==================== cpu32
### Routing congestion, cpu32

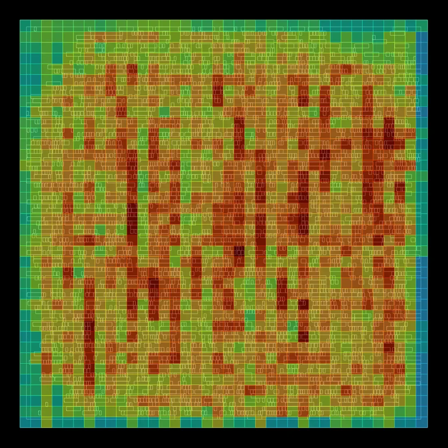

### src/rtl/cpu32_pkg.sv
// rtl/cpu32_pkg.sv - shared opcodes and widths for the cpu32 core
package cpu32_pkg;
  localparam int DATA_W = 32;
  localparam int PC_W   = 8;
  localparam int REG_N  = 16;

  localparam logic [3:0] OP_LOADI = 4'h1;
  localparam logic [3:0] OP_ADD   = 4'h2;
  localparam logic [3:0] OP_SUB   = 4'h3;
  localparam logic [3:0] OP_AND   = 4'h4;
  localparam logic [3:0] OP_OR    = 4'h5;
  localparam logic [3:0] OP_XOR   = 4'h6;
  localparam logic [3:0] OP_NOT   = 4'h7;
  localparam logic [3:0] OP_BZ    = 4'h8;
  localparam logic [3:0] OP_BNZ   = 4'h9;
  localparam logic [3:0] OP_HALT  = 4'hF;
endpackage

### src/rtl/cla32.sv
// rtl/cla32.sv - 32-bit adder from eight 4-bit carry-lookahead groups
module cla32 (
  input  logic [31:0] a,
  input  logic [31:0] b,
  input  logic        cin,
  output logic [31:0] sum
);
  logic [7:0] c;
  assign c[0] = cin;

  for (genvar gi = 0; gi < 8; gi++) begin : g_grp
    logic [3:0] p;
    logic [3:0] g;
    logic [3:0] cc;
    assign p = a[4*gi +: 4] ^ b[4*gi +: 4];
    assign g = a[4*gi +: 4] & b[4*gi +: 4];
    assign cc[0] = c[gi];
    assign cc[1] = g[0] | (p[0] & cc[0]);
    assign cc[2] = g[1] | (p[1] & g[0]) | (p[1] & p[0] & cc[0]);
    assign cc[3] = g[2] | (p[2] & g[1]) | (p[2] & p[1] & g[0]) | (p[2] & p[1] & p[0] & cc[0]);
    assign sum[4*gi +: 4] = p ^ cc;
    // The final group's carry-out is dropped: arithmetic wraps modulo 2^32.
    if (gi < 7) begin : g_co
      assign c[gi+1] = g[3] | (p[3] & g[2]) | (p[3] & p[2] & g[1])
                     | (p[3] & p[2] & p[1] & g[0]) | (&p & cc[0]);
    end
  end
endmodule

### src/rtl/cpu32.sv
// rtl/cpu32.sv - single-cycle 32-bit CPU: decode, 16x32 register file, 8-bit pc
module cpu32
  import cpu32_pkg::*;
(
  input  logic              clk,
  input  logic              power,
  output logic [PC_W-1:0]   pc,
  output logic [DATA_W-1:0] mem_s,
  input  logic [15:0]       code,
  output logic              write_en,
  output logic              imm_en,
  output logic              branch_en,
  output logic [PC_W-1:0]   next_pc
);
  logic [DATA_W-1:0] mem_q [REG_N];
  logic [PC_W-1:0]   pc_q;
  logic [PC_W-1:0]   pc_d;

  logic [3:0]        op, rd, ra, rb;
  logic [DATA_W-1:0] a_val, b_val, add_b, add_sum;
  logic              is_sub;

  assign op    = code[15:12];
  assign rd    = code[11:8];
  assign ra    = code[7:4];
  assign rb    = code[3:0];
  assign a_val = mem_q[ra];
  assign b_val = mem_q[rb];

  // Subtraction reuses the adder as a + ~b + 1.
  assign is_sub = (op == OP_SUB);
  assign add_b  = is_sub ? ~b_val : b_val;

  cla32 u_cla (
    .a   (a_val),
    .b   (add_b),
    .cin (is_sub),
    .sum (add_sum)
  );

  always_comb begin
    mem_s     = a_val;
    write_en  = 1'b0;
    imm_en    = 1'b0;
    branch_en = 1'b0;
    pc_d      = pc_q + 8'd1;
    case (op)
      OP_LOADI: begin mem_s = {{24{code[7]}}, code[7:0]}; imm_en = 1'b1; end
      OP_ADD,
      OP_SUB:   begin mem_s = add_sum;         write_en = 1'b1; end
      OP_AND:   begin mem_s = a_val & b_val;   write_en = 1'b1; end
      OP_OR:    begin mem_s = a_val | b_val;   write_en = 1'b1; end
      OP_XOR:   begin mem_s = a_val ^ b_val;   write_en = 1'b1; end
      OP_NOT:   begin mem_s = ~a_val;          write_en = 1'b1; end
      OP_BZ:    branch_en = (a_val == '0);
      OP_BNZ:   branch_en = (a_val != '0);
      OP_HALT:  pc_d = pc_q;
      default:  ;
    endcase
    if (branch_en) pc_d = {code[11:8], code[3:0]};
  end

  assign next_pc = pc_d;
  assign pc      = pc_q;

  always_ff @(posedge clk or negedge power) begin
    if (!power) begin
      pc_q <= '0;
      for (int i = 0; i < REG_N; i++) mem_q[i] <= '0;
    end else begin
      pc_q <= pc_d;
      if (write_en | imm_en) mem_q[rd] <= mem_s;
    end
  end
endmodule

### config.mk
export PLATFORM = sky130hd
export DESIGN_NAME = cpu32
export DESIGN_NICKNAME = d
export VERILOG_FILES = /design/src/rtl/cpu32_pkg.sv /design/src/rtl/cla32.sv /design/src/rtl/cpu32.sv
export SDC_FILE = /design/constraint.sdc
export NUM_CORES = 1
export LEC_CHECK = 0
export ABC_AREA = 1
export ABC_CLOCK_PERIOD_IN_PS = 7000
export CORE_MARGIN = 4
export CORE_UTILIZATION = 50
export DETAILED_ROUTE_END_ITERATION = 8
export DONT_BUFFER_PORTS = 1
export SYNTH_ARGS = -nofsm -noshare
export SYNTH_HDL_FRONTEND = slang
export SYNTH_SLANG_ARGS = --single-unit
### constraint.sdc
create_clock -name clk -period 7 [get_ports clk]
set_clock_uncertainty 0.15 [all_clocks]
set_input_delay 0.7 -clock clk [delete_from_list [all_inputs] [get_ports clk]]
set_output_delay 0.7 -clock clk [all_outputs]
set_load 0.02 [all_outputs]
==================== seq_div
`src/rtl/seq_div_pkg.sv`:
```
// Shared types and constants for the sequential restoring divider (seq_div).
package seq_div_pkg;

    typedef enum logic [1:0] {
        ST_IDLE = 2'd0,
        ST_CALC = 2'd1,
        ST_FIX  = 2'd2,
        ST_DONE = 2'd3
    } state_e;

    localparam int DEFAULT_WIDTH = 32;

    // Quotient returned for a zero divisor; sliced down to WIDTH (WIDTH <= 64).
    localparam logic [63:0] DZ_QUOTIENT = 64'hFFFF_FFFF_FFFF_FFFF;

endpackage

```
`src/rtl/seq_div.sv`:
```
// Sequential restoring divider: one quotient bit per cycle, fixed WIDTH+2 latency.
// Macro SEQ_DIV_SIGNED_EN selects two's-complement operands; default build is unsigned.
module seq_div
    import seq_div_pkg::*;
#(
    parameter int WIDTH = DEFAULT_WIDTH
) (
    input  logic             clk,
    input  logic             reset,
    input  logic             start,
    input  logic [WIDTH-1:0] a,
    input  logic [WIDTH-1:0] b,
    output logic [WIDTH-1:0] q,
    output logic [WIDTH-1:0] r,
    output logic             busy,
    output logic             done,
    output logic             dz
);

    localparam int CNT_W = $clog2(WIDTH + 1);

    state_e             state_q, state_d;
    logic [CNT_W-1:0]   cnt_q, cnt_d;
    logic [WIDTH-1:0]   quo_q, quo_d;
    logic [WIDTH-1:0]   rem_q, rem_d;
    logic [WIDTH-1:0]   dvs_q, dvs_d;
    logic [WIDTH-1:0]   a_q, a_d;
    logic               bz_q, bz_d;
    logic [WIDTH-1:0]   q_q, q_d;
    logic [WIDTH-1:0]   r_q, r_d;
    logic               dz_q, dz_d;
    logic               busy_q, busy_d;
    logic               done_q, done_d;
    logic [WIDTH:0]     rem_shift_s;
    logic [WIDTH:0]     diff_s;
`ifdef SEQ_DIV_SIGNED_EN
    logic               quo_neg_q, quo_neg_d;
    logic               rem_neg_q, rem_neg_d;
`endif

    // FSM state and status-flag registers
    always_ff @(posedge clk or posedge reset) begin
        if (reset) begin
            state_q <= ST_IDLE;
            busy_q  <= 1'b0;
            done_q  <= 1'b0;
        end else begin
            state_q <= state_d;
            busy_q  <= busy_d;
            done_q  <= done_d;
        end
    end

    // FSM next-state logic
    always_comb begin
        state_d = state_q;
        case (state_q)
            ST_IDLE: begin
                if (start) begin
                    state_d = ST_CALC;
                end else begin
                    state_d = ST_IDLE;
                end
            end
            ST_CALC: begin
                if (cnt_q == CNT_W'(WIDTH - 1)) begin
                    state_d = ST_FIX;
                end else begin
                    state_d = ST_CALC;
                end
            end
            ST_FIX:  state_d = ST_DONE;
            ST_DONE: state_d = ST_IDLE;
            default: state_d = ST_IDLE;
        endcase
    end

    // FSM outputs: done pulses the cycle after DONE, once q/r/dz are already stable
    always_comb begin
        busy_d = (state_d == ST_CALC) || (state_d == ST_FIX);
        done_d = (state_q == ST_DONE);
    end

    // Datapath registers
    always_ff @(posedge clk or posedge reset) begin
        if (reset) begin
            cnt_q     <= '0;
            quo_q     <= '0;
            rem_q     <= '0;
            dvs_q     <= '0;
            a_q       <= '0;
            bz_q      <= 1'b0;
            q_q       <= '0;
            r_q       <= '0;
            dz_q      <= 1'b0;
`ifdef SEQ_DIV_SIGNED_EN
            quo_neg_q <= 1'b0;
            rem_neg_q <= 1'b0;
`endif
        end else begin
            cnt_q     <= cnt_d;
            quo_q     <= quo_d;
            rem_q     <= rem_d;
            dvs_q     <= dvs_d;
            a_q       <= a_d;
            bz_q      <= bz_d;
            q_q       <= q_d;
            r_q       <= r_d;
            dz_q      <= dz_d;
`ifdef SEQ_DIV_SIGNED_EN
            quo_neg_q <= quo_neg_d;
            rem_neg_q <= rem_neg_d;
`endif
        end
    end

    // Datapath: operand capture, restoring step, sign/zero fix-up
    always_comb begin
        cnt_d     = cnt_q;
        quo_d     = quo_q;
        rem_d     = rem_q;
        dvs_d     = dvs_q;
        a_d       = a_q;
        bz_d      = bz_q;
        q_d       = q_q;
        r_d       = r_q;
        dz_d      = dz_q;
`ifdef SEQ_DIV_SIGNED_EN
        quo_neg_d = quo_neg_q;
        rem_neg_d = rem_neg_q;
`endif
        // Guard bit on the shifted remainder: diff_s[WIDTH] set means "restore".
        rem_shift_s = {rem_q, quo_q[WIDTH-1]};
        diff_s      = rem_shift_s - {1'b0, dvs_q};

        case (state_q)
            ST_IDLE: begin
                if (start) begin
                    a_d   = a;
                    bz_d  = (b == '0);
                    cnt_d = '0;
                    rem_d = '0;
`ifdef SEQ_DIV_SIGNED_EN
                    quo_d     = a[WIDTH-1] ? (-a) : a;
                    dvs_d     = b[WIDTH-1] ? (-b) : b;
                    quo_neg_d = a[WIDTH-1] ^ b[WIDTH-1];
                    rem_neg_d = a[WIDTH-1];
`else
                    quo_d = a;
                    dvs_d = b;
`endif
                end else begin
                    cnt_d = cnt_q;
                end
            end
            ST_CALC: begin
                cnt_d = cnt_q + CNT_W'(1);
                quo_d = {quo_q[WIDTH-2:0], ~diff_s[WIDTH]};
                if (diff_s[WIDTH]) begin
                    rem_d = rem_shift_s[WIDTH-1:0];
                end else begin
                    rem_d = diff_s[WIDTH-1:0];
                end
            end
            ST_FIX: begin
                if (bz_q) begin
                    q_d  = DZ_QUOTIENT[WIDTH-1:0];
                    r_d  = a_q;
                    dz_d = 1'b1;
                end else begin
`ifdef SEQ_DIV_SIGNED_EN
                    q_d = quo_neg_q ? (-quo_q) : quo_q;
                    r_d = rem_neg_q ? (-rem_q) : rem_q;
`else
                    q_d = quo_q;
                    r_d = rem_q;
`endif
                    dz_d = 1'b0;
                end
            end
            ST_DONE: begin
                cnt_d = cnt_q;
            end
            default: begin
                cnt_d = cnt_q;
            end
        endcase
    end

    assign q    = q_q;
    assign r    = r_q;
    assign dz   = dz_q;
    assign busy = busy_q;
    assign done = done_q;

endmodule

```
`config.mk`:
```
export PLATFORM = sky130hd
export DESIGN_NAME = seq_div
export DESIGN_NICKNAME = d
export VERILOG_FILES = /design/src/rtl/seq_div_pkg.sv /design/src/rtl/seq_div.sv
export SDC_FILE = /design/constraint.sdc
export NUM_CORES = 1
export LEC_CHECK = 0
export CAP_MARGIN = 20
export CORE_ASPECT_RATIO = 0.5
export CORE_UTILIZATION = 56
export CTS_CLUSTER_DIAMETER = 50
export DETAILED_ROUTE_END_ITERATION = 16
export HOLD_SLACK_MARGIN = 0.02
export PLACE_DENSITY_LB_ADDON = 0.15
export SETUP_SLACK_MARGIN = 0.5
export SYNTH_ARGS = -nofsm -noshare
export SYNTH_HDL_FRONTEND = slang
export SYNTH_SLANG_ARGS = --single-unit
```
`constraint.sdc`:
```
create_clock -name clk -period 8.5 [get_ports clk]
set_clock_uncertainty 0.1 [all_clocks]
set_input_delay 1.7 -clock clk [delete_from_list [all_inputs] [get_ports clk]]
set_output_delay 1.7 -clock clk [all_outputs]
set_load 0.05 [all_outputs]
```
### Routing congestion, seq_div

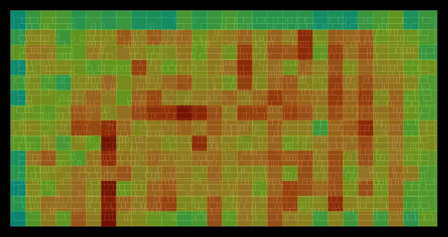
met2 Track Usage GR: 41.2%
GRT met1 Usage: 48.9%

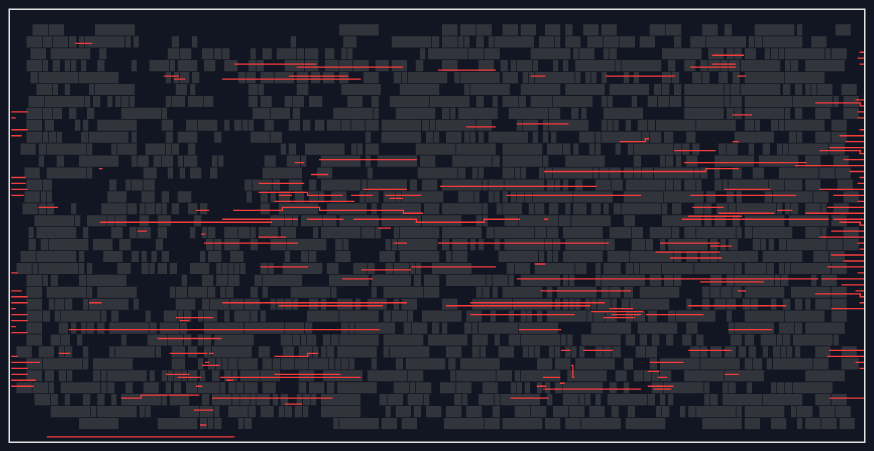
*M3 wires, seq_div*
main direction: horizontal
longest straight run: 70.6 um
share of all routed wire: 6.7%
nets with wire on the layer: 149
wire length on this layer: 1850 um
total number of vias: 8931
wire length after detailed routing: 27500 um
grt met3 use: 3.90%

==> out/results.env, seq_div <==
CTS-ROOT-BUF='sky130_fd_sc_hd__clkbuf_16'
CTS-BUFFERS-INSERTED=19
EDF_COUNT=0
DOMINANT_REGISTER_CELL_IN_THE_SYNTHESIZED_NETLIST='sky130_fd_sc_hd__dfrtp_1'
LAYOUT.BUFFER.NONCLOCK.AREA_SHARE_PCT=11.8
PLACED_AREA_SQ_MM=0.0118
FIN_SETUP_TNS_PS=0
WORSTSETUPPATHDEPTH=12
DRTPASS1ITERATIONS=5
P_TOTAL_W=0.00533
POWER.IR.VDD_WORST_mV=0.178
MAX_SLEW.WORST_PIN.SLEW_PS=946
PERIOD_MINUS_SLACK_PS=3900
CATEGORY_OF_THE_MOST_CRITICAL_SETUP_PATH='reg2reg'
TIMING.HOLD.WORST_PATH_DEPTH=2
DETAIL_ROUTE.VIAS_PER_CELL=5.90
RUN_STATUS='complete, no violations'
HOLD_VIOL_FINAL=0
DPL.HPWL_UM=19200
COMBINATIONALPOWERSHARE_PCT=52.1
SYN-CELL-AREA_SQ_MM=0.0104
CLOCK_AREA_SHARE_PCT=5.02
PATH_TYPE_OF_THE_WORST_MIN_DELAY_PATH='reg2reg'
GLOBAL_ROUTE.USAGE.TOTAL_PCT=29.5
FINAL_LAYOUT_NET_COUNT=1369
RR_STARTPOINT='quo_q[31]'
BIGGESTCELLCATEGORY='sequential cells'
CLOCK_POWER_SHARE_PCT=16.3
POWER_SHARE_OF_THE_SEQUENTIAL_GROUP_PCT=31.6
YS_CHIP_AREA_SQ_MM=0.0104
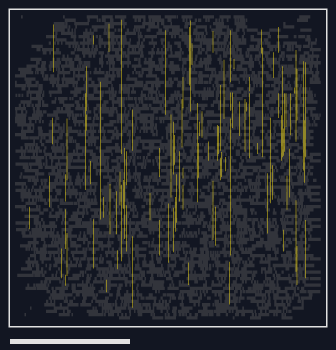
*The metal 4 layer, cpu32*
Scale bar: 100 um.
wire length on this layer: 3930 um
main direction: vertical
nets with wire on the layer: 61
wire length after detailed routing: 113000 um
total number of vias: 30600

## Picture notes: 'Routing congestion' of cpu32
All-Layer GR Usage: 32.0%
met2 Track Usage GR: 49.1%
Routed wire per std cell: 22.1 um

==> out/results.env, cpu32 <==
STARTPOINT='code[0]'
CTS-HTREE-LEVELS=3
CLKLATENCYLATEPIN_PS=620
NON_CLOCK_BUFFER_COUNT=78
HOLD_VIOL_FINAL=520
SYNTH_SEQ_SHARE_PCT=40.1
MET1WIRELENGTH_UM=49600
FIN_SETUP_TNS_PS=0
LAYOUT.BUFFER.NONCLOCK.AREA_SHARE_PCT=1.69
FINALMAXSLEWVIOLATIONS=158
NUMBER_OF_MULTI_INPUT_COMBINATIONAL_CELLS_IN_THE_LAYOUT=3151
VIOLATIONS='hold timing, slew limit'
EDF_COUNT=0
CP-START-KIND='input port'
GRT_PASS1_VIAS=28700
LAYOUT_TOP_CELLS_EXCL_FILL_TAP='sky130_fd_sc_hd__nand2_1, sky130_fd_sc_hd__o21ai_0, sky130_fd_sc_hd__dfrtp_1'
FIN_HOLD_WS_PS=-342
GRT_START_MAX_NET_PINS=521
ENDPOINT='mem_s[28]'
CLOCK_AREA_SHARE_PCT=6.42
LARGEST-REGISTER='mem_q'
CRITICAL_PATH_PEAK_FANOUT=503
RUN_STATUS='finished, violations left'
SYNTH-ADDER-AREA-SHARE_PCT=4.13
RSZ0062_AT_GRT='false'
PLACED_AREA_SQ_MM=0.0324

==================== score_acc
===== src/rtl/score_pkg.sv =====
// Shared definitions for the Score-path partial-sum accumulator.
//   SCORE_* : default lane count and datapath widths
//   score_state_e : accumulator FSM state encoding
//   sat_add : unsigned add clamped to an arbitrary width (<= 32 bits)
package score_pkg;

   localparam int unsigned SCORE_LANES = 8;
   localparam int unsigned SCORE_IN_W  = 8;
   localparam int unsigned SCORE_ACC_W = 16;
   localparam int unsigned SCORE_OUT_W = 8;

   typedef enum logic {
      ST_IDLE = 1'b0,
      ST_ACC  = 1'b1
   } score_state_e;

   // Returns {clipped, value}; value is clamped to 2^w-1 when a+b exceeds it.
   function automatic logic [32:0] sat_add(input logic [31:0] a,
                                           input logic [31:0] b,
                                           input int unsigned w);
      logic [32:0] sum;
      logic [32:0] lim;
      sum = {1'b0, a} + {1'b0, b};
      lim = (33'(1) << w) - 33'(1);
      if (sum > lim) begin
         sat_add = {1'b1, lim[31:0]};
      end else begin
         sat_add = {1'b0, sum[31:0]};
      end
   endfunction

endpackage


===== src/rtl/score_fifo.sv =====
// Synchronous FIFO holding finished score vectors.
//   clk, rst : clock, synchronous active-high reset
//   push, wdata : write request and entry (ignored while full)
//   pop, rdata  : read request (ignored while empty) and head entry
//   full, empty, count : occupancy status, all derived from registers
module score_fifo #(
   parameter int unsigned WIDTH = 72,
   parameter int unsigned DEPTH = 4
) (
   input  logic                       clk,
   input  logic                       rst,
   input  logic                       push,
   input  logic [WIDTH-1:0]           wdata,
   input  logic                       pop,
   output logic [WIDTH-1:0]           rdata,
   output logic                       full,
   output logic                       empty,
   output logic [$clog2(DEPTH):0]     count
);

   localparam int unsigned AW    = $clog2(DEPTH);
   localparam int unsigned CNT_W = AW + 1;

   logic [WIDTH-1:0] mem [DEPTH];
   logic [AW-1:0]    wr_ptr;
   logic [AW-1:0]    rd_ptr;
   logic [CNT_W-1:0] count_q;
   logic             do_push;
   logic             do_pop;

   assign full    = (count_q == CNT_W'(DEPTH));
   assign empty   = (count_q == '0);
   assign count   = count_q;
   assign do_push = push && !full;
   assign do_pop  = pop && !empty;
   assign rdata   = mem[rd_ptr];

   // Pointers wrap naturally because DEPTH is a power of two.
   always_ff @(posedge clk) begin
      if (rst) begin
         wr_ptr  <= '0;
         rd_ptr  <= '0;
         count_q <= '0;
      end else begin
         if (do_push) wr_ptr <= wr_ptr + AW'(1);
         if (do_pop)  rd_ptr <= rd_ptr + AW'(1);
         case ({do_push, do_pop})
            2'b10:   count_q <= count_q + CNT_W'(1);
            2'b01:   count_q <= count_q - CNT_W'(1);
            default: count_q <= count_q;
         endcase
      end
   end

   // Storage array; contents are meaningless until written.
   always_ff @(posedge clk) begin
      if (do_push) mem[wr_ptr] <= wdata;
   end

endmodule


===== src/rtl/score_acc.sv =====
// Lane-parallel partial-sum accumulator for col_cim outputs.
//   clk, rst   : clock, synchronous active-high reset
//   in_valid, in_last, psum : beat input; in_last closes a dot product
//   in_ready   : FIFO has room (depends on registered occupancy only)
//   out_valid, out_data, out_sat, out_ready : result FIFO head and handshake
//   busy       : a partial accumulation is held
module score_acc
   import score_pkg::*;
#(
   parameter int unsigned LANES = SCORE_LANES,
   parameter int unsigned IN_W  = SCORE_IN_W,
   parameter int unsigned ACC_W = SCORE_ACC_W,
   parameter int unsigned OUT_W = SCORE_OUT_W,
   parameter int unsigned SHIFT = 4,
   parameter int unsigned DEPTH = 4
) (
   input  logic                   clk,
   input  logic                   rst,
   input  logic                   in_valid,
   input  logic                   in_last,
   input  logic [LANES*IN_W-1:0]  psum,
   output logic                   in_ready,
   output logic                   out_valid,
   output logic [LANES*OUT_W-1:0] out_data,
   output logic [LANES-1:0]       out_sat,
   input  logic                   out_ready,
   output logic                   busy
);

   localparam int unsigned DATA_W = LANES * OUT_W;
   localparam int unsigned ENT_W  = DATA_W + LANES;
   localparam int unsigned CNT_W  = $clog2(DEPTH) + 1;

   score_state_e state_q;
   score_state_e state_d;

   logic [LANES-1:0][ACC_W-1:0] acc_q;
   logic [LANES-1:0][ACC_W-1:0] acc_nxt;
   logic [LANES-1:0]            sat_q;
   logic [LANES-1:0]            clip;
   logic [LANES-1:0]            lane_sat;
   logic [LANES-1:0][OUT_W-1:0] lane_out;

   logic             accept;
   logic             push;
   logic             pop;
   logic             acc_load;
   logic             acc_clr;
   logic [ENT_W-1:0] push_entry;
   logic [ENT_W-1:0] head_entry;
   logic [CNT_W-1:0] fifo_count;
   logic             fifo_full_unused;
   logic             fifo_empty;

   assign accept = in_valid && in_ready;

   // Per-lane saturating accumulate, scale and output clamp.
   for (genvar i = 0; i < LANES; i++) begin : g_lane
      logic [32:0]      sum_w;
      logic             sum_unused;
      logic [ACC_W-1:0] scaled;
      logic             out_clip;

      assign sum_w       = sat_add(32'(acc_q[i]), 32'(psum[i*IN_W +: IN_W]), ACC_W);
      assign acc_nxt[i]  = sum_w[ACC_W-1:0];
      assign clip[i]     = sum_w[32];
      assign sum_unused  = ^sum_w[31:ACC_W];
      assign scaled      = acc_nxt[i] >> SHIFT;
      assign out_clip    = |(scaled >> OUT_W);
      assign lane_out[i] = out_clip ? '1 : scaled[OUT_W-1:0];
      // Result flag includes a clamp occurring on the closing beat itself.
      assign lane_sat[i] = out_clip | clip[i] | sat_q[i];
   end

   assign push_entry = {lane_sat, lane_out};

   // Next-state and datapath control.
   always_comb begin
      state_d  = state_q;
      acc_load = 1'b0;
      acc_clr  = 1'b0;
      push     = 1'b0;
      unique case (state_q)
         ST_IDLE: begin
            if (accept) begin
               if (in_last) begin
                  push    = 1'b1;
                  acc_clr = 1'b1;
               end else begin
                  acc_load = 1'b1;
                  state_d  = ST_ACC;
               end
            end
         end
         ST_ACC: begin
            if (accept) begin
               if (in_last) begin
                  push    = 1'b1;
                  acc_clr = 1'b1;
                  state_d = ST_IDLE;
               end else begin
                  acc_load = 1'b1;
               end
            end
         end
         default: state_d = ST_IDLE;
      endcase
   end

   // State, accumulators and sticky clamp flags.
   always_ff @(posedge clk) begin
      if (rst) begin
         state_q <= ST_IDLE;
         acc_q   <= '0;
         sat_q   <= '0;
      end else begin
         state_q <= state_d;
         if (acc_clr) begin
            acc_q <= '0;
            sat_q <= '0;
         end else if (acc_load) begin
            acc_q <= acc_nxt;
            sat_q <= sat_q | clip;
         end
      end
   end

   score_fifo #(
      .WIDTH (ENT_W),
      .DEPTH (DEPTH)
   ) u_fifo (
      .clk   (clk),
      .rst   (rst),
      .push  (push),
      .wdata (push_entry),
      .pop   (pop),
      .rdata (head_entry),
      .full  (fifo_full_unused),
      .empty (fifo_empty),
      .count (fifo_count)
   );

   assign in_ready  = (fifo_count != CNT_W'(DEPTH));
   assign out_valid = !fifo_empty;
   assign pop       = out_valid && out_ready;
   assign out_data  = head_entry[DATA_W-1:0];
   assign out_sat   = head_entry[ENT_W-1 -: LANES];
   assign busy      = (state_q == ST_ACC);

endmodule


===== config.mk =====
export PLATFORM = sky130hd
export DESIGN_NAME = score_acc
export DESIGN_NICKNAME = d
export VERILOG_FILES = /design/src/rtl/score_pkg.sv /design/src/rtl/score_fifo.sv /design/src/rtl/score_acc.sv
export SDC_FILE = /design/constraint.sdc
export NUM_CORES = 1
export LEC_CHECK = 0
export CAP_MARGIN = 40
export CORE_ASPECT_RATIO = 0.5
export CORE_MARGIN = 1
export CORE_UTILIZATION = 28
export DETAILED_ROUTE_END_ITERATION = 16
export GPL_ROUTABILITY_DRIVEN = 0
export GPL_TIMING_DRIVEN = 0
export HOLD_SLACK_MARGIN = 0.12
export PLACE_DENSITY = 0.46
export SETUP_SLACK_MARGIN = 0.5
export SLEW_MARGIN = 40
export SYNTH_ARGS = -nofsm -noshare
export SYNTH_HDL_FRONTEND = slang
export SYNTH_SLANG_ARGS = --single-unit

===== constraint.sdc =====
create_clock -name clk -period 3.13 [get_ports clk]
set_input_delay 0.313 -clock clk [delete_from_list [all_inputs] [get_ports clk]]
set_output_delay 0.313 -clock clk [all_outputs]
set_load 0.01 [all_outputs]

==================== input_conditioner_flat
--- src/rtl/input_conditioner_pkg.sv ---
// Shared constants and the button FSM state type for the input conditioner.
// Board defaults assume a 100 MHz clock; the *_SIM values keep simulations short.
package input_conditioner_pkg;

  typedef enum logic [1:0] {
    BTN_IDLE = 2'd0,
    BTN_HELD = 2'd1,
    BTN_LONG = 2'd2
  } btn_state_e;

  localparam int DEB_CYCLES_DEFAULT  = 1_000_000;    // 10 ms
  localparam int LONG_CYCLES_DEFAULT = 100_000_000;  // 1 s
  localparam int DEB_CYCLES_SIM      = 4;
  localparam int LONG_CYCLES_SIM     = 8;

endpackage

--- src/rtl/input_conditioner_if.sv ---
// Raw board inputs and conditioned outputs of the input conditioner.
// The master side drives the pins; the slave side is the conditioner.
interface input_conditioner_if;

  logic RLSwitch;
  logic PauseSwitch;
  logic Button_mid;
  logic RLSwitch_db;
  logic PauseSwitch_db;
  logic Button_mid_db;
  logic Button_press;
  logic Button_short;
  logic Button_long;

  modport master (
    output RLSwitch, PauseSwitch, Button_mid,
    input  RLSwitch_db, PauseSwitch_db, Button_mid_db,
    input  Button_press, Button_short, Button_long
  );

  modport slave (
    input  RLSwitch, PauseSwitch, Button_mid,
    output RLSwitch_db, PauseSwitch_db, Button_mid_db,
    output Button_press, Button_short, Button_long
  );

endinterface

--- src/rtl/input_conditioner_debounce_cell.sv ---
// Two-flop synchroniser followed by a stability filter: the output only
// follows the synchronised input after DEB_CYCLES consecutive differing samples.
module debounce_cell
  import input_conditioner_pkg::*;
#(
  parameter int DEB_CYCLES = DEB_CYCLES_DEFAULT
) (
  input  logic CLK,
  input  logic Reset,
  input  logic din,
  output logic dout
);

  localparam int             CNT_W    = $clog2(DEB_CYCLES);
  localparam logic [CNT_W-1:0] CNT_LAST = CNT_W'(DEB_CYCLES - 1);

  logic             s1_q, s2_q;
  logic             out_q, out_d;
  logic [CNT_W-1:0] cnt_q, cnt_d;

  always_ff @(posedge CLK) begin
    if (Reset) begin
      s1_q  <= 1'b0;
      s2_q  <= 1'b0;
      out_q <= 1'b0;
      cnt_q <= '0;
    end else begin
      s1_q  <= din;
      s2_q  <= s1_q;
      out_q <= out_d;
      cnt_q <= cnt_d;
    end
  end

  // A sample matching the output clears the run, so a glitch never accumulates.
  always_comb begin
    out_d = out_q;
    cnt_d = '0;
    if (s2_q != out_q) begin
      if (cnt_q == CNT_LAST) begin
        out_d = s2_q;
      end else begin
        cnt_d = cnt_q + CNT_W'(1);
      end
    end
  end

  assign dout = out_q;

endmodule

--- src/rtl/input_conditioner.sv ---
// Debounces the three board inputs and turns the debounced centre button into
// press / short-release / long-hold event pulses.
module input_conditioner
  import input_conditioner_pkg::*;
#(
  parameter int DEB_CYCLES  = DEB_CYCLES_DEFAULT,
  parameter int LONG_CYCLES = LONG_CYCLES_DEFAULT
) (
  input logic                CLK,
  input logic                Reset,
  input_conditioner_if.slave io
);

  localparam int                HCNT_W    = $clog2(LONG_CYCLES + 1);
  localparam logic [HCNT_W-1:0] HCNT_LAST = HCNT_W'(LONG_CYCLES - 1);
  localparam logic [HCNT_W-1:0] HCNT_MAX  = HCNT_W'(LONG_CYCLES);

  logic [2:0] raw;
  logic [2:0] db;

  assign raw = {io.Button_mid, io.PauseSwitch, io.RLSwitch};

  generate
    for (genvar gi = 0; gi < 3; gi++) begin : g_deb
      debounce_cell #(
        .DEB_CYCLES(DEB_CYCLES)
      ) u_cell (
        .CLK  (CLK),
        .Reset(Reset),
        .din  (raw[gi]),
        .dout (db[gi])
      );
    end
  endgenerate

  assign io.RLSwitch_db    = db[0];
  assign io.PauseSwitch_db = db[1];
  assign io.Button_mid_db  = db[2];

  btn_state_e        state_q, state_d;
  logic [HCNT_W-1:0] hcnt_q, hcnt_d;
  logic              press, short_rel, long_hold;

  always_ff @(posedge CLK) begin
    if (Reset) begin
      state_q <= BTN_IDLE;
      hcnt_q  <= '0;
    end else begin
      state_q <= state_d;
      hcnt_q  <= hcnt_d;
    end
  end

  // Pulses decode only registered state and the registered debounced level,
  // so each lands in the same cycle as the db level that causes it.
  always_comb begin
    state_d   = state_q;
    hcnt_d    = hcnt_q;
    press     = 1'b0;
    short_rel = 1'b0;
    long_hold = 1'b0;
    case (state_q)
      BTN_IDLE: begin
        if (db[2]) begin
          state_d = BTN_HELD;
          hcnt_d  = HCNT_W'(1);
          press   = 1'b1;
        end
      end
      BTN_HELD: begin
        if (!db[2]) begin
          state_d   = BTN_IDLE;
          short_rel = 1'b1;
        end else if (hcnt_q == HCNT_LAST) begin
          state_d   = BTN_LONG;
          long_hold = 1'b1;
        end else if (hcnt_q != HCNT_MAX) begin
          hcnt_d = hcnt_q + HCNT_W'(1);
        end
      end
      BTN_LONG: begin
        if (!db[2]) begin
          state_d = BTN_IDLE;
        end
      end
      default: state_d = BTN_IDLE;
    endcase
  end

  assign io.Button_press = press;
  assign io.Button_short = short_rel;
  assign io.Button_long  = long_hold;

endmodule
--- src/flat_wrapper.sv ---
// flat-port wrapper written by rule: the top's interface ports become plain ports
module input_conditioner_flat import input_conditioner_pkg::*;
#(
  parameter int DEB_CYCLES  = DEB_CYCLES_DEFAULT,
  parameter int LONG_CYCLES = LONG_CYCLES_DEFAULT
)
  (CLK, Reset, io_RLSwitch, io_PauseSwitch, io_Button_mid, io_RLSwitch_db, io_PauseSwitch_db, io_Button_mid_db, io_Button_press, io_Button_short, io_Button_long);
  input_conditioner_if io_i ();
  input logic CLK;
  input logic Reset;
  input wire logic [$bits(io_i.RLSwitch)-1:0] io_RLSwitch;
  input wire logic [$bits(io_i.PauseSwitch)-1:0] io_PauseSwitch;
  input wire logic [$bits(io_i.Button_mid)-1:0] io_Button_mid;
  output wire logic [$bits(io_i.RLSwitch_db)-1:0] io_RLSwitch_db;
  output wire logic [$bits(io_i.PauseSwitch_db)-1:0] io_PauseSwitch_db;
  output wire logic [$bits(io_i.Button_mid_db)-1:0] io_Button_mid_db;
  output wire logic [$bits(io_i.Button_press)-1:0] io_Button_press;
  output wire logic [$bits(io_i.Button_short)-1:0] io_Button_short;
  output wire logic [$bits(io_i.Button_long)-1:0] io_Button_long;
  assign io_i.RLSwitch = io_RLSwitch;
  assign io_i.PauseSwitch = io_PauseSwitch;
  assign io_i.Button_mid = io_Button_mid;
  assign io_RLSwitch_db = io_i.RLSwitch_db;
  assign io_PauseSwitch_db = io_i.PauseSwitch_db;
  assign io_Button_mid_db = io_i.Button_mid_db;
  assign io_Button_press = io_i.Button_press;
  assign io_Button_short = io_i.Button_short;
  assign io_Button_long = io_i.Button_long;
  input_conditioner #(.DEB_CYCLES(DEB_CYCLES), .LONG_CYCLES(LONG_CYCLES)) u_core (.CLK(CLK), .Reset(Reset), .io(io_i));
endmodule
--- config.mk ---
export PLATFORM = sky130hd
export DESIGN_NAME = input_conditioner_flat
export DESIGN_NICKNAME = d
export VERILOG_FILES = /design/src/rtl/input_conditioner_pkg.sv /design/src/rtl/input_conditioner_if.sv /design/src/rtl/input_conditioner_debounce_cell.sv /design/src/rtl/input_conditioner.sv /design/src/flat_wrapper.sv
export SDC_FILE = /design/constraint.sdc
export NUM_CORES = 1
export LEC_CHECK = 0
export ABC_AREA = 1
export CAP_MARGIN = 5
export CORE_MARGIN = 1
export CORE_UTILIZATION = 40
export CTS_BUF_LIST = sky130_fd_sc_hd__clkbuf_4 sky130_fd_sc_hd__clkbuf_8 sky130_fd_sc_hd__clkbuf_16
export DETAILED_ROUTE_END_ITERATION = 16
export GPL_ROUTABILITY_DRIVEN = 0
export GPL_TIMING_DRIVEN = 1
export SYNTH_ARGS = -nofsm -noshare
export SYNTH_HDL_FRONTEND = slang
export SYNTH_SLANG_ARGS = --single-unit
export TNS_END_PERCENT = 100
--- constraint.sdc ---
create_clock -name CLK -period 2.5 [get_ports CLK]
set_input_delay 0.25 -clock CLK [delete_from_list [all_inputs] [get_ports CLK]]
set_output_delay 0.25 -clock CLK [all_outputs]
set_load 0.01 [all_outputs]
### The metal 4 layer, score_acc

Scale bar: 100 um.
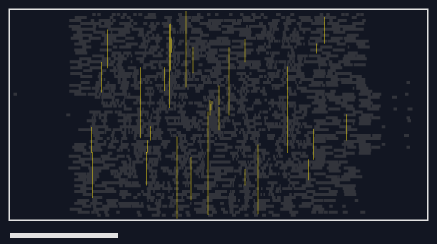
nets with wire on the layer: 17
main direction: vertical
wire length on this layer: 1120 um
share of all routed wire: 1.8%
longest straight run: 95.2 um
wire length after detailed routing: 62000 um
total number of vias: 14800

==> out/results.env, score_acc <==
RUN_STATUS='complete, no violations'
YOSYS.AREA_SHARE.SIMPLE_PCT=12.0
N_ALL_INVERTERS=46
LAYOUT.BUFFER.NONCLOCK.AREA_SHARE_PCT=10.5
YS_CHIP_AREA_SQ_MM=0.0205
NETSWITCHINGPOWER_W=0.00490
MAX_SLEW.WORST_PIN.SLEW_PS=878
CTS-BUFFERS-INSERTED=44
STARTPOINT='acc_q[0]'
COMBINATIONALPOWERSHARE_PCT=27.8
GRT_PASS1_WL_UM=91300
DRTPASS1ITERATIONS=5
DESIGN.DIE.AREA_SQ_MM=0.0743
FILLERS=6905
MUX_AREA_SHARE_PCT=8.71
CRITPATHCAPTURETYPE='register'
NETSWITCHINGFRACTION_PCT=29.0
WORSTSETUPPATHDEPTH=12
WORSTPATHCELLLIST='ha_4 > inv_1 > fa_2 > nor2b_4 > o31ai_4 > a21o_1 > a21oi_2 > nand4_1 > a222oi_1 > buf_4 > buf_12 > nand2_4'
HOLD_END='acc_q[94]'
ANTENNA_FOUND_INITIAL=5
REL_SLEW_SLACK_PCT=41.4
SEQ_AREA_SQ_MM=0.0116
SYN_INST=1704
GLOBAL_ROUTE.USAGE.MET3_PCT=3.19
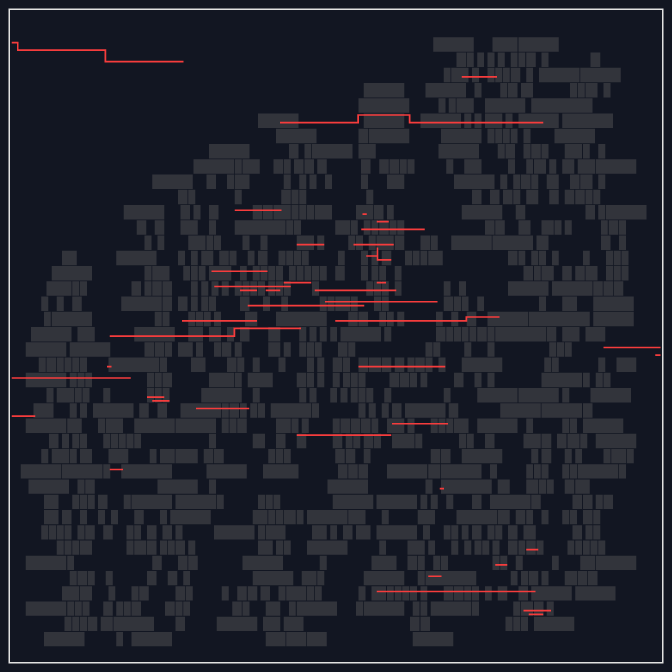
*M3 wires, input_conditioner_flat*
share of all routed wire: 3.8%
wire length on this layer: 429 um
total number of vias: 4933
grt met3 use: 4.51%

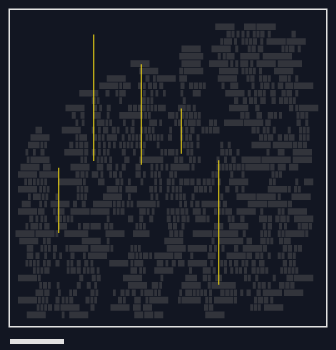
*The metal 4 layer, input_conditioner_flat*
Scale bar: 20 um.
longest straight run: 46.2 um
wire length on this layer: 169 um

==> out/results.env, input_conditioner_flat <==
SYN-MEAN-INSTANCE-AREA_SQ_UM=6.43
SEQUENTIAL_GROUP_POWER_W=0.00157
HOLD_END='u_core.g_deb[2].u_cell.s2_q'
MAXCAPVIOLATIONS=0
NETSWITCHINGPOWER_W=0.000633
SETUP.REG_TO_REG.WORST_SLACK_PS=440
DOMINANT_REGISTER_CELL_IN_THE_SYNTHESIZED_NETLIST='sky130_fd_sc_hd__dfxtp_1'
FF_LATCH_COUNT_SYNTH=98
EDF_COUNT=0
INTERNAL_POWER_W=0.00246
N_ALL_INVERTERS=97
PERIOD_MINUS_SLACK_PS=2240
DRCVIOLATIONCOUNT=0
RR_WORST_DEPTH=12
IO_BUFFER_COUNT=10
SYNTH_SEQ_SHARE_PCT=37.5
LAYOUT-AREA-OVERHEAD-VS-SYNTH_PCT=11.9
FINAL.SETUP_SKEW_PS=4.38
SYNTH_AREA_LEADER_CELL='sky130_fd_sc_hd__dfxtp_1'
DETAIL_ROUTE.VIAS_PER_CELL=4.91
SYN-CELL-AREA_SQ_MM=0.00523
ROW_COUNT=41
FLOORPLAN.IO_PINS=11
LAYOUT.BUFFER.NONCLOCK.AREA_SHARE_PCT=2.97
RSZ0062_AT_GRT='false'
CLOCK_AREA_SHARE_PCT=5.44
WARNINGS=27
SYNTH.AREA.TOP_CELLS='sky130_fd_sc_hd__dfxtp_1, sky130_fd_sc_hd__nand2_1, sky130_fd_sc_hd__nor2_1, sky130_fd_sc_hd__inv_1, sky130_fd_sc_hd__nand3_1'
MAXIMUM_BUFFER_DEPTH_OF_THE_CLOCK_TREE=2
WIRE_PER_INST_UM=11.4
RUN_STATUS='complete, no violations'
NETSWITCHINGFRACTION_PCT=20.5
SETUP_WS_PS=262
PLACED_AREA_SQ_MM=0.00553
SYNTH-ADDER-AREA-SHARE_PCT=1.20
FLIP_FLOP_AND_LATCH_SHARE_OF_THE_LAYOUT_CELL_AREA_PCT=33.6

==================== rtc_bcd_clock
### M3 wires, rtc_bcd_clock

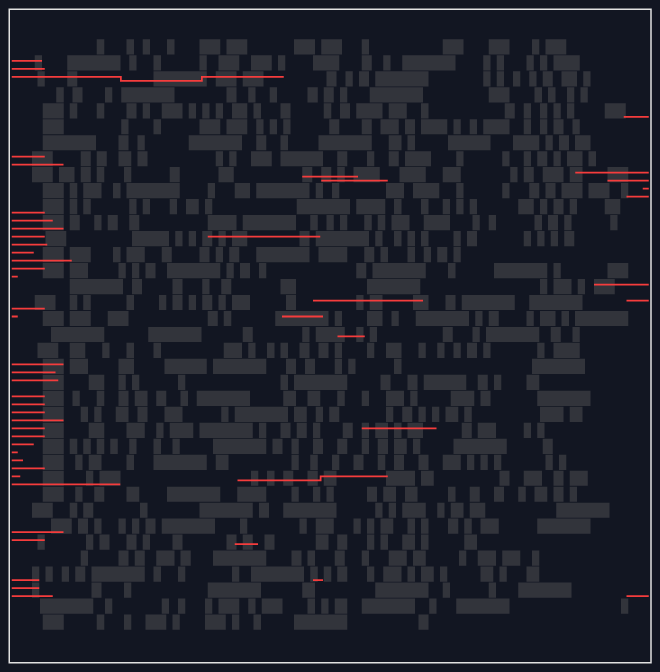

**src/rtl/rtc_bcd_clock.sv**
```systemverilog
// rtc_bcd_clock
//   BCD time-of-day clock (hh:mm:ss) advanced once per second from a prescaler
//   running in the clk_m domain. Features: time-set load handshake with range
//   validation, run/pause, 12/24-hour display mapping, and a day-rollover pulse.
//   The optional alarm comparator is compiled in when RTC_ALARM_EN is defined.
//   rst asserts asynchronously. The reset controller is expected to release it
//   synchronously to clk_m.
module rtc_bcd_clock #(
  parameter int CLK_HZ  = 50_000_000,
  parameter int DIGIT_W = 8
) (
  input  logic                 clk_m,
  input  logic                 rst,
  input  logic                 run,
  input  logic                 mode12,
  input  logic                 set_valid,
  input  logic [23:0]          set_time,
  output logic                 set_ack,
  output logic                 set_err,
  output logic                 sec_tick,
  output logic                 day_roll,
  output logic                 pm,
`ifdef RTC_ALARM_EN
  input  logic                 alarm_set,
  input  logic [23:0]          alarm_time,
  input  logic                 alarm_en,
  output logic                 alarm,
`endif
  output logic [6*DIGIT_W-1:0] timestruct
);

  localparam int PRESC_W = $clog2(CLK_HZ);
  localparam logic [PRESC_W-1:0] PRESC_MAX = PRESC_W'(CLK_HZ - 1);

  // Field order matches set_time: {h_t, h_o, m_t, m_o, s_t, s_o}.
  typedef struct packed {
    logic [3:0] h_t;
    logic [3:0] h_o;
    logic [3:0] m_t;
    logic [3:0] m_o;
    logic [3:0] s_t;
    logic [3:0] s_o;
  } bcd_time_t;

  localparam bcd_time_t MIDNIGHT = 24'h000000;
  localparam bcd_time_t LAST_SEC = 24'h235959;

  // True when every digit is legal BCD and the value is a real 24-hour time.
  function automatic logic time_ok(input bcd_time_t t);
    return (t.h_t <= 4'd2) && (t.h_o <= 4'd9) &&
           (t.m_t <= 4'd5) && (t.m_o <= 4'd9) &&
           (t.s_t <= 4'd5) && (t.s_o <= 4'd9) &&
           !((t.h_t == 4'd2) && (t.h_o > 4'd3));
  endfunction

  // One-second BCD increment with ripple carry; 23:59:59 wraps to 00:00:00.
  function automatic bcd_time_t time_inc(input bcd_time_t t);
    bcd_time_t r;
    r = t;
    if (t.s_o != 4'd9) begin
      r.s_o = t.s_o + 4'd1;
    end else begin
      r.s_o = 4'd0;
      if (t.s_t != 4'd5) begin
        r.s_t = t.s_t + 4'd1;
      end else begin
        r.s_t = 4'd0;
        if (t.m_o != 4'd9) begin
          r.m_o = t.m_o + 4'd1;
        end else begin
          r.m_o = 4'd0;
          if (t.m_t != 4'd5) begin
            r.m_t = t.m_t + 4'd1;
          end else begin
            r.m_t = 4'd0;
            if ((t.h_t == 4'd2) && (t.h_o == 4'd3)) begin
              r.h_t = 4'd0;
              r.h_o = 4'd0;
            end else if (t.h_o == 4'd9) begin
              r.h_o = 4'd0;
              r.h_t = t.h_t + 4'd1;
            end else begin
              r.h_o = t.h_o + 4'd1;
            end
          end
        end
      end
    end
    return r;
  endfunction

  // Zero-extends a BCD nibble to a timestruct digit field.
  function automatic logic [DIGIT_W-1:0] pad(input logic [3:0] n);
    logic [DIGIT_W-1:0] v;
    v      = '0;
    v[3:0] = n;
    return v;
  endfunction

  logic [PRESC_W-1:0] presc;
  bcd_time_t          cur;
  bcd_time_t          time_next;
  bcd_time_t          set_bcd;
  logic               load_ok;
  logic               load_bad;
  logic               tick;
  logic               advance;

  logic [4:0]         hour_bin;
  logic [4:0]         disp_hour;
  logic [3:0]         disp_h_t;
  logic [3:0]         disp_h_o;

  assign set_bcd = bcd_time_t'(set_time);

  // Load validation, tick detection and next time value; a valid load wins over a tick.
  always_comb begin
    // NOTE: every output of a combinational block gets a default first so no path leaves it unassigned (no latch).
    load_ok   = set_valid && time_ok(set_bcd);
    load_bad  = set_valid && !load_ok;
    tick      = run && (presc == PRESC_MAX);
    advance   = tick && !load_ok;
    time_next = cur;
    if (load_ok) begin
      time_next = set_bcd;
    end else if (advance) begin
      time_next = time_inc(cur);
    end
  end

  // Prescaler: counts 0..CLK_HZ-1 while running, restarts on an accepted load.
  always_ff @(posedge clk_m or posedge rst) begin
    // NOTE: sequential state uses non-blocking assignments so every flop samples pre-edge values.
    if (rst) begin
      presc <= '0;
    end else if (load_ok) begin
      presc <= '0;
    end else if (run) begin
      presc <= (presc == PRESC_MAX) ? '0 : presc + PRESC_W'(1);
    end
  end

  // Time registers.
  always_ff @(posedge clk_m or posedge rst) begin
    if (rst) begin
      cur <= MIDNIGHT;
    end else begin
      cur <= time_next;
    end
  end

  // Status pulses, registered on the same edge that updates the time.
  always_ff @(posedge clk_m or posedge rst) begin
    if (rst) begin
      set_ack  <= 1'b0;
      set_err  <= 1'b0;
      sec_tick <= 1'b0;
      day_roll <= 1'b0;
    end else begin
      set_ack  <= load_ok;
      set_err  <= load_bad;
      sec_tick <= advance;
      day_roll <= advance && (cur == LAST_SEC);
    end
  end

  // Display hour mapping: 24-hour passthrough or 12-hour (0->12, 13..23->1..11).
  always_comb begin
    hour_bin  = 5'(cur.h_t) * 5'd10 + 5'(cur.h_o);
    disp_hour = hour_bin;
    if (mode12) begin
      if (hour_bin == 5'd0) begin
        disp_hour = 5'd12;
      end else if (hour_bin > 5'd12) begin
        disp_hour = hour_bin - 5'd12;
      end
    end
    if (disp_hour >= 5'd20) begin
      disp_h_t = 4'd2;
      disp_h_o = 4'(disp_hour - 5'd20);
    end else if (disp_hour >= 5'd10) begin
      disp_h_t = 4'd1;
      disp_h_o = 4'(disp_hour - 5'd10);
    end else begin
      disp_h_t = 4'd0;
      disp_h_o = 4'(disp_hour);
    end
  end

  assign pm = (hour_bin >= 5'd12);

  // Packed from the most significant field down: s_o, s_t, m_o, m_t, h_o, h_t.
  assign timestruct = {pad(cur.s_o), pad(cur.s_t), pad(cur.m_o),
                       pad(cur.m_t), pad(disp_h_o), pad(disp_h_t)};

`ifdef RTC_ALARM_EN
  bcd_time_t alarm_reg;
  bcd_time_t alarm_bcd;

  assign alarm_bcd = bcd_time_t'(alarm_time);

  // Alarm register load and match pulse on any time update that lands on it.
  always_ff @(posedge clk_m or posedge rst) begin
    if (rst) begin
      alarm_reg <= MIDNIGHT;
      alarm     <= 1'b0;
    end else begin
      if (alarm_set && time_ok(alarm_bcd)) begin
        alarm_reg <= alarm_bcd;
      end
      alarm <= alarm_en && (load_ok || advance) && (time_next == alarm_reg);
    end
  end
`endif

endmodule
```
**config.mk**
```make
export PLATFORM = sky130hd
export DESIGN_NAME = rtc_bcd_clock
export DESIGN_NICKNAME = d
export VERILOG_FILES = /design/src/rtl/rtc_bcd_clock.sv
export SDC_FILE = /design/constraint.sdc
export NUM_CORES = 1
export LEC_CHECK = 0
export ABC_AREA = 1
export CAP_MARGIN = 10
export CELL_PAD_IN_SITES_DETAIL_PLACEMENT = 1
export CELL_PAD_IN_SITES_GLOBAL_PLACEMENT = 1
export CORE_AREA = 3 3 106 108
export DETAILED_ROUTE_END_ITERATION = 10
export DIE_AREA = 0 0 109 111
export GPL_TIMING_DRIVEN = 1
export PLACE_DENSITY_LB_ADDON = 0.08
export SLEW_MARGIN = 10
export SYNTH_ARGS = -nofsm -noshare
export SYNTH_HDL_FRONTEND = slang
export SYNTH_SLANG_ARGS = --single-unit
```
**constraint.sdc**
```tcl
create_clock -name clk_m -period 5.4 [get_ports clk_m]
set_input_delay 0.81 -clock clk_m [delete_from_list [all_inputs] [get_ports clk_m]]
set_output_delay 0.81 -clock clk_m [all_outputs]
set_load 0.005 [all_outputs]
```
==================== draw_point_arbiter
## src/rtl/draw_point_arbiter.sv

```systemverilog
// Frame-buffer write-port arbiter: round-robin between camera and overlay
// pixel writers, plus a full-buffer clear sweep that preempts both.
module draw_point_arbiter #(
  parameter int unsigned BUF_W     = 320,
  parameter int unsigned BUF_H     = 240,
  parameter logic [11:0] CLEAR_RGB = 12'h000
) (
  input  logic        piul1Clock,
  input  logic        piul1Reset,
  input  logic        piul1CamReq,
  input  logic [8:0]  piul9CamPosX,
  input  logic [8:0]  piul9CamPosY,
  input  logic [11:0] piul12CamRgb,
  output logic        poul1CamAck,
  input  logic        piul1OvlReq,
  input  logic [8:0]  piul9OvlPosX,
  input  logic [8:0]  piul9OvlPosY,
  input  logic [11:0] piul12OvlRgb,
  output logic        poul1OvlAck,
  input  logic        piul1ClearStart,
  output logic        poul1ClearBusy,
  output logic [8:0]  poul9PosX,
  output logic [8:0]  poul9PosY,
  output logic [11:0] poul12Rgb,
  output logic        poul1Update,
  output logic        poul1OobError
);

  localparam int unsigned CW   = 9;
  localparam int unsigned CWE  = CW + 1;
  localparam int unsigned RGBW = 12;

  localparam logic [CW-1:0] X_LAST = CW'(BUF_W - 1);
  localparam logic [CW-1:0] Y_LAST = CW'(BUF_H - 1);
  localparam logic [CWE-1:0] X_LIM = CWE'(BUF_W);
  localparam logic [CWE-1:0] Y_LIM = CWE'(BUF_H);

  typedef enum logic {
    IDLE  = 1'b0,
    CLEAR = 1'b1
  } state_t;

  state_t state, state_nxt;

  logic [CW-1:0]   cnt_x, cnt_y, cnt_x_nxt, cnt_y_nxt;
  logic            last_ovl, last_ovl_nxt;
  logic            cam_ack_nxt, ovl_ack_nxt, update_nxt, oob_nxt, busy_nxt;
  logic [CW-1:0]   pos_x_nxt, pos_y_nxt;
  logic [RGBW-1:0] rgb_nxt;

  logic            sweep_last_c, start_clear_c, sweeping_c, arb_en_c;
  logic            cam_elig_c, ovl_elig_c, grant_cam_c, grant_ovl_c;
  logic [CW-1:0]   sel_x_c, sel_y_c;
  logic [RGBW-1:0] sel_rgb_c;
  logic            sel_in_range_c;
  logic [CW-1:0]   adv_x_c, adv_y_c;

  // Sweep control: the counters hold the pixel currently on the write port.
  assign sweep_last_c  = (cnt_x == X_LAST) && (cnt_y == Y_LAST);
  assign start_clear_c = (state == IDLE) && piul1ClearStart;
  assign sweeping_c    = (state == CLEAR) && !sweep_last_c;
  assign arb_en_c      = !start_clear_c && !sweeping_c;

  assign adv_x_c = (cnt_x == X_LAST) ? '0 : cnt_x + CW'(1);
  assign adv_y_c = (cnt_x == X_LAST) ? cnt_y + CW'(1) : cnt_y;

  // A requester whose ack is on the port this cycle must not be taken again.
  assign cam_elig_c  = piul1CamReq && !poul1CamAck;
  assign ovl_elig_c  = piul1OvlReq && !poul1OvlAck;
  assign grant_cam_c = arb_en_c && cam_elig_c && (!ovl_elig_c || last_ovl);
  assign grant_ovl_c = arb_en_c && ovl_elig_c && (!cam_elig_c || !last_ovl);

  assign sel_x_c   = grant_cam_c ? piul9CamPosX : piul9OvlPosX;
  assign sel_y_c   = grant_cam_c ? piul9CamPosY : piul9OvlPosY;
  assign sel_rgb_c = grant_cam_c ? piul12CamRgb : piul12OvlRgb;
  assign sel_in_range_c = ({1'b0, sel_x_c} < X_LIM) && ({1'b0, sel_y_c} < Y_LIM);

  // State and output registers.
  always_ff @(posedge piul1Clock) begin
    if (piul1Reset) begin
      state          <= IDLE;
      cnt_x          <= '0;
      cnt_y          <= '0;
      last_ovl       <= 1'b1;
      poul1CamAck    <= 1'b0;
      poul1OvlAck    <= 1'b0;
      poul1ClearBusy <= 1'b0;
      poul9PosX      <= '0;
      poul9PosY      <= '0;
      poul12Rgb      <= '0;
      poul1Update    <= 1'b0;
      poul1OobError  <= 1'b0;
    end else begin
      state          <= state_nxt;
      cnt_x          <= cnt_x_nxt;
      cnt_y          <= cnt_y_nxt;
      last_ovl       <= last_ovl_nxt;
      poul1CamAck    <= cam_ack_nxt;
      poul1OvlAck    <= ovl_ack_nxt;
      poul1ClearBusy <= busy_nxt;
      poul9PosX      <= pos_x_nxt;
      poul9PosY      <= pos_y_nxt;
      poul12Rgb      <= rgb_nxt;
      poul1Update    <= update_nxt;
      poul1OobError  <= oob_nxt;
    end
  end

  // Next-state logic.
  always_comb begin
    state_nxt = state;
    case (state)
      IDLE:    if (piul1ClearStart) state_nxt = CLEAR;
      CLEAR:   if (sweep_last_c) state_nxt = IDLE;
      default: state_nxt = IDLE;
    endcase
  end

  // Output/datapath logic; the final sweep edge arbitrates like IDLE.
  always_comb begin
    cam_ack_nxt  = 1'b0;
    ovl_ack_nxt  = 1'b0;
    update_nxt   = 1'b0;
    oob_nxt      = 1'b0;
    busy_nxt     = 1'b0;
    pos_x_nxt    = poul9PosX;
    pos_y_nxt    = poul9PosY;
    rgb_nxt      = poul12Rgb;
    cnt_x_nxt    = cnt_x;
    cnt_y_nxt    = cnt_y;
    last_ovl_nxt = last_ovl;

    if (start_clear_c) begin
      cnt_x_nxt  = '0;
      cnt_y_nxt  = '0;
      update_nxt = 1'b1;
      busy_nxt   = 1'b1;
      pos_x_nxt  = '0;
      pos_y_nxt  = '0;
      rgb_nxt    = CLEAR_RGB;
    end else if (sweeping_c) begin
      cnt_x_nxt  = adv_x_c;
      cnt_y_nxt  = adv_y_c;
      update_nxt = 1'b1;
      busy_nxt   = 1'b1;
      pos_x_nxt  = adv_x_c;
      pos_y_nxt  = adv_y_c;
      rgb_nxt    = CLEAR_RGB;
    end else if (grant_cam_c || grant_ovl_c) begin
      cam_ack_nxt  = grant_cam_c;
      ovl_ack_nxt  = grant_ovl_c;
      last_ovl_nxt = grant_ovl_c;
      if (sel_in_range_c) begin
        update_nxt = 1'b1;
        pos_x_nxt  = sel_x_c;
        pos_y_nxt  = sel_y_c;
        rgb_nxt    = sel_rgb_c;
      end else begin
        oob_nxt = 1'b1;
      end
    end
  end

endmodule

```

## config.mk

```make
export PLATFORM = sky130hd
export DESIGN_NAME = draw_point_arbiter
export DESIGN_NICKNAME = d
export VERILOG_FILES = /design/src/rtl/draw_point_arbiter.sv
export SDC_FILE = /design/constraint.sdc
export NUM_CORES = 1
export LEC_CHECK = 0
export CAP_MARGIN = 20
export CORE_MARGIN = 4
export CORE_UTILIZATION = 49
export CTS_BUF_LIST = sky130_fd_sc_hd__clkbuf_8 sky130_fd_sc_hd__clkbuf_16
export DETAILED_ROUTE_END_ITERATION = 6
export PLACE_DENSITY = 0.86
export REMOVE_ABC_BUFFERS = 1
export SKIP_CTS_REPAIR_TIMING = 1
export SYNTH_ARGS = -nofsm -noshare
export SYNTH_HDL_FRONTEND = slang
export SYNTH_SLANG_ARGS = --single-unit
```

## constraint.sdc

```tcl
create_clock -name piul1Clock -period 5.5 [get_ports piul1Clock]
set_input_delay 1.375 -clock piul1Clock [delete_from_list [all_inputs] [get_ports piul1Clock]]
set_output_delay 1.375 -clock piul1Clock [all_outputs]
set_load 0.005 [all_outputs]
```

==================== clock_div_sched
==> src/rtl/clock_div_sched.sv <==
// clock_div_sched: multi-channel programmable clock-divide scheduler
// Generates per-channel tick enables (one pulse every P cycles) and divided
// clocks (period 2P, 50% duty). All channels share one valid/ready config port.
// Ports:
//   i_clock       system clock, rising edge
//   i_reset       asynchronous active-high reset
//   i_cfg_valid   configuration request present
//   o_cfg_ready   request can be accepted this cycle
//   i_cfg_ch      target channel index
//   i_cfg_en      1 = start/restart channel, 0 = stop channel
//   i_cfg_period  divide period P (1..2^CNT_W-1)
//   o_cfg_err     one-cycle pulse after a rejected request
//   o_active      per-channel running flag
//   o_tick        per-channel enable pulse every P cycles
//   o_div_clock   per-channel divided clock
module clock_div_sched #(
   parameter int NUM_CH = 4,
   parameter int CNT_W  = 17,
   localparam int CH_W  = (NUM_CH > 1) ? $clog2(NUM_CH) : 1
) (
   input  logic              i_clock,
   input  logic              i_reset,
   input  logic              i_cfg_valid,
   output logic              o_cfg_ready,
   input  logic [CH_W-1:0]   i_cfg_ch,
   input  logic              i_cfg_en,
   input  logic [CNT_W-1:0]  i_cfg_period,
   output logic              o_cfg_err,
   output logic [NUM_CH-1:0] o_active,
   output logic [NUM_CH-1:0] o_tick,
   output logic [NUM_CH-1:0] o_div_clock
);
   typedef enum logic {S_READY = 1'b0, S_BUSY = 1'b1} state_t;
   state_t r_state, w_next;
   logic   w_accept, w_ch_ok, w_bad, r_err;
   always_ff @(posedge i_clock or posedge i_reset)
      if (i_reset) r_state <= S_READY;
      else         r_state <= w_next;
   always_comb w_next = (r_state == S_READY && w_accept) ? S_BUSY : S_READY;
   always_comb o_cfg_ready = (r_state == S_READY);
   assign w_accept = i_cfg_valid && o_cfg_ready;
   // extra bit so NUM_CH itself is representable when it is a power of two
   assign w_ch_ok  = {1'b0, i_cfg_ch} < (CH_W + 1)'(NUM_CH);
   assign w_bad    = !w_ch_ok || (i_cfg_en && i_cfg_period == '0);
   always_ff @(posedge i_clock or posedge i_reset)
      if (i_reset) r_err <= 1'b0;
      else         r_err <= w_accept && w_bad;
   assign o_cfg_err = r_err;
   for (genvar g = 0; g < NUM_CH; g++) begin : g_ch
      logic [CNT_W-1:0] r_cnt, r_per;
      logic             r_act, r_div, w_wr;
      assign w_wr = w_accept && !w_bad && (i_cfg_ch == CH_W'(g));
      assign o_tick[g]      = r_act && (r_cnt == '0);
      assign o_active[g]    = r_act;
      assign o_div_clock[g] = r_div;
      // a config write takes priority over a coincident tick reload
      always_ff @(posedge i_clock or posedge i_reset)
         if (i_reset) begin
            r_act <= 1'b0;
            r_div <= 1'b0;
            r_cnt <= '0;
            r_per <= '0;
         end else if (w_wr) begin
            r_act <= i_cfg_en;
            r_div <= 1'b0;
            r_cnt <= i_cfg_en ? i_cfg_period - 1'b1 : '0;
            if (i_cfg_en) r_per <= i_cfg_period;
         end else if (o_tick[g]) begin
            r_cnt <= r_per - 1'b1;
            r_div <= ~r_div;
         end else if (r_act) begin
            r_cnt <= r_cnt - 1'b1;
         end
   end
endmodule

==> config.mk <==
export PLATFORM = sky130hd
export DESIGN_NAME = clock_div_sched
export DESIGN_NICKNAME = d
export VERILOG_FILES = /design/src/rtl/clock_div_sched.sv
export SDC_FILE = /design/constraint.sdc
export NUM_CORES = 1
export LEC_CHECK = 0
export ABC_AREA = 1
export CAP_MARGIN = 10
export CORE_MARGIN = 5
export CORE_UTILIZATION = 55
export DETAILED_ROUTE_END_ITERATION = 6
export GPL_TIMING_DRIVEN = 0
export MAX_ROUTING_LAYER = met4
export PLACE_DENSITY = 0.73
export SLEW_MARGIN = 10
export SYNTH_ARGS = -nofsm -noshare
export SYNTH_HDL_FRONTEND = slang
export SYNTH_SLANG_ARGS = --single-unit
export TNS_END_PERCENT = 30
==> constraint.sdc <==
create_clock -name i_clock -period 15.2 [get_ports i_clock]
set_input_delay 3.8 -clock i_clock [delete_from_list [all_inputs] [get_ports i_clock]]
set_output_delay 3.8 -clock i_clock [all_outputs]
set_load 0.01 [all_outputs]
### Sequential cells grouped by signal name, rtc_bcd_clock

Scale bar: 20 um.
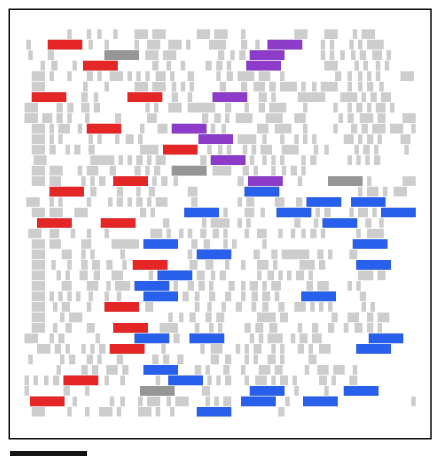
| netlist name | color | placed flops |
|---|---|---|
| cur | purple | 8 |
| presc | blue | 26 |
| timestruct | red | 16 |
not colored: 4

## Picture notes: 'M3 wires' of rtc_bcd_clock
main direction: horizontal
longest straight run: 18.9 um
nets with wire on the layer: 51
share of all routed wire: 3.6%
wire length on this layer: 401 um

==> out/results.env, rtc_bcd_clock <==
RUN_STATUS='complete, no violations'
LAYOUT.AREA.COMB_SQ_MM=0.00219
FLOORPLAN.IO_PINS=82
SYN-CELL-AREA_SQ_MM=0.00410
MOST_INSTANTIATED_CELLS_AFTER_SYNTHESIS='sky130_fd_sc_hd__nand2_1, sky130_fd_sc_hd__inv_1, sky130_fd_sc_hd__nor2_1'
MAXIMUM_BUFFER_DEPTH_OF_THE_CLOCK_TREE=2
REL_SLEW_SLACK_PCT=46.9
POSTROUTEWIRELENGTH_UM=11100
ROUTED-WL-MET3_UM=400
SEQUENTIAL_GROUP_POWER_W=0.000489
FINALMAXSLEWVIOLATIONS=0
DOMINANT_REGISTER_CELL_IN_THE_SYNTHESIZED_NETLIST='sky130_fd_sc_hd__dfrtp_1'
ANTENNA_FOUND_INITIAL=0
DPL.HPWL_UM=8870
SYNTH-ADDER-AREA-SHARE_PCT=4.15
REGTOREGENDPOINT='timestruct[17]'
ROUTED-VIA-COUNT=3758
FIN_HOLD_WS_PS=542
DOMINANT_COMB_CELL='simple AND/OR/NAND/NOR gates'
GLOBALROUTE.BUSIESTLAYER='met2'
GLOBAL_ROUTE.USAGE.MET3_PCT=3.38
LAYOUT_TOP_CELLS_EXCL_FILL_TAP='sky130_fd_sc_hd__nand2_1, sky130_fd_sc_hd__inv_1, sky130_fd_sc_hd__nor2_1, sky130_fd_sc_hd__clkdlybuf4s50_1, sky130_fd_sc_hd__dfrtp_1'
POWER-TOP-GROUP='registers'
FINAL_LAYOUT_NET_COUNT=653
REQUIRED_PS=4590
CTS-ROOT-BUF='sky130_fd_sc_hd__clkbuf_8'
LARGEST_REGISTER_FFS=26
CATEGORY_OF_THE_MOST_CRITICAL_SETUP_PATH='reg2out'
INTERNAL_POWER_W=0.000642
GRT_PASS1_VIAS=3909
CTS_HOLD_REPAIR.BUFFERS=0
SEQ_AREA_SQ_MM=0.00135
ENDPOINT='timestruct[9]'
FINALCOREUTILIZATION_PCT=45.4
STARTPOINT='cur[20]'
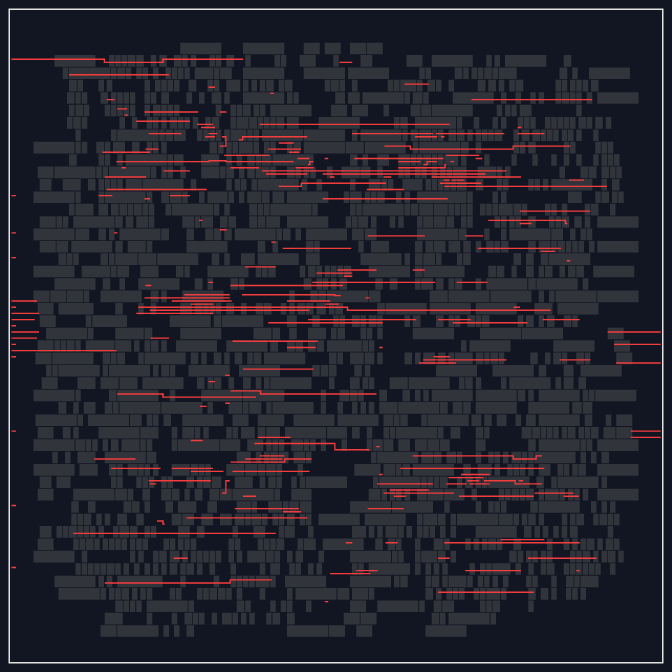
*M3 wires, clock_div_sched*
nets with wire on the layer: 141
longest straight run: 53.4 um
grt met3 use: 5.73%
total number of vias: 9403
wire length after detailed routing: 29600 um

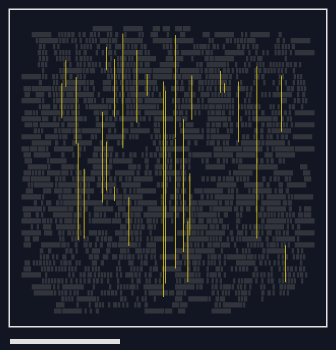
*The metal 4 layer, clock_div_sched*
Scale bar: 50 um.
longest straight run: 97.2 um
wire length on this layer: 936 um
share of all routed wire: 3.2%
nets with wire on the layer: 21
main direction: vertical

==> out/results.env, clock_div_sched <==
RUN_STATUS='complete, no violations'
WORST-ENDPOINT-ARRIVAL_PS=6530
SYNTH-XOR-AREA-SHARE_PCT=1.89
WORSTSETUPPATHDEPTH=11
HOLD_VIOL_FINAL=0
POWER.IR.VDD_WORST_mV=0.0921
MUX_AREA_SHARE_PCT=0
CP-START-KIND='input port'
POST_ROUTE_CELLS_DRIVE_ABOVE_1_SHARE_PCT=10.1
FLOORPLAN.INITIALDENSITY_PCT=56.1
SETUP_WS_PS=9060
FINALCOREUTILIZATION_PCT=63.2
PLACED_AREA_SQ_MM=0.0104
DIE_WIDTH_UM=143
ASYNC_RESET_FF_SHARE_PCT=100
DESIGN.DIE.AREA_SQ_MM=0.0205
SYNTH_AREA_LEADER_CELL='sky130_fd_sc_hd__dfrtp_1'
FINALINSTANCEAREA_SQ_MM=0.0110
FINAL-SETUP-VIOL-COUNT=0
REL_SLEW_SLACK_PCT=22.1
NUMBER_OF_DISTINCT_LIBRARY_CELLS_AFTER_SYNTHESIS=41
MAXIMUM_BUFFER_DEPTH_OF_THE_CLOCK_TREE=2
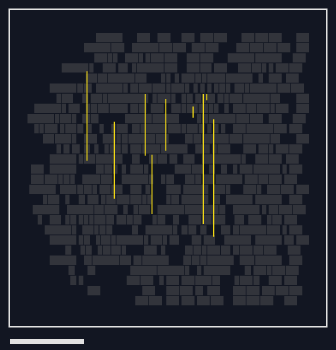
*The metal 4 layer, draw_point_arbiter*
Scale bar: 20 um.
longest straight run: 34.7 um
share of all routed wire: 1.8%
wire length on this layer: 160 um
main direction: vertical

==> out/results.env, draw_point_arbiter <==
FIN_CELLS=517
LAYOUT-AREA-OVERHEAD-VS-SYNTH_PCT=38.7
CTS-BUFFERS-INSERTED=5
LAYOUT.BUFFER.NONCLOCK.AREA_SHARE_PCT=25.4
STARTPOINT='piul1ClearStart'
FF_LATCH_COUNT_SYNTH=54
CTS-HTREE-LEVELS=2
YS_CHIP_AREA_SQ_MM=0.00290
DETAIL_ROUTE.VIAS_PER_CELL=5.82
TRITONCTS_CLOCK_TREE='yes'
SYNTH_AREA_LEADER_CELL='sky130_fd_sc_hd__dfxtp_1'
GRT_PASS1_WL_UM=14300
HOLD_PATH_STARTPOINT='poul9PosX[0]'
DRTITER0DRC=250
P_CLK_W=0.000273
WORSTPATHCELLLIST='clkdlybuf4s50_1 > nor2b_1 > or3_1 > a211oi_2 > nor3b_4 > buf_4 > a31oi_1 > o221a_1'
FINALCOREUTILIZATION_PCT=71.8
RUN_STATUS='complete, no violations'
MET1WIRELENGTH_UM=3810
TIMING.HOLD.WORST_PATH_DEPTH=2
NON_CLOCK_BUFFER_COUNT=103
SEQUENTIAL_GROUP_POWER_W=0.000415
GLOBAL_ROUTE_CONGESTION_OVERFLOW_TOTAL=0
LAYOUT.AREA.COMB_SQ_MM=0.00171
CLKLATENCYLATEPIN_PS=320
SYN_INST=358
INTERNAL_POWER_W=0.000637
GROUTE.LAYER.MET2.USAGE_PCT=39.8
DP_CELLS=509
REQUIRED_PS=5720
PERIOD_MINUS_SLACK_PS=3980
RR_WORST_DEPTH=7
FMAX_MHz=251
FINAL.SETUP_SKEW_PS=13.2
POSTROUTEWIRELENGTH_UM=8890
POWER-PER-CELL-AREA_mW_PER_MM2=217
HOLD_VIOL_FINAL=0
GRT_PASS1_VIAS=2837
YOSYS.AREA.TOP_TYPE_SHARE_PCT=37.3
P_TOTAL_W=0.000874

==================== rom_loader_uart
### M3 wires, rom_loader_uart

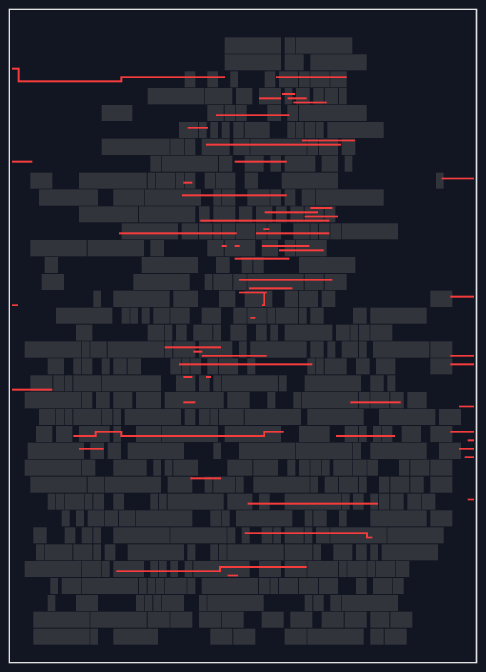

[src/rtl/rom_loader_uart.sv]
// rom_loader_uart: serial boot loader. Receives 8N1 bytes on uart_rx, parses load
// packets (0x55, addr[15:0], len[15:0], data..., [checksum]) into ROM writes, and
// holds the CPU in reset while ROM contents may change (0x5A releases it).
// Optional feature macro: ROM_LOADER_CHECKSUM_EN adds the trailing checksum byte
// and the load_error flag; without it packets carry no checksum.
module rom_loader_uart #(
  parameter int CLKS_PER_BIT = 104
) (
  input  logic        clk,
  input  logic        rst_n,
  input  logic        uart_rx,
  output logic        cpu_rst,
  output logic [15:0] rom_write_addr,
  output logic [7:0]  rom_write_data,
  output logic        rom_write_en,
  output logic        load_busy,
  output logic        load_error,
  output logic        frame_error
);

  localparam int              CNT_W    = $clog2(CLKS_PER_BIT + 1);
  localparam logic [CNT_W-1:0] CNT_FULL = CNT_W'(CLKS_PER_BIT - 1);
  localparam logic [CNT_W-1:0] CNT_HALF = CNT_W'(CLKS_PER_BIT / 2 - 1);
  localparam logic [7:0]       SYNC_LOAD = 8'h55;
  localparam logic [7:0]       SYNC_RUN  = 8'h5A;

  // ---------------------------------------------------------------- receiver
  typedef enum logic [1:0] {RX_IDLE, RX_START, RX_DATA, RX_STOP} rx_state_t;

  rx_state_t        rx_state, rx_next;
  logic             rx_meta, rx_sync, rx_prev;
  logic [CNT_W-1:0] rx_cnt;
  logic [2:0]       rx_bit_idx;
  logic [7:0]       rx_shift;
  logic             rx_sample;
  logic             byte_valid;
  logic             frame_err_pulse;

  // Two-flop synchronizer plus one delayed copy for falling-edge detection.
  always_ff @(posedge clk or negedge rst_n) begin
    if (!rst_n) begin
      rx_meta <= 1'b1;
      rx_sync <= 1'b1;
      rx_prev <= 1'b1;
    end else begin
      // NOTE: non-blocking assignments make every flop sample the pre-edge value,
      // so this chain really is three stages and not one.
      rx_meta <= uart_rx;
      rx_sync <= rx_meta;
      rx_prev <= rx_sync;
    end
  end

  // Receiver state register.
  always_ff @(posedge clk or negedge rst_n) begin
    if (!rst_n) rx_state <= RX_IDLE;
    else        rx_state <= rx_next;
  end

  // Receiver next state and the bit sample point (mid start bit, then every bit time).
  always_comb begin
    // NOTE: defaults first so every path assigns every output and no latch is inferred.
    rx_next   = rx_state;
    rx_sample = 1'b0;
    case (rx_state)
      RX_IDLE:  if (rx_prev && !rx_sync) rx_next = RX_START;
      RX_START: if (rx_cnt == CNT_HALF) begin
        rx_sample = 1'b1;
        rx_next   = rx_sync ? RX_IDLE : RX_DATA;  // high here means a glitch
      end
      RX_DATA:  if (rx_cnt == CNT_FULL) begin
        rx_sample = 1'b1;
        if (rx_bit_idx == 3'd7) rx_next = RX_STOP;
      end
      RX_STOP:  if (rx_cnt == CNT_FULL) begin
        rx_sample = 1'b1;
        rx_next   = RX_IDLE;
      end
      default:  rx_next = RX_IDLE;
    endcase
  end

  // Bit timer, shift register and the one-cycle byte/framing-error pulses.
  always_ff @(posedge clk or negedge rst_n) begin
    if (!rst_n) begin
      rx_cnt          <= '0;
      rx_bit_idx      <= '0;
      rx_shift        <= '0;
      byte_valid      <= 1'b0;
      frame_err_pulse <= 1'b0;
    end else begin
      byte_valid      <= 1'b0;
      frame_err_pulse <= 1'b0;
      if (rx_state == RX_IDLE || rx_sample) rx_cnt <= '0;
      else                                  rx_cnt <= rx_cnt + CNT_W'(1);
      if (rx_state == RX_IDLE) rx_bit_idx <= '0;
      if (rx_sample) begin
        case (rx_state)
          RX_DATA: begin
            rx_shift   <= {rx_sync, rx_shift[7:1]};  // LSB arrives first
            rx_bit_idx <= rx_bit_idx + 3'd1;
          end
          RX_STOP: begin
            byte_valid      <= rx_sync;
            frame_err_pulse <= !rx_sync;
          end
          default: ;
        endcase
      end
    end
  end

  // ------------------------------------------------------------------ parser
  typedef enum logic [2:0] {
    P_IDLE, P_ADDR_HI, P_ADDR_LO, P_LEN_HI, P_LEN_LO, P_DATA
`ifdef ROM_LOADER_CHECKSUM_EN
    , P_CSUM
`endif
  } p_state_t;

  p_state_t    p_state, p_next;
  logic [15:0] byte_cnt;

  // Parser state register.
  always_ff @(posedge clk or negedge rst_n) begin
    if (!rst_n) p_state <= P_IDLE;
    else        p_state <= p_next;
  end

  // Parser next state; a framing error abandons any packet in progress.
  always_comb begin
    p_next = p_state;
    if (frame_err_pulse) begin
      p_next = P_IDLE;
    end else if (byte_valid) begin
      case (p_state)
        P_IDLE:    if (rx_shift == SYNC_LOAD) p_next = P_ADDR_HI;
        P_ADDR_HI: p_next = P_ADDR_LO;
        P_ADDR_LO: p_next = P_LEN_HI;
        P_LEN_HI:  p_next = P_LEN_LO;
        P_LEN_LO:  p_next = P_DATA;
`ifdef ROM_LOADER_CHECKSUM_EN
        P_DATA:    if (byte_cnt == 16'd1) p_next = P_CSUM;
        P_CSUM:    p_next = P_IDLE;
`else
        P_DATA:    if (byte_cnt == 16'd1) p_next = P_IDLE;
`endif
        default:   p_next = P_IDLE;
      endcase
    end
  end

  assign load_busy = (p_state != P_IDLE);

`ifdef ROM_LOADER_CHECKSUM_EN
  logic [7:0] csum;
  logic       load_error_q;
  assign load_error = load_error_q;

  // Running sum of every byte after 0x55; a good packet sums to zero with its checksum.
  always_ff @(posedge clk or negedge rst_n) begin
    if (!rst_n) begin
      csum         <= '0;
      load_error_q <= 1'b0;
    end else if (byte_valid) begin
      if (p_state == P_IDLE) begin
        if (rx_shift == SYNC_LOAD) begin
          csum         <= '0;
          load_error_q <= 1'b0;
        end
      end else begin
        csum <= csum + rx_shift;
        if (p_state == P_CSUM && 8'(csum + rx_shift) != 8'h00) load_error_q <= 1'b1;
      end
    end
  end
`else
  assign load_error = 1'b0;
`endif

  // Packet datapath: address/length capture, ROM write strobe, CPU reset and frame flag.
  always_ff @(posedge clk or negedge rst_n) begin
    if (!rst_n) begin
      cpu_rst        <= 1'b1;
      rom_write_addr <= '0;
      rom_write_data <= '0;
      rom_write_en   <= 1'b0;
      byte_cnt       <= '0;
      frame_error    <= 1'b0;
    end else begin
      rom_write_en <= 1'b0;
      // Address stays on the bus for the strobe cycle, then moves to the next byte.
      if (rom_write_en) rom_write_addr <= rom_write_addr + 16'd1;
      if (frame_err_pulse) frame_error <= 1'b1;
      if (byte_valid) begin
        case (p_state)
          P_IDLE: begin
            if (rx_shift == SYNC_LOAD)                  cpu_rst <= 1'b1;
            else if (rx_shift == SYNC_RUN && !load_error) cpu_rst <= 1'b0;
          end
          P_ADDR_HI: rom_write_addr[15:8] <= rx_shift;
          P_ADDR_LO: rom_write_addr[7:0]  <= rx_shift;
          P_LEN_HI:  byte_cnt[15:8]       <= rx_shift;
          P_LEN_LO:  byte_cnt[7:0]        <= rx_shift;  // 0 wraps to 65536 bytes
          P_DATA: begin
            rom_write_data <= rx_shift;
            rom_write_en   <= 1'b1;
            byte_cnt       <= byte_cnt - 16'd1;
          end
          default: ;
        endcase
      end
    end
  end

endmodule

[config.mk]
export PLATFORM = sky130hd
export DESIGN_NAME = rom_loader_uart
export DESIGN_NICKNAME = d
export VERILOG_FILES = /design/src/rtl/rom_loader_uart.sv
export SDC_FILE = /design/constraint.sdc
export NUM_CORES = 1
export LEC_CHECK = 0
export CORE_AREA = 2 2 73 103
export DETAILED_ROUTE_END_ITERATION = 8
export DIE_AREA = 0 0 75 105
export GPL_TIMING_DRIVEN = 1
export PLACE_DENSITY = 0.85
export RECOVER_POWER = 50
export SYNTH_ARGS = -nofsm -noshare
export SYNTH_HDL_FRONTEND = slang
export SYNTH_SLANG_ARGS = --single-unit
[constraint.sdc]
create_clock -name clk -period 2.56 [get_ports clk]
set_clock_uncertainty 0.05 [all_clocks]
set_input_delay 0.384 -clock clk [delete_from_list [all_inputs] [get_ports clk]]
set_output_delay 0.384 -clock clk [all_outputs]
set_load 0.005 [all_outputs]
==================== dser_tx
==> config.mk <==
export PLATFORM = sky130hd
export DESIGN_NAME = dser_tx
export DESIGN_NICKNAME = d
export VERILOG_FILES = /design/src/rtl/dser_pkg.sv /design/src/rtl/dser_tick.sv /design/src/rtl/dser_tx.sv
export SDC_FILE = /design/constraint.sdc
export NUM_CORES = 1
export LEC_CHECK = 0
export CORE_ASPECT_RATIO = 0.75
export CORE_UTILIZATION = 45
export CTS_CLUSTER_DIAMETER = 150
export DETAILED_ROUTE_END_ITERATION = 10
export PLACE_DENSITY_LB_ADDON = 0.3
export SLEW_MARGIN = 0
export SYNTH_ARGS = -nofsm -noshare
export SYNTH_HDL_FRONTEND = slang
export SYNTH_SLANG_ARGS = --single-unit
==> constraint.sdc <==
create_clock -name clk50m -period 1.6 [get_ports clk50m]
set_input_delay 0.24 -clock clk50m [delete_from_list [all_inputs] [get_ports clk50m]]
set_output_delay 0.24 -clock clk50m [all_outputs]
set_load 0.05 [all_outputs]
==> src/rtl/dser_pkg.sv <==
// Shared types and line levels for the dser_tx serial frame transmitter.
package dser_pkg;
  typedef enum logic [1:0] {IDLE, START, DATA, STOP} dser_state_t;

  localparam logic IDLE_LVL  = 1'b1;
  localparam logic START_LVL = 1'b0;
  localparam logic STOP_LVL  = 1'b1;
endpackage

==> src/rtl/dser_tick.sv <==
// Bit-period divider: tick marks the last clk50m cycle of every serial bit.
module dser_tick #(
  parameter int CLKDIV = 4
) (
  input  logic clk50m,
  input  logic rst,
  input  logic en,
  output logic tick
);
  localparam int            CW   = (CLKDIV > 1) ? $clog2(CLKDIV) : 1;
  localparam logic [CW-1:0] LAST = CW'(CLKDIV - 1);

  logic [CW-1:0] r_cnt;

  always_ff @(posedge clk50m) begin
    if (rst || !en)         r_cnt <= '0;
    else if (r_cnt == LAST) r_cnt <= '0;
    else                    r_cnt <= r_cnt + CW'(1);
  end

  assign tick = en && (r_cnt == LAST);
endmodule

==> src/rtl/dser_tx.sv <==
// Parallel-in/serial-out transmitter: start bit, W data bits MSB first, stop bit.
module dser_tx
  import dser_pkg::*;
#(
  parameter int W      = 16,
  parameter int CLKDIV = 4
) (
  input  logic         clk50m,
  input  logic         rst,
  input  logic         load,
  input  logic [W-1:0] d,
  output logic         ready,
  output logic         busy,
  output logic         sdo,
  output logic         done
);
  localparam int            BW      = $clog2(W + 1);
  localparam logic [BW-1:0] LASTBIT = BW'(W - 1);

  dser_state_t   r_state, w_nstate;
  logic [W-1:0]  r_shreg, w_nshreg;
  logic [BW-1:0] r_bitcnt, w_nbitcnt;
  logic          r_sdo, w_nsdo;
  logic          w_en, w_tick, w_fin, w_accept;

  assign w_en = (r_state != IDLE);

  dser_tick #(.CLKDIV(CLKDIV)) u_tick (
    .clk50m (clk50m),
    .rst    (rst),
    .en     (w_en),
    .tick   (w_tick)
  );

  // The last stop-bit cycle doubles as the done/ready cycle, so a word offered
  // then starts its start bit immediately with no idle gap. Only flops feed these.
  assign w_fin    = (r_state == STOP) && w_tick;
  assign ready    = (r_state == IDLE) || w_fin;
  assign busy     = !ready;
  assign done     = w_fin;
  assign sdo      = r_sdo;
  assign w_accept = load && ready;

  always_comb begin
    w_nstate  = r_state;
    w_nshreg  = r_shreg;
    w_nbitcnt = r_bitcnt;
    case (r_state)
      IDLE:  ;
      START: if (w_tick) w_nstate = DATA;
      DATA:  if (w_tick) begin
        w_nshreg  = r_shreg << 1;
        w_nbitcnt = r_bitcnt + BW'(1);
        if (r_bitcnt == LASTBIT) w_nstate = STOP;
      end
      STOP:  if (w_tick) w_nstate = IDLE;
      default: w_nstate = IDLE;
    endcase
    if (w_accept) begin
      w_nstate  = START;
      w_nshreg  = d;
      w_nbitcnt = '0;
    end
    // sdo is registered from the next state so it lines up with the state it shows
    case (w_nstate)
      IDLE:    w_nsdo = IDLE_LVL;
      START:   w_nsdo = START_LVL;
      DATA:    w_nsdo = w_nshreg[W-1];
      default: w_nsdo = STOP_LVL;
    endcase
  end

  always_ff @(posedge clk50m) begin
    if (rst) begin
      r_state  <= IDLE;
      r_shreg  <= '0;
      r_bitcnt <= '0;
      r_sdo    <= IDLE_LVL;
    end else begin
      r_state  <= w_nstate;
      r_shreg  <= w_nshreg;
      r_bitcnt <= w_nbitcnt;
      r_sdo    <= w_nsdo;
    end
  end
endmodule
### The metal 4 layer, rom_loader_uart

Scale bar: 20 um.
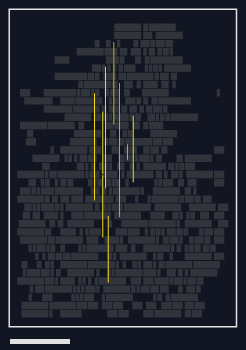
main direction: vertical
nets with wire on the layer: 8
longest straight run: 44.2 um
total number of vias: 3079
wire length after detailed routing: 8280 um

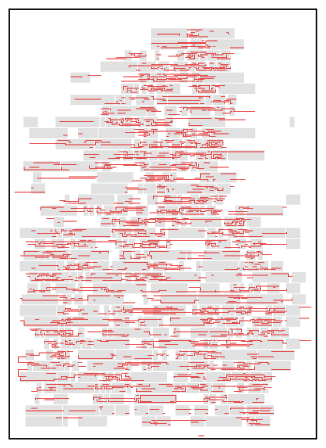
*Metal 1, rom_loader_uart*
share of all routed wire: 40%
wire length on this layer: 3320 um
longest straight run: 22.1 um
main direction: horizontal
nets with wire on the layer: 396

About 'M3 wires' of rom_loader_uart:
share of all routed wire: 5.6%
main direction: horizontal
grt met3 use: 6.08%

==> out/results.env, rom_loader_uart <==
RUN_STATUS='complete, no violations'
CTS-BUFFERS-INSERTED=9
GLOBALROUTE.BUSIESTLAYER='met2'
CTS-ROOT-BUF='sky130_fd_sc_hd__clkbuf_8'
WORST-ENDPOINT-ARRIVAL_PS=1750
HOLD_END='rx_sync'
ANT_NETS=0
STARTPOINT='p_state[1]'
LAYOUT.BUFFER.NONCLOCK.AREA_SHARE_PCT=8.11
CTS_HOLD_REPAIR.BUFFERS=1
COMBINATIONALPOWERSHARE_PCT=8.3
WARNINGS=27
PLACE_WORST_SETUP_SLACK_PS=551
MAX_SLEW.WORST_PIN.SLEW_PS=1360
SEQ_AREA_SQ_MM=0.00178
RR_STARTPOINT='rx_cnt[0]'
POWER_SHARE_OF_THE_SEQUENTIAL_GROUP_PCT=48.1
WL_MET2_UM=4260
POWER-PER-CELL-AREA_mW_PER_MM2=610
FMAX_MHz=458
PLACED_AREA_SQ_MM=0.00412
GROUTE.LAYER.MET2.USAGE_PCT=36.9
POSTCTSSETUPREPAIRBUFS=0
FINALCOREUTILIZATION_PCT=63.3
CLOCK_AREA_SHARE_PCT=5.85
FLOORPLAN.IO_PINS=32
LAYOUT-AREA-OVERHEAD-VS-SYNTH_PCT=16.9
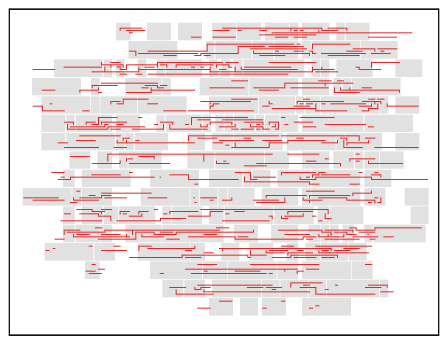
*Metal 1, dser_tx*
longest straight run: 24.4 um
wire length on this layer: 1430 um
total number of vias: 1135
GRT met1 Usage: 23.1%

==> out/results.env, dser_tx <==
FF_LATCH_COUNT_SYNTH=26
FP_NETS=161
FINALWEIGHTEDCONGESTION=0.810
PLACED_AREA_SQ_MM=0.00159
CRITPATHSLOWESTCELL='sky130_fd_sc_hd__dfxtp_2'
ANT_NETS=0
LARGEST-REGISTER='r_shreg'
CTS-BUFFERS-INSERTED=3
GROUTE.LAYER.MET2.USAGE_PCT=32.6
RUN_STATUS='finished, violations left'
COMBAREAFRACTION_PCT=40.9
ANTENNA_FOUND_INITIAL=0
WIRE_PER_INST_UM=15.9
FINALINSTANCEAREA_SQ_MM=0.00183
GRT_PASS1_VIAS=937
CTS-HTREE-LEVELS=1
CPPEAKSTAGEDELAY_PS=340
DPL.HPWL_UM=1840
CTS_HOLD_REPAIR.BUFFERS=0
SYN_INST=139
PATH_TYPE_OF_THE_WORST_MIN_DELAY_PATH='reg2reg'
SETUP_WS_PS=-87.2
FINAL-SETUP-VIOL-COUNT=5
VIOLATIONS='setup timing'
DESIGN.DIE.AREA_SQ_MM=0.00305

==================== gate_sweep_unit_flat
## config.mk

```make
export PLATFORM = sky130hd
export DESIGN_NAME = gate_sweep_unit_flat
export DESIGN_NICKNAME = d
export VERILOG_FILES = /design/src/rtl/gate_sweep_unit_if.sv /design/src/rtl/gate_sweep_unit.sv /design/src/flat_wrapper.sv
export SDC_FILE = /design/constraint.sdc
export NUM_CORES = 1
export LEC_CHECK = 0
export ABC_AREA = 1
export CAP_MARGIN = 20
export CORE_MARGIN = 2
export CORE_UTILIZATION = 37
export CTS_CLUSTER_DIAMETER = 50
export DETAILED_ROUTE_END_ITERATION = 16
export HOLD_SLACK_MARGIN = 0.03
export PLACE_DENSITY = 0.67
export SLEW_MARGIN = 30
export SYNTH_ARGS = -nofsm -noshare
export SYNTH_HDL_FRONTEND = slang
export SYNTH_SLANG_ARGS = --single-unit
```

## constraint.sdc

```tcl
create_clock -name clk -period 2.1 [get_ports clk]
set_input_delay 0.21 -clock clk [delete_from_list [all_inputs] [get_ports clk]]
set_output_delay 0.21 -clock clk [all_outputs]
set_load 0.1 [all_outputs]
```

## src/rtl/gate_sweep_unit_if.sv

```systemverilog
// Control and result bundle for gate_sweep_unit: sweep control in, stimulus and measurement out.
`timescale 1ns/1ps
interface gate_sweep_unit_if #(
    parameter int unsigned N_IN  = 4,
    parameter int unsigned CNT_W = N_IN + 1
);
    logic             start;
    logic [1:0]       mode;
    logic             step_en;
    logic             abort;
    logic [N_IN-1:0]  in_vec;
    logic             y;
    logic             y_valid;
    logic [CNT_W-1:0] ones_cnt;
    logic             busy;
    logic             done;

    modport master (
        output start, mode, step_en, abort,
        input  in_vec, y, y_valid, ones_cnt, busy, done
    );

    modport slave (
        input  start, mode, step_en, abort,
        output in_vec, y, y_valid, ones_cnt, busy, done
    );
endinterface

```

## src/rtl/gate_sweep_unit.sv

```systemverilog
// Exhaustive N-input gate sweep: counts through all input vectors, applies a selectable
// reduction, registers the result and tallies how many vectors produced a 1.
`timescale 1ns/1ps
module gate_sweep_unit #(
    parameter int unsigned N_IN  = 4,
    parameter int unsigned CNT_W = N_IN + 1
) (
    input logic            clk,
    input logic            reset_n,
    gate_sweep_unit_if.slave bus
);
    localparam logic [1:0] S_IDLE  = 2'd0;
    localparam logic [1:0] S_SWEEP = 2'd1;
    localparam logic [1:0] S_DONE  = 2'd2;

    localparam logic [1:0] M_AND  = 2'b00;
    localparam logic [1:0] M_OR   = 2'b01;
    localparam logic [1:0] M_XOR  = 2'b10;

    localparam logic [N_IN-1:0] VEC_MAX = '1;

    logic [1:0]       state_q, state_d;
    logic [1:0]       mode_q, mode_d;
    logic [N_IN-1:0]  vec_q, vec_d;
    logic             y_q, y_d;
    logic             yv_q, yv_d;
    logic [CNT_W-1:0] cnt_q, cnt_d;
    logic             busy_q, busy_d;
    logic             done_q, done_d;
    logic             red_c;

    // Reduction of the vector currently presented, under the latched mode.
    always_comb begin
        case (mode_q)
            M_AND:   red_c = &vec_q;
            M_OR:    red_c = |vec_q;
            M_XOR:   red_c = ^vec_q;
            default: red_c = ~&vec_q;
        endcase
    end

    always_ff @(posedge clk or negedge reset_n) begin
        if (!reset_n) begin
            state_q <= S_IDLE;
            mode_q  <= 2'b00;
            vec_q   <= '0;
            y_q     <= 1'b0;
            yv_q    <= 1'b0;
            cnt_q   <= '0;
            busy_q  <= 1'b0;
            done_q  <= 1'b0;
        end else begin
            state_q <= state_d;
            mode_q  <= mode_d;
            vec_q   <= vec_d;
            y_q     <= y_d;
            yv_q    <= yv_d;
            cnt_q   <= cnt_d;
            busy_q  <= busy_d;
            done_q  <= done_d;
        end
    end

    always_comb begin
        state_d = state_q;
        mode_d  = mode_q;
        vec_d   = vec_q;
        y_d     = y_q;
        yv_d    = 1'b0;
        cnt_d   = cnt_q;
        busy_d  = busy_q;
        done_d  = 1'b0;

        case (state_q)
            S_IDLE: begin
                if (bus.start) begin
                    mode_d  = bus.mode;
                    vec_d   = '0;
                    cnt_d   = '0;
                    y_d     = 1'b0;
                    busy_d  = 1'b1;
                    state_d = S_SWEEP;
                end
            end
            S_SWEEP: begin
                // abort wins over step_en; partial count is left visible
                if (bus.abort) begin
                    busy_d  = 1'b0;
                    state_d = S_IDLE;
                end else if (bus.step_en) begin
                    y_d   = red_c;
                    yv_d  = 1'b1;
                    cnt_d = cnt_q + CNT_W'(red_c);
                    if (vec_q != VEC_MAX) begin
                        vec_d = vec_q + N_IN'(1);
                    end else begin
                        done_d  = 1'b1;
                        busy_d  = 1'b0;
                        state_d = S_DONE;
                    end
                end
            end
            S_DONE: begin
                state_d = S_IDLE;
            end
            default: begin
                busy_d  = 1'b0;
                state_d = S_IDLE;
            end
        endcase
    end

    assign bus.in_vec   = vec_q;
    assign bus.y        = y_q;
    assign bus.y_valid  = yv_q;
    assign bus.ones_cnt = cnt_q;
    assign bus.busy     = busy_q;
    assign bus.done     = done_q;
endmodule
```

## src/flat_wrapper.sv

```systemverilog
// flat-port wrapper written by rule: the top's interface ports become plain ports
module gate_sweep_unit_flat 
#(
    parameter int unsigned N_IN  = 4,
    parameter int unsigned CNT_W = N_IN + 1
)
  (clk, reset_n, bus_start, bus_mode, bus_step_en, bus_abort, bus_in_vec, bus_y, bus_y_valid, bus_ones_cnt, bus_busy, bus_done);
  gate_sweep_unit_if #(.N_IN(N_IN), .CNT_W(CNT_W)) bus_i ();
  input logic clk;
  input logic reset_n;
  input wire logic [$bits(bus_i.start)-1:0] bus_start;
  input wire logic [$bits(bus_i.mode)-1:0] bus_mode;
  input wire logic [$bits(bus_i.step_en)-1:0] bus_step_en;
  input wire logic [$bits(bus_i.abort)-1:0] bus_abort;
  output wire logic [$bits(bus_i.in_vec)-1:0] bus_in_vec;
  output wire logic [$bits(bus_i.y)-1:0] bus_y;
  output wire logic [$bits(bus_i.y_valid)-1:0] bus_y_valid;
  output wire logic [$bits(bus_i.ones_cnt)-1:0] bus_ones_cnt;
  output wire logic [$bits(bus_i.busy)-1:0] bus_busy;
  output wire logic [$bits(bus_i.done)-1:0] bus_done;
  assign bus_i.start = bus_start;
  assign bus_i.mode = bus_mode;
  assign bus_i.step_en = bus_step_en;
  assign bus_i.abort = bus_abort;
  assign bus_in_vec = bus_i.in_vec;
  assign bus_y = bus_i.y;
  assign bus_y_valid = bus_i.y_valid;
  assign bus_ones_cnt = bus_i.ones_cnt;
  assign bus_busy = bus_i.busy;
  assign bus_done = bus_i.done;
  gate_sweep_unit #(.N_IN(N_IN), .CNT_W(CNT_W)) u_core (.clk(clk), .reset_n(reset_n), .bus(bus_i));
endmodule
```

==================== pipe_stage_skid
$ cat src/rtl/pipe_pkg.sv
// Shared definitions for the generic pipeline stage register and the
// inter-stage bundle layouts that travel through it.
package pipe_pkg;

  // Stage occupancy: EMPTY, main register only, main plus skid.
  typedef enum logic [1:0] {
    ST_EMPTY = 2'd0,
    ST_ONE   = 2'd1,
    ST_FULL  = 2'd2
  } occ_t;

  localparam int unsigned DEF_DATA_W = 70;
  localparam int unsigned DEF_CNT_W  = 16;

  // IF->ID bundle: {pc[31:0], instr[31:0]}
  localparam int unsigned IFID_INSTR_LSB = 0;
  localparam int unsigned IFID_PC_LSB    = 32;
  localparam int unsigned IFID_W         = 64;

  // MEM->WB bundle: {wb_en, mem_read, dest[3:0], alu_result[31:0], mem_data[31:0]}
  localparam int unsigned MEMWB_MEM_LSB      = 0;
  localparam int unsigned MEMWB_MEM_W        = 32;
  localparam int unsigned MEMWB_ALU_LSB      = 32;
  localparam int unsigned MEMWB_ALU_W        = 32;
  localparam int unsigned MEMWB_DEST_LSB     = 64;
  localparam int unsigned MEMWB_DEST_W       = 4;
  localparam int unsigned MEMWB_MEM_READ_BIT = 68;
  localparam int unsigned MEMWB_WB_EN_BIT    = 69;
  localparam int unsigned MEMWB_W            = 70;

  function automatic logic [MEMWB_W-1:0] memwb_pack(
    input logic        wb_en,
    input logic        mem_read,
    input logic [3:0]  dest,
    input logic [31:0] alu_result,
    input logic [31:0] mem_data
  );
    memwb_pack = {wb_en, mem_read, dest, alu_result, mem_data};
  endfunction

endpackage

$ cat src/rtl/pipe_stage_skid_sat_counter.sv
// Saturating up-counter with synchronous clear (clear wins over increment).
module sat_counter #(
  parameter int unsigned W = 16
) (
  input  logic         clk,
  input  logic         rst,
  input  logic         inc,
  input  logic         clr,
  output logic [W-1:0] cnt
);

  // Count up on inc, stick at all-ones, clear on request.
  always_ff @(posedge clk or posedge rst) begin
    if (rst) begin
      cnt <= '0;
    end else if (clr) begin
      cnt <= '0;
    end else if (inc && (cnt != '1)) begin
      cnt <= cnt + 1'b1;
    end
  end

endmodule

$ cat src/rtl/pipe_stage_skid.sv
// Generic valid/ready pipeline stage with a 2-entry skid buffer so that
// in_ready is a flop, plus synchronous flush and a saturating stall counter.
module pipe_stage_skid
  import pipe_pkg::*;
#(
  parameter int unsigned DATA_W         = DEF_DATA_W,
  parameter bit          CLEAR_ON_FLUSH = 1'b1,
  parameter int unsigned CNT_W          = DEF_CNT_W
) (
  input  logic              clk,
  input  logic              rst,
  input  logic              flush,
  input  logic              in_valid,
  output logic              in_ready,
  input  logic [DATA_W-1:0] in_data,
  output logic              out_valid,
  input  logic              out_ready,
  output logic [DATA_W-1:0] out_data,
  output logic [CNT_W-1:0]  stall_cnt,
  input  logic              stall_clr
);

  occ_t              state, state_nx;
  logic [DATA_W-1:0] main_q, main_nx;
  logic [DATA_W-1:0] skid_q, skid_nx;
  logic              in_fire, out_fire;

  assign out_data = main_q;

  // Occupancy, data registers and the registered handshake flags.
  always_ff @(posedge clk or posedge rst) begin
    if (rst) begin
      state     <= ST_EMPTY;
      main_q    <= '0;
      skid_q    <= '0;
      out_valid <= 1'b0;
      in_ready  <= 1'b1;
    end else begin
      state     <= state_nx;
      main_q    <= main_nx;
      skid_q    <= skid_nx;
      out_valid <= (state_nx != ST_EMPTY);
      in_ready  <= (state_nx != ST_FULL);
    end
  end

  // Next occupancy and data moves; flush overrides every handshake.
  always_comb begin
    in_fire  = in_valid & in_ready;
    out_fire = out_valid & out_ready;
    state_nx = state;
    main_nx  = main_q;
    skid_nx  = skid_q;
    if (flush) begin
      state_nx = ST_EMPTY;
      if (CLEAR_ON_FLUSH) begin
        main_nx = '0;
        skid_nx = '0;
      end
    end else begin
      case (state)
        ST_EMPTY: begin
          if (in_fire) begin
            main_nx  = in_data;
            state_nx = ST_ONE;
          end
        end
        ST_ONE: begin
          if (in_fire && out_fire) begin
            main_nx = in_data;
          end else if (in_fire) begin
            skid_nx  = in_data;
            state_nx = ST_FULL;
          end else if (out_fire) begin
            state_nx = ST_EMPTY;
          end
        end
        ST_FULL: begin
          if (out_fire) begin
            main_nx  = skid_q;
            state_nx = ST_ONE;
          end
        end
        default: state_nx = ST_EMPTY;
      endcase
    end
  end

  sat_counter #(
    .W(CNT_W)
  ) u_stall_cnt (
    .clk(clk),
    .rst(rst),
    .inc(out_valid & ~out_ready & ~flush),
    .clr(stall_clr),
    .cnt(stall_cnt)
  );

endmodule

$ cat config.mk
export PLATFORM = sky130hd
export DESIGN_NAME = pipe_stage_skid
export DESIGN_NICKNAME = d
export VERILOG_FILES = /design/src/rtl/pipe_pkg.sv /design/src/rtl/pipe_stage_skid_sat_counter.sv /design/src/rtl/pipe_stage_skid.sv
export SDC_FILE = /design/constraint.sdc
export NUM_CORES = 1
export LEC_CHECK = 0
export ABC_AREA = 1
export CORE_MARGIN = 4
export CORE_UTILIZATION = 25
export CTS_CLUSTER_SIZE = 10
export DETAILED_ROUTE_END_ITERATION = 10
export GPL_TIMING_DRIVEN = 0
export SYNTH_ARGS = -nofsm -noshare
export SYNTH_HDL_FRONTEND = slang
export SYNTH_SLANG_ARGS = --single-unit
$ cat constraint.sdc
create_clock -name clk -period 12.11 [get_ports clk]
set_input_delay 1.211 -clock clk [delete_from_list [all_inputs] [get_ports clk]]
set_output_delay 1.211 -clock clk [all_outputs]
set_load 0.05 [all_outputs]
==================== mux_nto1_pipe_flat
<file path="src/rtl/mux_nto1_pipe_if.sv">
// Handshake bundle for mux_nto1_pipe: NCH source channels, select control, one output stream.
// The master modport is the environment side, the slave modport is the selector itself.
interface mux_nto1_pipe_if #(
    parameter int WIDTH = 8,
    parameter int NCH   = 4,
    parameter int SELW  = 2
);
    logic [NCH*WIDTH-1:0] ch_data;
    logic [NCH-1:0]       ch_valid;
    logic [NCH-1:0]       ch_ready;
    logic                 rr_en;
    logic [SELW-1:0]      sel;
    logic                 sel_load;
    logic                 sel_err;
    logic [SELW-1:0]      cur_sel;
    logic [WIDTH-1:0]     out_data;
    logic                 out_valid;
    logic                 out_ready;

    modport master (
        output ch_data, ch_valid, rr_en, sel, sel_load, out_ready,
        input  ch_ready, sel_err, cur_sel, out_data, out_valid
    );

    modport slave (
        input  ch_data, ch_valid, rr_en, sel, sel_load, out_ready,
        output ch_ready, sel_err, cur_sel, out_data, out_valid
    );
endinterface

</file>
<file path="src/rtl/mux_nto1_pipe.sv">
// Registered N-to-1 channel selector with fixed or round-robin grant and a
// 2-entry in-order output buffer that isolates ch_ready from out_ready.
module mux_nto1_pipe #(
    parameter int WIDTH = 8,
    parameter int NCH   = 4,
    parameter int SELW  = 2
) (
    input  logic           clk,
    input  logic           rst_n,
    mux_nto1_pipe_if.slave bus
);
    localparam int IW = (NCH > 1) ? $clog2(NCH) : 1;

    typedef logic [SELW-1:0]  sel_t;
    typedef logic [WIDTH-1:0] data_t;

    sel_t       cur_sel_q, cur_sel_d;
    logic       sel_err_q, sel_err_d;
    data_t      buf_q [2];
    data_t      buf_d [2];
    logic       head_q, head_d;
    logic       tail_q, tail_d;
    logic [1:0] cnt_q, cnt_d;

    int         grant_i;
    logic       grant_vld;
    logic       full;
    logic       accept;
    logic       pop;
    data_t      grant_data;

    assign full = cnt_q[1];

    // Round-robin scans circularly starting at cur_sel; fixed mode always grants cur_sel.
    // NOTE: every output of a combinational block gets a default first, so no path leaves it unassigned and no latch is inferred.
    always_comb begin
        int idx;
        idx       = 0;
        grant_i   = int'(cur_sel_q);
        grant_vld = !bus.rr_en;
        if (bus.rr_en) begin
            for (int k = 0; k < NCH; k++) begin
                idx = int'(cur_sel_q) + k;
                if (idx >= NCH) idx = idx - NCH;
                if (!grant_vld && bus.ch_valid[IW'(idx)]) begin
                    grant_vld = 1'b1;
                    grant_i   = idx;
                end
            end
        end
    end

    always_comb begin
        bus.ch_ready = '0;
        if (grant_vld && !full) bus.ch_ready[IW'(grant_i)] = 1'b1;
    end

    assign grant_data = bus.ch_data[grant_i*WIDTH +: WIDTH];
    assign accept     = grant_vld && !full && bus.ch_valid[IW'(grant_i)];
    assign pop        = (cnt_q != 2'd0) && bus.out_ready;

    // A valid sel_load wins over the round-robin advance; an out-of-range one only flags an error.
    always_comb begin
        cur_sel_d = cur_sel_q;
        sel_err_d = 1'b0;
        if (bus.sel_load && (int'(bus.sel) < NCH)) begin
            cur_sel_d = bus.sel;
        end else begin
            if (bus.sel_load) sel_err_d = 1'b1;
            if (bus.rr_en && accept) begin
                cur_sel_d = (grant_i + 1 == NCH) ? '0 : sel_t'(grant_i + 1);
            end
        end
    end

    always_comb begin
        buf_d  = buf_q;
        head_d = head_q ^ pop;
        tail_d = tail_q ^ accept;
        cnt_d  = cnt_q + {1'b0, accept} - {1'b0, pop};
        if (accept) buf_d[tail_q] = grant_data;
    end

    // NOTE: state registers use non-blocking assignments so every flop samples pre-edge values regardless of block order.
    always_ff @(posedge clk or negedge rst_n) begin
        if (!rst_n) begin
            cur_sel_q <= '0;
            sel_err_q <= 1'b0;
            head_q    <= 1'b0;
            tail_q    <= 1'b0;
            cnt_q     <= 2'd0;
            // NOTE: the two buffer entries are reset because out_data exposes the head entry and must read 0 out of reset.
            buf_q[0]  <= '0;
            buf_q[1]  <= '0;
        end else begin
            cur_sel_q <= cur_sel_d;
            sel_err_q <= sel_err_d;
            head_q    <= head_d;
            tail_q    <= tail_d;
            cnt_q     <= cnt_d;
            buf_q     <= buf_d;
        end
    end

    assign bus.out_valid = (cnt_q != 2'd0);
    assign bus.out_data  = buf_q[head_q];
    assign bus.sel_err   = sel_err_q;
    assign bus.cur_sel   = cur_sel_q;
endmodule
</file>
<file path="src/flat_wrapper.sv">
// flat-port wrapper written by rule: the top's interface ports become plain ports
module mux_nto1_pipe_flat 
#(
    parameter int WIDTH = 8,
    parameter int NCH   = 4,
    parameter int SELW  = 2
)
  (clk, rst_n, bus_ch_data, bus_ch_valid, bus_rr_en, bus_sel, bus_sel_load, bus_out_ready, bus_ch_ready, bus_sel_err, bus_cur_sel, bus_out_data, bus_out_valid);
  mux_nto1_pipe_if #(.WIDTH(WIDTH), .NCH(NCH), .SELW(SELW)) bus_i ();
  input  logic clk;
  input  logic rst_n;
  input wire logic [$bits(bus_i.ch_data)-1:0] bus_ch_data;
  input wire logic [$bits(bus_i.ch_valid)-1:0] bus_ch_valid;
  input wire logic [$bits(bus_i.rr_en)-1:0] bus_rr_en;
  input wire logic [$bits(bus_i.sel)-1:0] bus_sel;
  input wire logic [$bits(bus_i.sel_load)-1:0] bus_sel_load;
  input wire logic [$bits(bus_i.out_ready)-1:0] bus_out_ready;
  output wire logic [$bits(bus_i.ch_ready)-1:0] bus_ch_ready;
  output wire logic [$bits(bus_i.sel_err)-1:0] bus_sel_err;
  output wire logic [$bits(bus_i.cur_sel)-1:0] bus_cur_sel;
  output wire logic [$bits(bus_i.out_data)-1:0] bus_out_data;
  output wire logic [$bits(bus_i.out_valid)-1:0] bus_out_valid;
  assign bus_i.ch_data = bus_ch_data;
  assign bus_i.ch_valid = bus_ch_valid;
  assign bus_i.rr_en = bus_rr_en;
  assign bus_i.sel = bus_sel;
  assign bus_i.sel_load = bus_sel_load;
  assign bus_i.out_ready = bus_out_ready;
  assign bus_ch_ready = bus_i.ch_ready;
  assign bus_sel_err = bus_i.sel_err;
  assign bus_cur_sel = bus_i.cur_sel;
  assign bus_out_data = bus_i.out_data;
  assign bus_out_valid = bus_i.out_valid;
  mux_nto1_pipe #(.WIDTH(WIDTH), .NCH(NCH), .SELW(SELW)) u_core (.clk(clk), .rst_n(rst_n), .bus(bus_i));
endmodule
</file>
<file path="config.mk">
export PLATFORM = sky130hd
export DESIGN_NAME = mux_nto1_pipe_flat
export DESIGN_NICKNAME = d
export VERILOG_FILES = /design/src/rtl/mux_nto1_pipe_if.sv /design/src/rtl/mux_nto1_pipe.sv /design/src/flat_wrapper.sv
export SDC_FILE = /design/constraint.sdc
export NUM_CORES = 1
export LEC_CHECK = 0
export ABC_AREA = 1
export ABC_CLOCK_PERIOD_IN_PS = 3500
export CAP_MARGIN = 5
export CORE_UTILIZATION = 48
export DETAILED_ROUTE_END_ITERATION = 10
export HOLD_SLACK_MARGIN = 0.05
export PLACE_DENSITY = 0.81
export SLEW_MARGIN = 10
export SYNTH_ARGS = -nofsm -noshare
export SYNTH_HDL_FRONTEND = slang
export SYNTH_SLANG_ARGS = --single-unit
</file>
<file path="constraint.sdc">
create_clock -name clk -period 3.5 [get_ports clk]
set_clock_uncertainty 0.1 [all_clocks]
set_input_delay 0.35 -clock clk [delete_from_list [all_inputs] [get_ports clk]]
set_output_delay 0.35 -clock clk [all_outputs]
set_load 0.01 [all_outputs]
</file>
### Routing congestion, gate_sweep_unit_flat

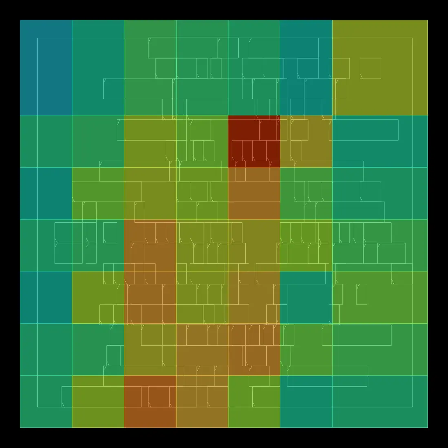
GRT met1 Usage: 18.2%
Routed wire per std cell: 11.1 um
All-Layer GR Usage: 15.4%

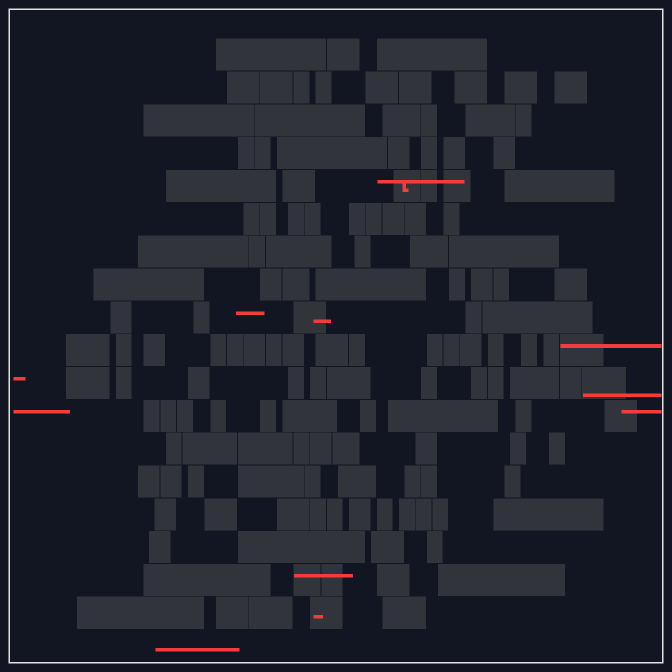
*M3 wires, gate_sweep_unit_flat*
longest straight run: 8.00 um
share of all routed wire: 2.4%

==> out/results.env, gate_sweep_unit_flat <==
PATH_TYPE_OF_THE_WORST_MIN_DELAY_PATH='in2async'
YOSYSMOSTFREQUENTCELL='sky130_fd_sc_hd__nand2_1'
LARGEST_REGISTER_FFS=5
COMBAREAFRACTION_PCT=38.1
PLACED_AREA_SQ_MM=0.00115
MET1WIRELENGTH_UM=837
RUN_STATUS='complete, no violations'
NETSWITCHINGPOWER_W=0.000448
SYNTH-ADDER-AREA-SHARE_PCT=8.11
FF_LATCH_COUNT_SYNTH=17
GLOBAL_ROUTE_CONGESTION_OVERFLOW_TOTAL=0
NUMBER_OF_DISTINCT_LIBRARY_CELLS_AFTER_SYNTHESIS=18
PERIOD_MINUS_SLACK_PS=2000
REL_SLEW_SLACK_PCT=76.4
POST_CTS_RESIZE_COUNT=0
FLOORPLAN.IO_PINS=20
CLKSINKCOUNT=17
ENDPOINT='u_core.bus.ones_cnt[2]'
WORST-PATH-BUF-INV=1
ANT_NETS=0
INTERNAL_POWER_W=0.000545
FINAL_LAYOUT_NET_COUNT=155
WARNINGS=28
CTS-HTREE-LEVELS=1
CP-START-KIND='register'
P_CLK_W=0.000185
CLOCK_AREA_SHARE_PCT=2.30
ASYNC_RESET_FF_SHARE_PCT=100
CATEGORY_OF_THE_MOST_CRITICAL_SETUP_PATH='reg2reg'
FMAX_MHz=500
FINAL.CLKBUF_COUNT=3
MAXCAPVIOLATIONS=0
COMPOUND_AREA_SHARE_PCT=4.73
FIN_CELLS=171
CRITPATHSLOWESTCELL='sky130_fd_sc_hd__dfrtp_4'
SYNTH_SEQ_SHARE_PCT=45.9
WL_MET2_UM=963
FINAL-SETUP-VIOL-COUNT=0
DESIGN.DIE.AREA_SQ_MM=0.00292
SYN-CELL-AREA_SQ_UM=926
SYN_INST=116
DOMINANT_REGISTER_CELL_IN_THE_SYNTHESIZED_NETLIST='sky130_fd_sc_hd__dfrtp_1'
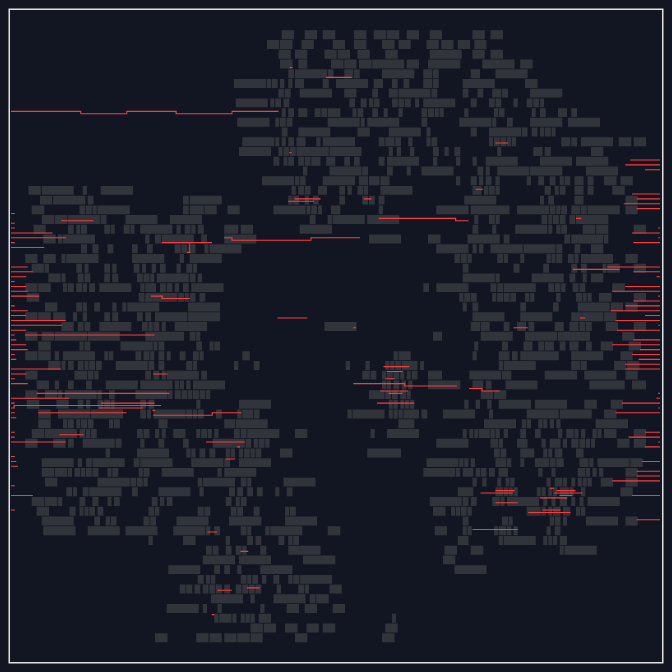
*M3 wires, pipe_stage_skid*
longest straight run: 40.9 um
nets with wire on the layer: 128
main direction: horizontal

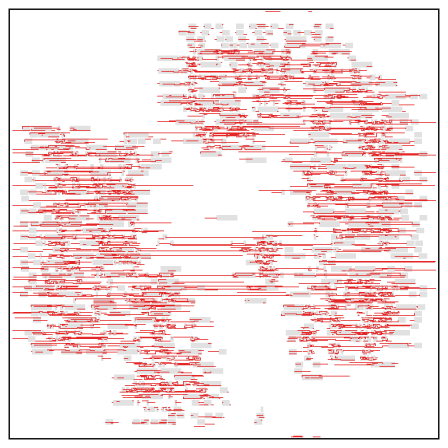
*Metal 1, pipe_stage_skid*
longest straight run: 53.4 um
main direction: horizontal

==> out/results.env, pipe_stage_skid <==
GRT_PASS1_WL_UM=38600
RUN_STATUS='complete, no violations'
ROW_COUNT=63
N_SEQUENTIAL_CELL=160
SYNTH_SEQ_SHARE_PCT=52.7
HOLD_END='out_data[56]'
YS_CHIP_AREA_SQ_MM=0.00760
DOMINANT_REGISTER_CELL_IN_THE_SYNTHESIZED_NETLIST='sky130_fd_sc_hd__dfrtp_1'
DRTPASS1ITERATIONS=5
CRITPATHCAPTURETYPE='output pin'
SYNTH_STAT.CELLS=922
FINALINSTANCEAREA_SQ_MM=0.0104
EDF_COUNT=0
P_TOTAL_W=0.00168
FLOORPLAN.INITIALDENSITY_PCT=25.5
WORSTPATHCELLLIST='clkdlybuf4s50_1'
N_ALL_INVERTERS=86
GRT_PASS1_VIAS=7189
GROUTE.LAYER.MET2.USAGE_PCT=23.5
YOSYS.AREA_SHARE.SIMPLE_PCT=24.3
YOSYS.AREA.TOP_TYPE_SHARE_PCT=52.3
POWER-PER-CELL-AREA_mW_PER_MM2=162
LAYOUT.AREA.COMB_SQ_MM=0.00298
GLOBAL_ROUTE.USAGE.MET3_PCT=2.99
LAYOUT-AREA-OVERHEAD-VS-SYNTH_PCT=36.5
FILLERS=3125
CELL_TYPE_GROUP_WITH_THE_LARGEST_TOTAL_DELAY_ON_THE_CRITICAL_PATH='buffers and inverters'
CLK_PIN_SLEW_PS=60
PLACE_WORST_SETUP_SLACK_PS=8680
GLOBAL_ROUTE.USAGE.TOTAL_PCT=14.4
ANT_NETS=0
SEQUENTIAL_GROUP_POWER_W=0.000630
CLKSINKCOUNT=160
FLIP_FLOP_AND_LATCH_SHARE_OF_THE_LAYOUT_CELL_AREA_PCT=38.6
DRCVIOLATIONCOUNT=0
DOMINANT_COMB_CELL='simple AND/OR/NAND/NOR gates'
CTS_HOLD_REPAIR.BUFFERS=0
CPPEAKSTAGEDELAY_PS=800
REL_SLEW_SLACK_PCT=60.3
HOLD_PATH_STARTPOINT='out_data[56]'
CTS-BUFFERS-INSERTED=17
SYNTH_WARNINGS=0
COMBINATIONALPOWERSHARE_PCT=27.9
ASYNC_RESET_FF_SHARE_PCT=100
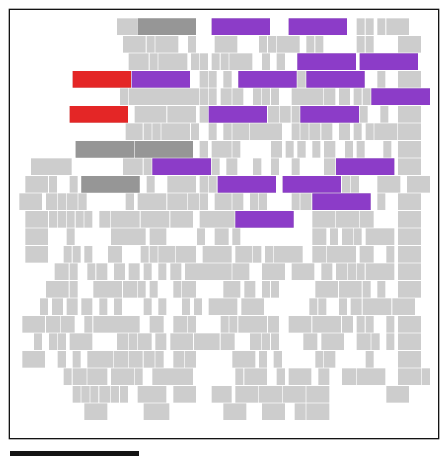
*Sequential cells grouped by signal name, mux_nto1_pipe_flat*
Scale bar: 20 um.
| netlist name | color | placed flops |
|---|---|---|
| u_core.cnt_q | red | 2 |
| u_core.buf_q | purple | 16 |
not colored: 4
sequential cell area: 551 sq um
flip-flop and latch share of the layout cell area: 20.5%
sequential group power: 0.000459 W

==> out/results.env, mux_nto1_pipe_flat <==
COMBINATIONALPOWERSHARE_PCT=75.4
RSZ0062_AT_GRT='false'
INTERNAL_POWER_W=0.00137
IO_BUFFER_COUNT=57
LARGEST-REGISTER='u_core.buf_q'
VIOLATIONS='DRC'
ROW_COUNT=23
N_SEQUENTIAL_CELL=22
USE_MET1_PCT=31.0
FP_NETS=335
CLK_PIN_SLEW_PS=80
GROUTE.LAYER.MET2.USAGE_PCT=43.6
DRCVIOLATIONCOUNT=2
FINALINSTANCEAREA_SQ_MM=0.00269
DIE_HEIGHT_UM=66.5
CTS-HTREE-LEVELS=1
REQUIRED_PS=3050
REL_SLEW_SLACK_PCT=34.2
HIGHEST-SIGNAL-LAYER='met4'
WL_MET2_UM=2570
CLKLATENCYLATEPIN_PS=260
FINAL-SETUP-VIOL-COUNT=0
DRTITER0DRC=153
ASYNC_RESET_FF_SHARE_PCT=100
GLOBALROUTE.BUSIESTLAYER='met2'
CATEGORY_OF_THE_MOST_CRITICAL_SETUP_PATH='reg2out'
RUN_STATUS='finished, violations left'
CLKSINKCOUNT=22
FILLERS=387
BIGGESTCELLCATEGORY='combinational gates'
HOLD_PATH_STARTPOINT='u_core.buf_q[6]'


==> screenshots <==
M2 wires.
panel A
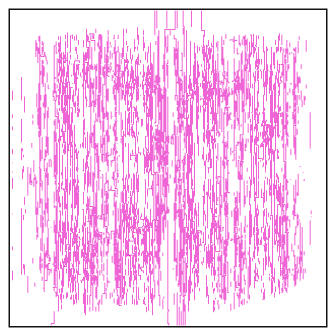
panel B
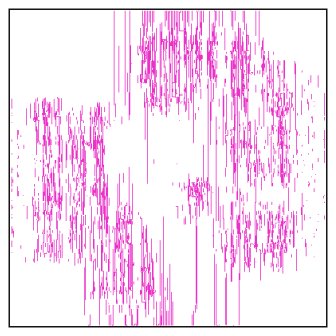
panel C
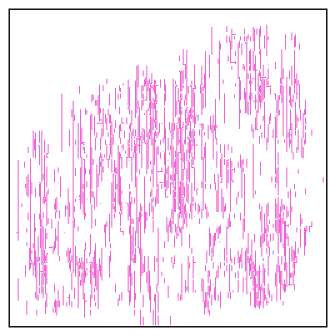
panel D
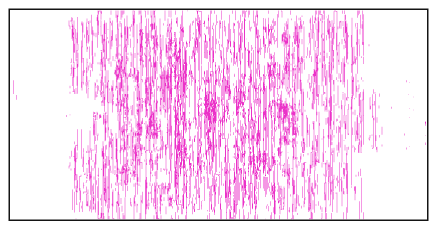
panel E
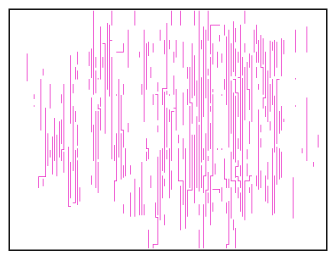
panel F
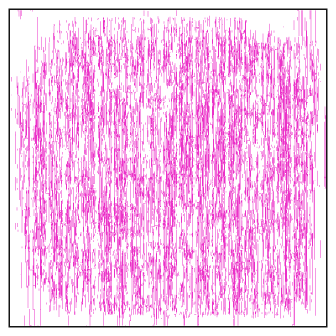
dser_tx: panel E
cpu32: panel F
input_conditioner_flat: panel C
pipe_stage_skid: panel B
clock_div_sched: panel A
score_acc: panel D

Key to panel A:
share of all routed wire: 45%
longest straight run: 77.9 um


==> gallery <==
M3 wires.
image #1
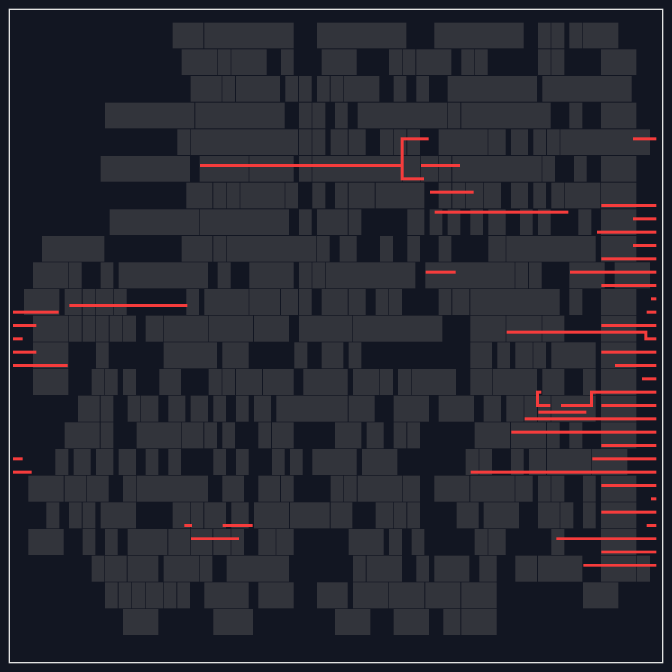
image #2
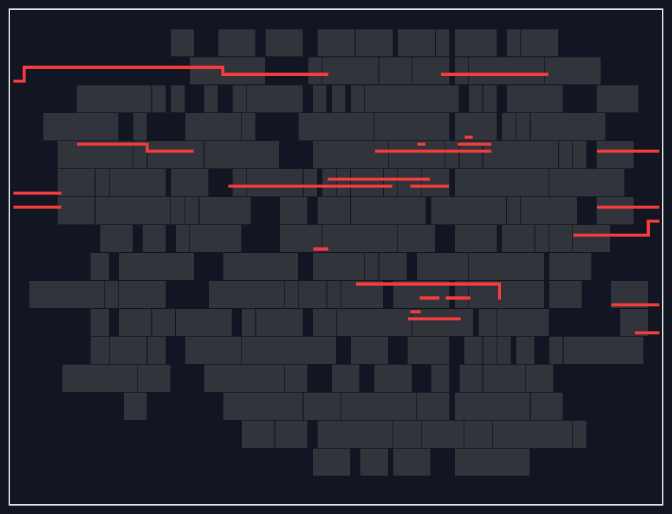
image #3
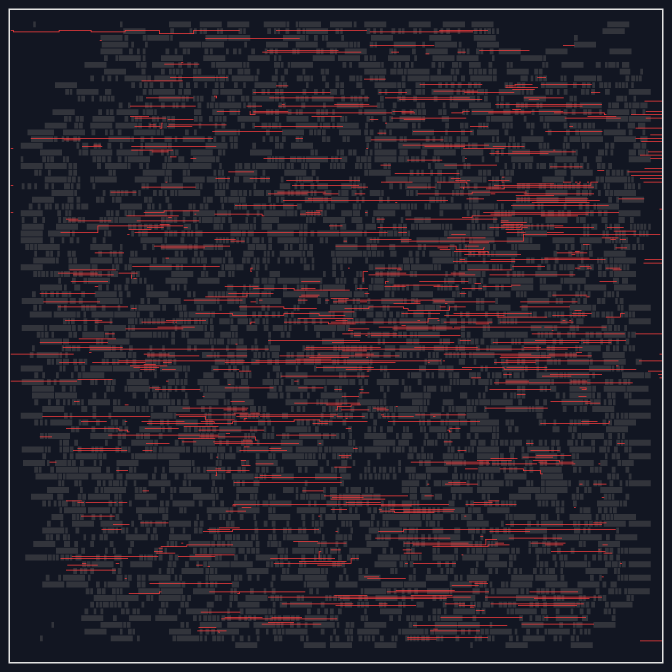
image #4
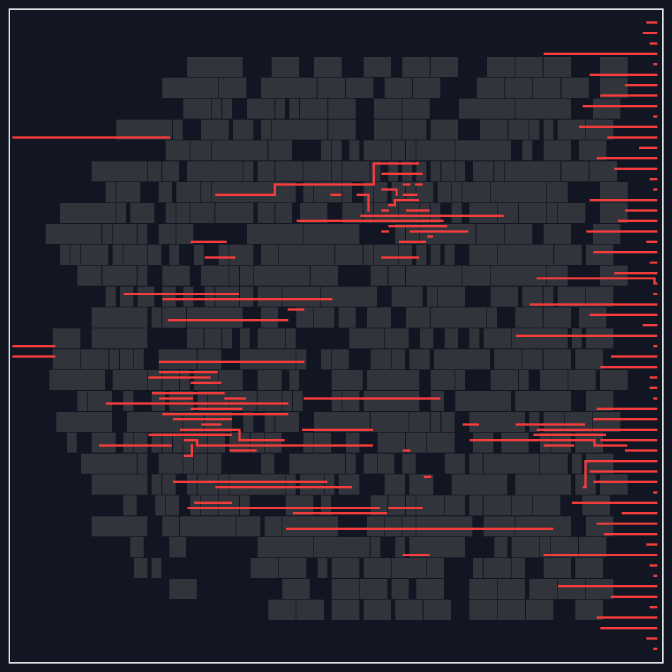
image #5
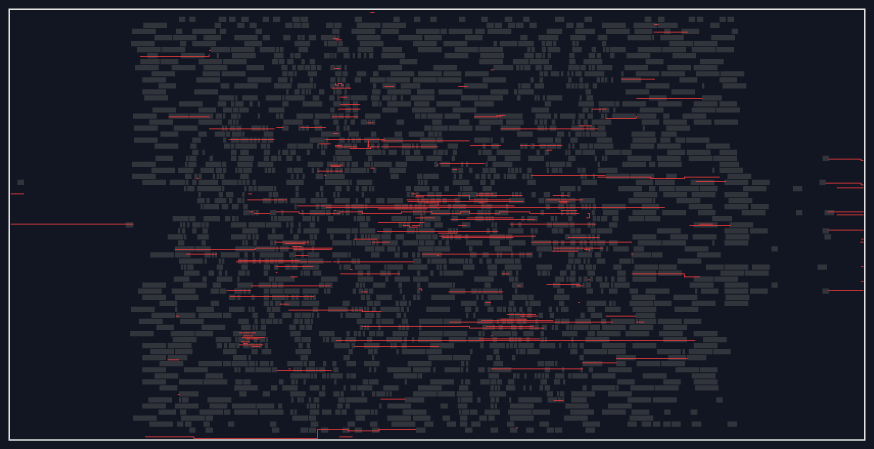
Image #5 comes from score_acc.
Image #1 comes from mux_nto1_pipe_flat.
Image #4 comes from draw_point_arbiter.
Image #2 comes from dser_tx.
Image #3 comes from cpu32.

Power is estimated from default activity; no workload was simulated.
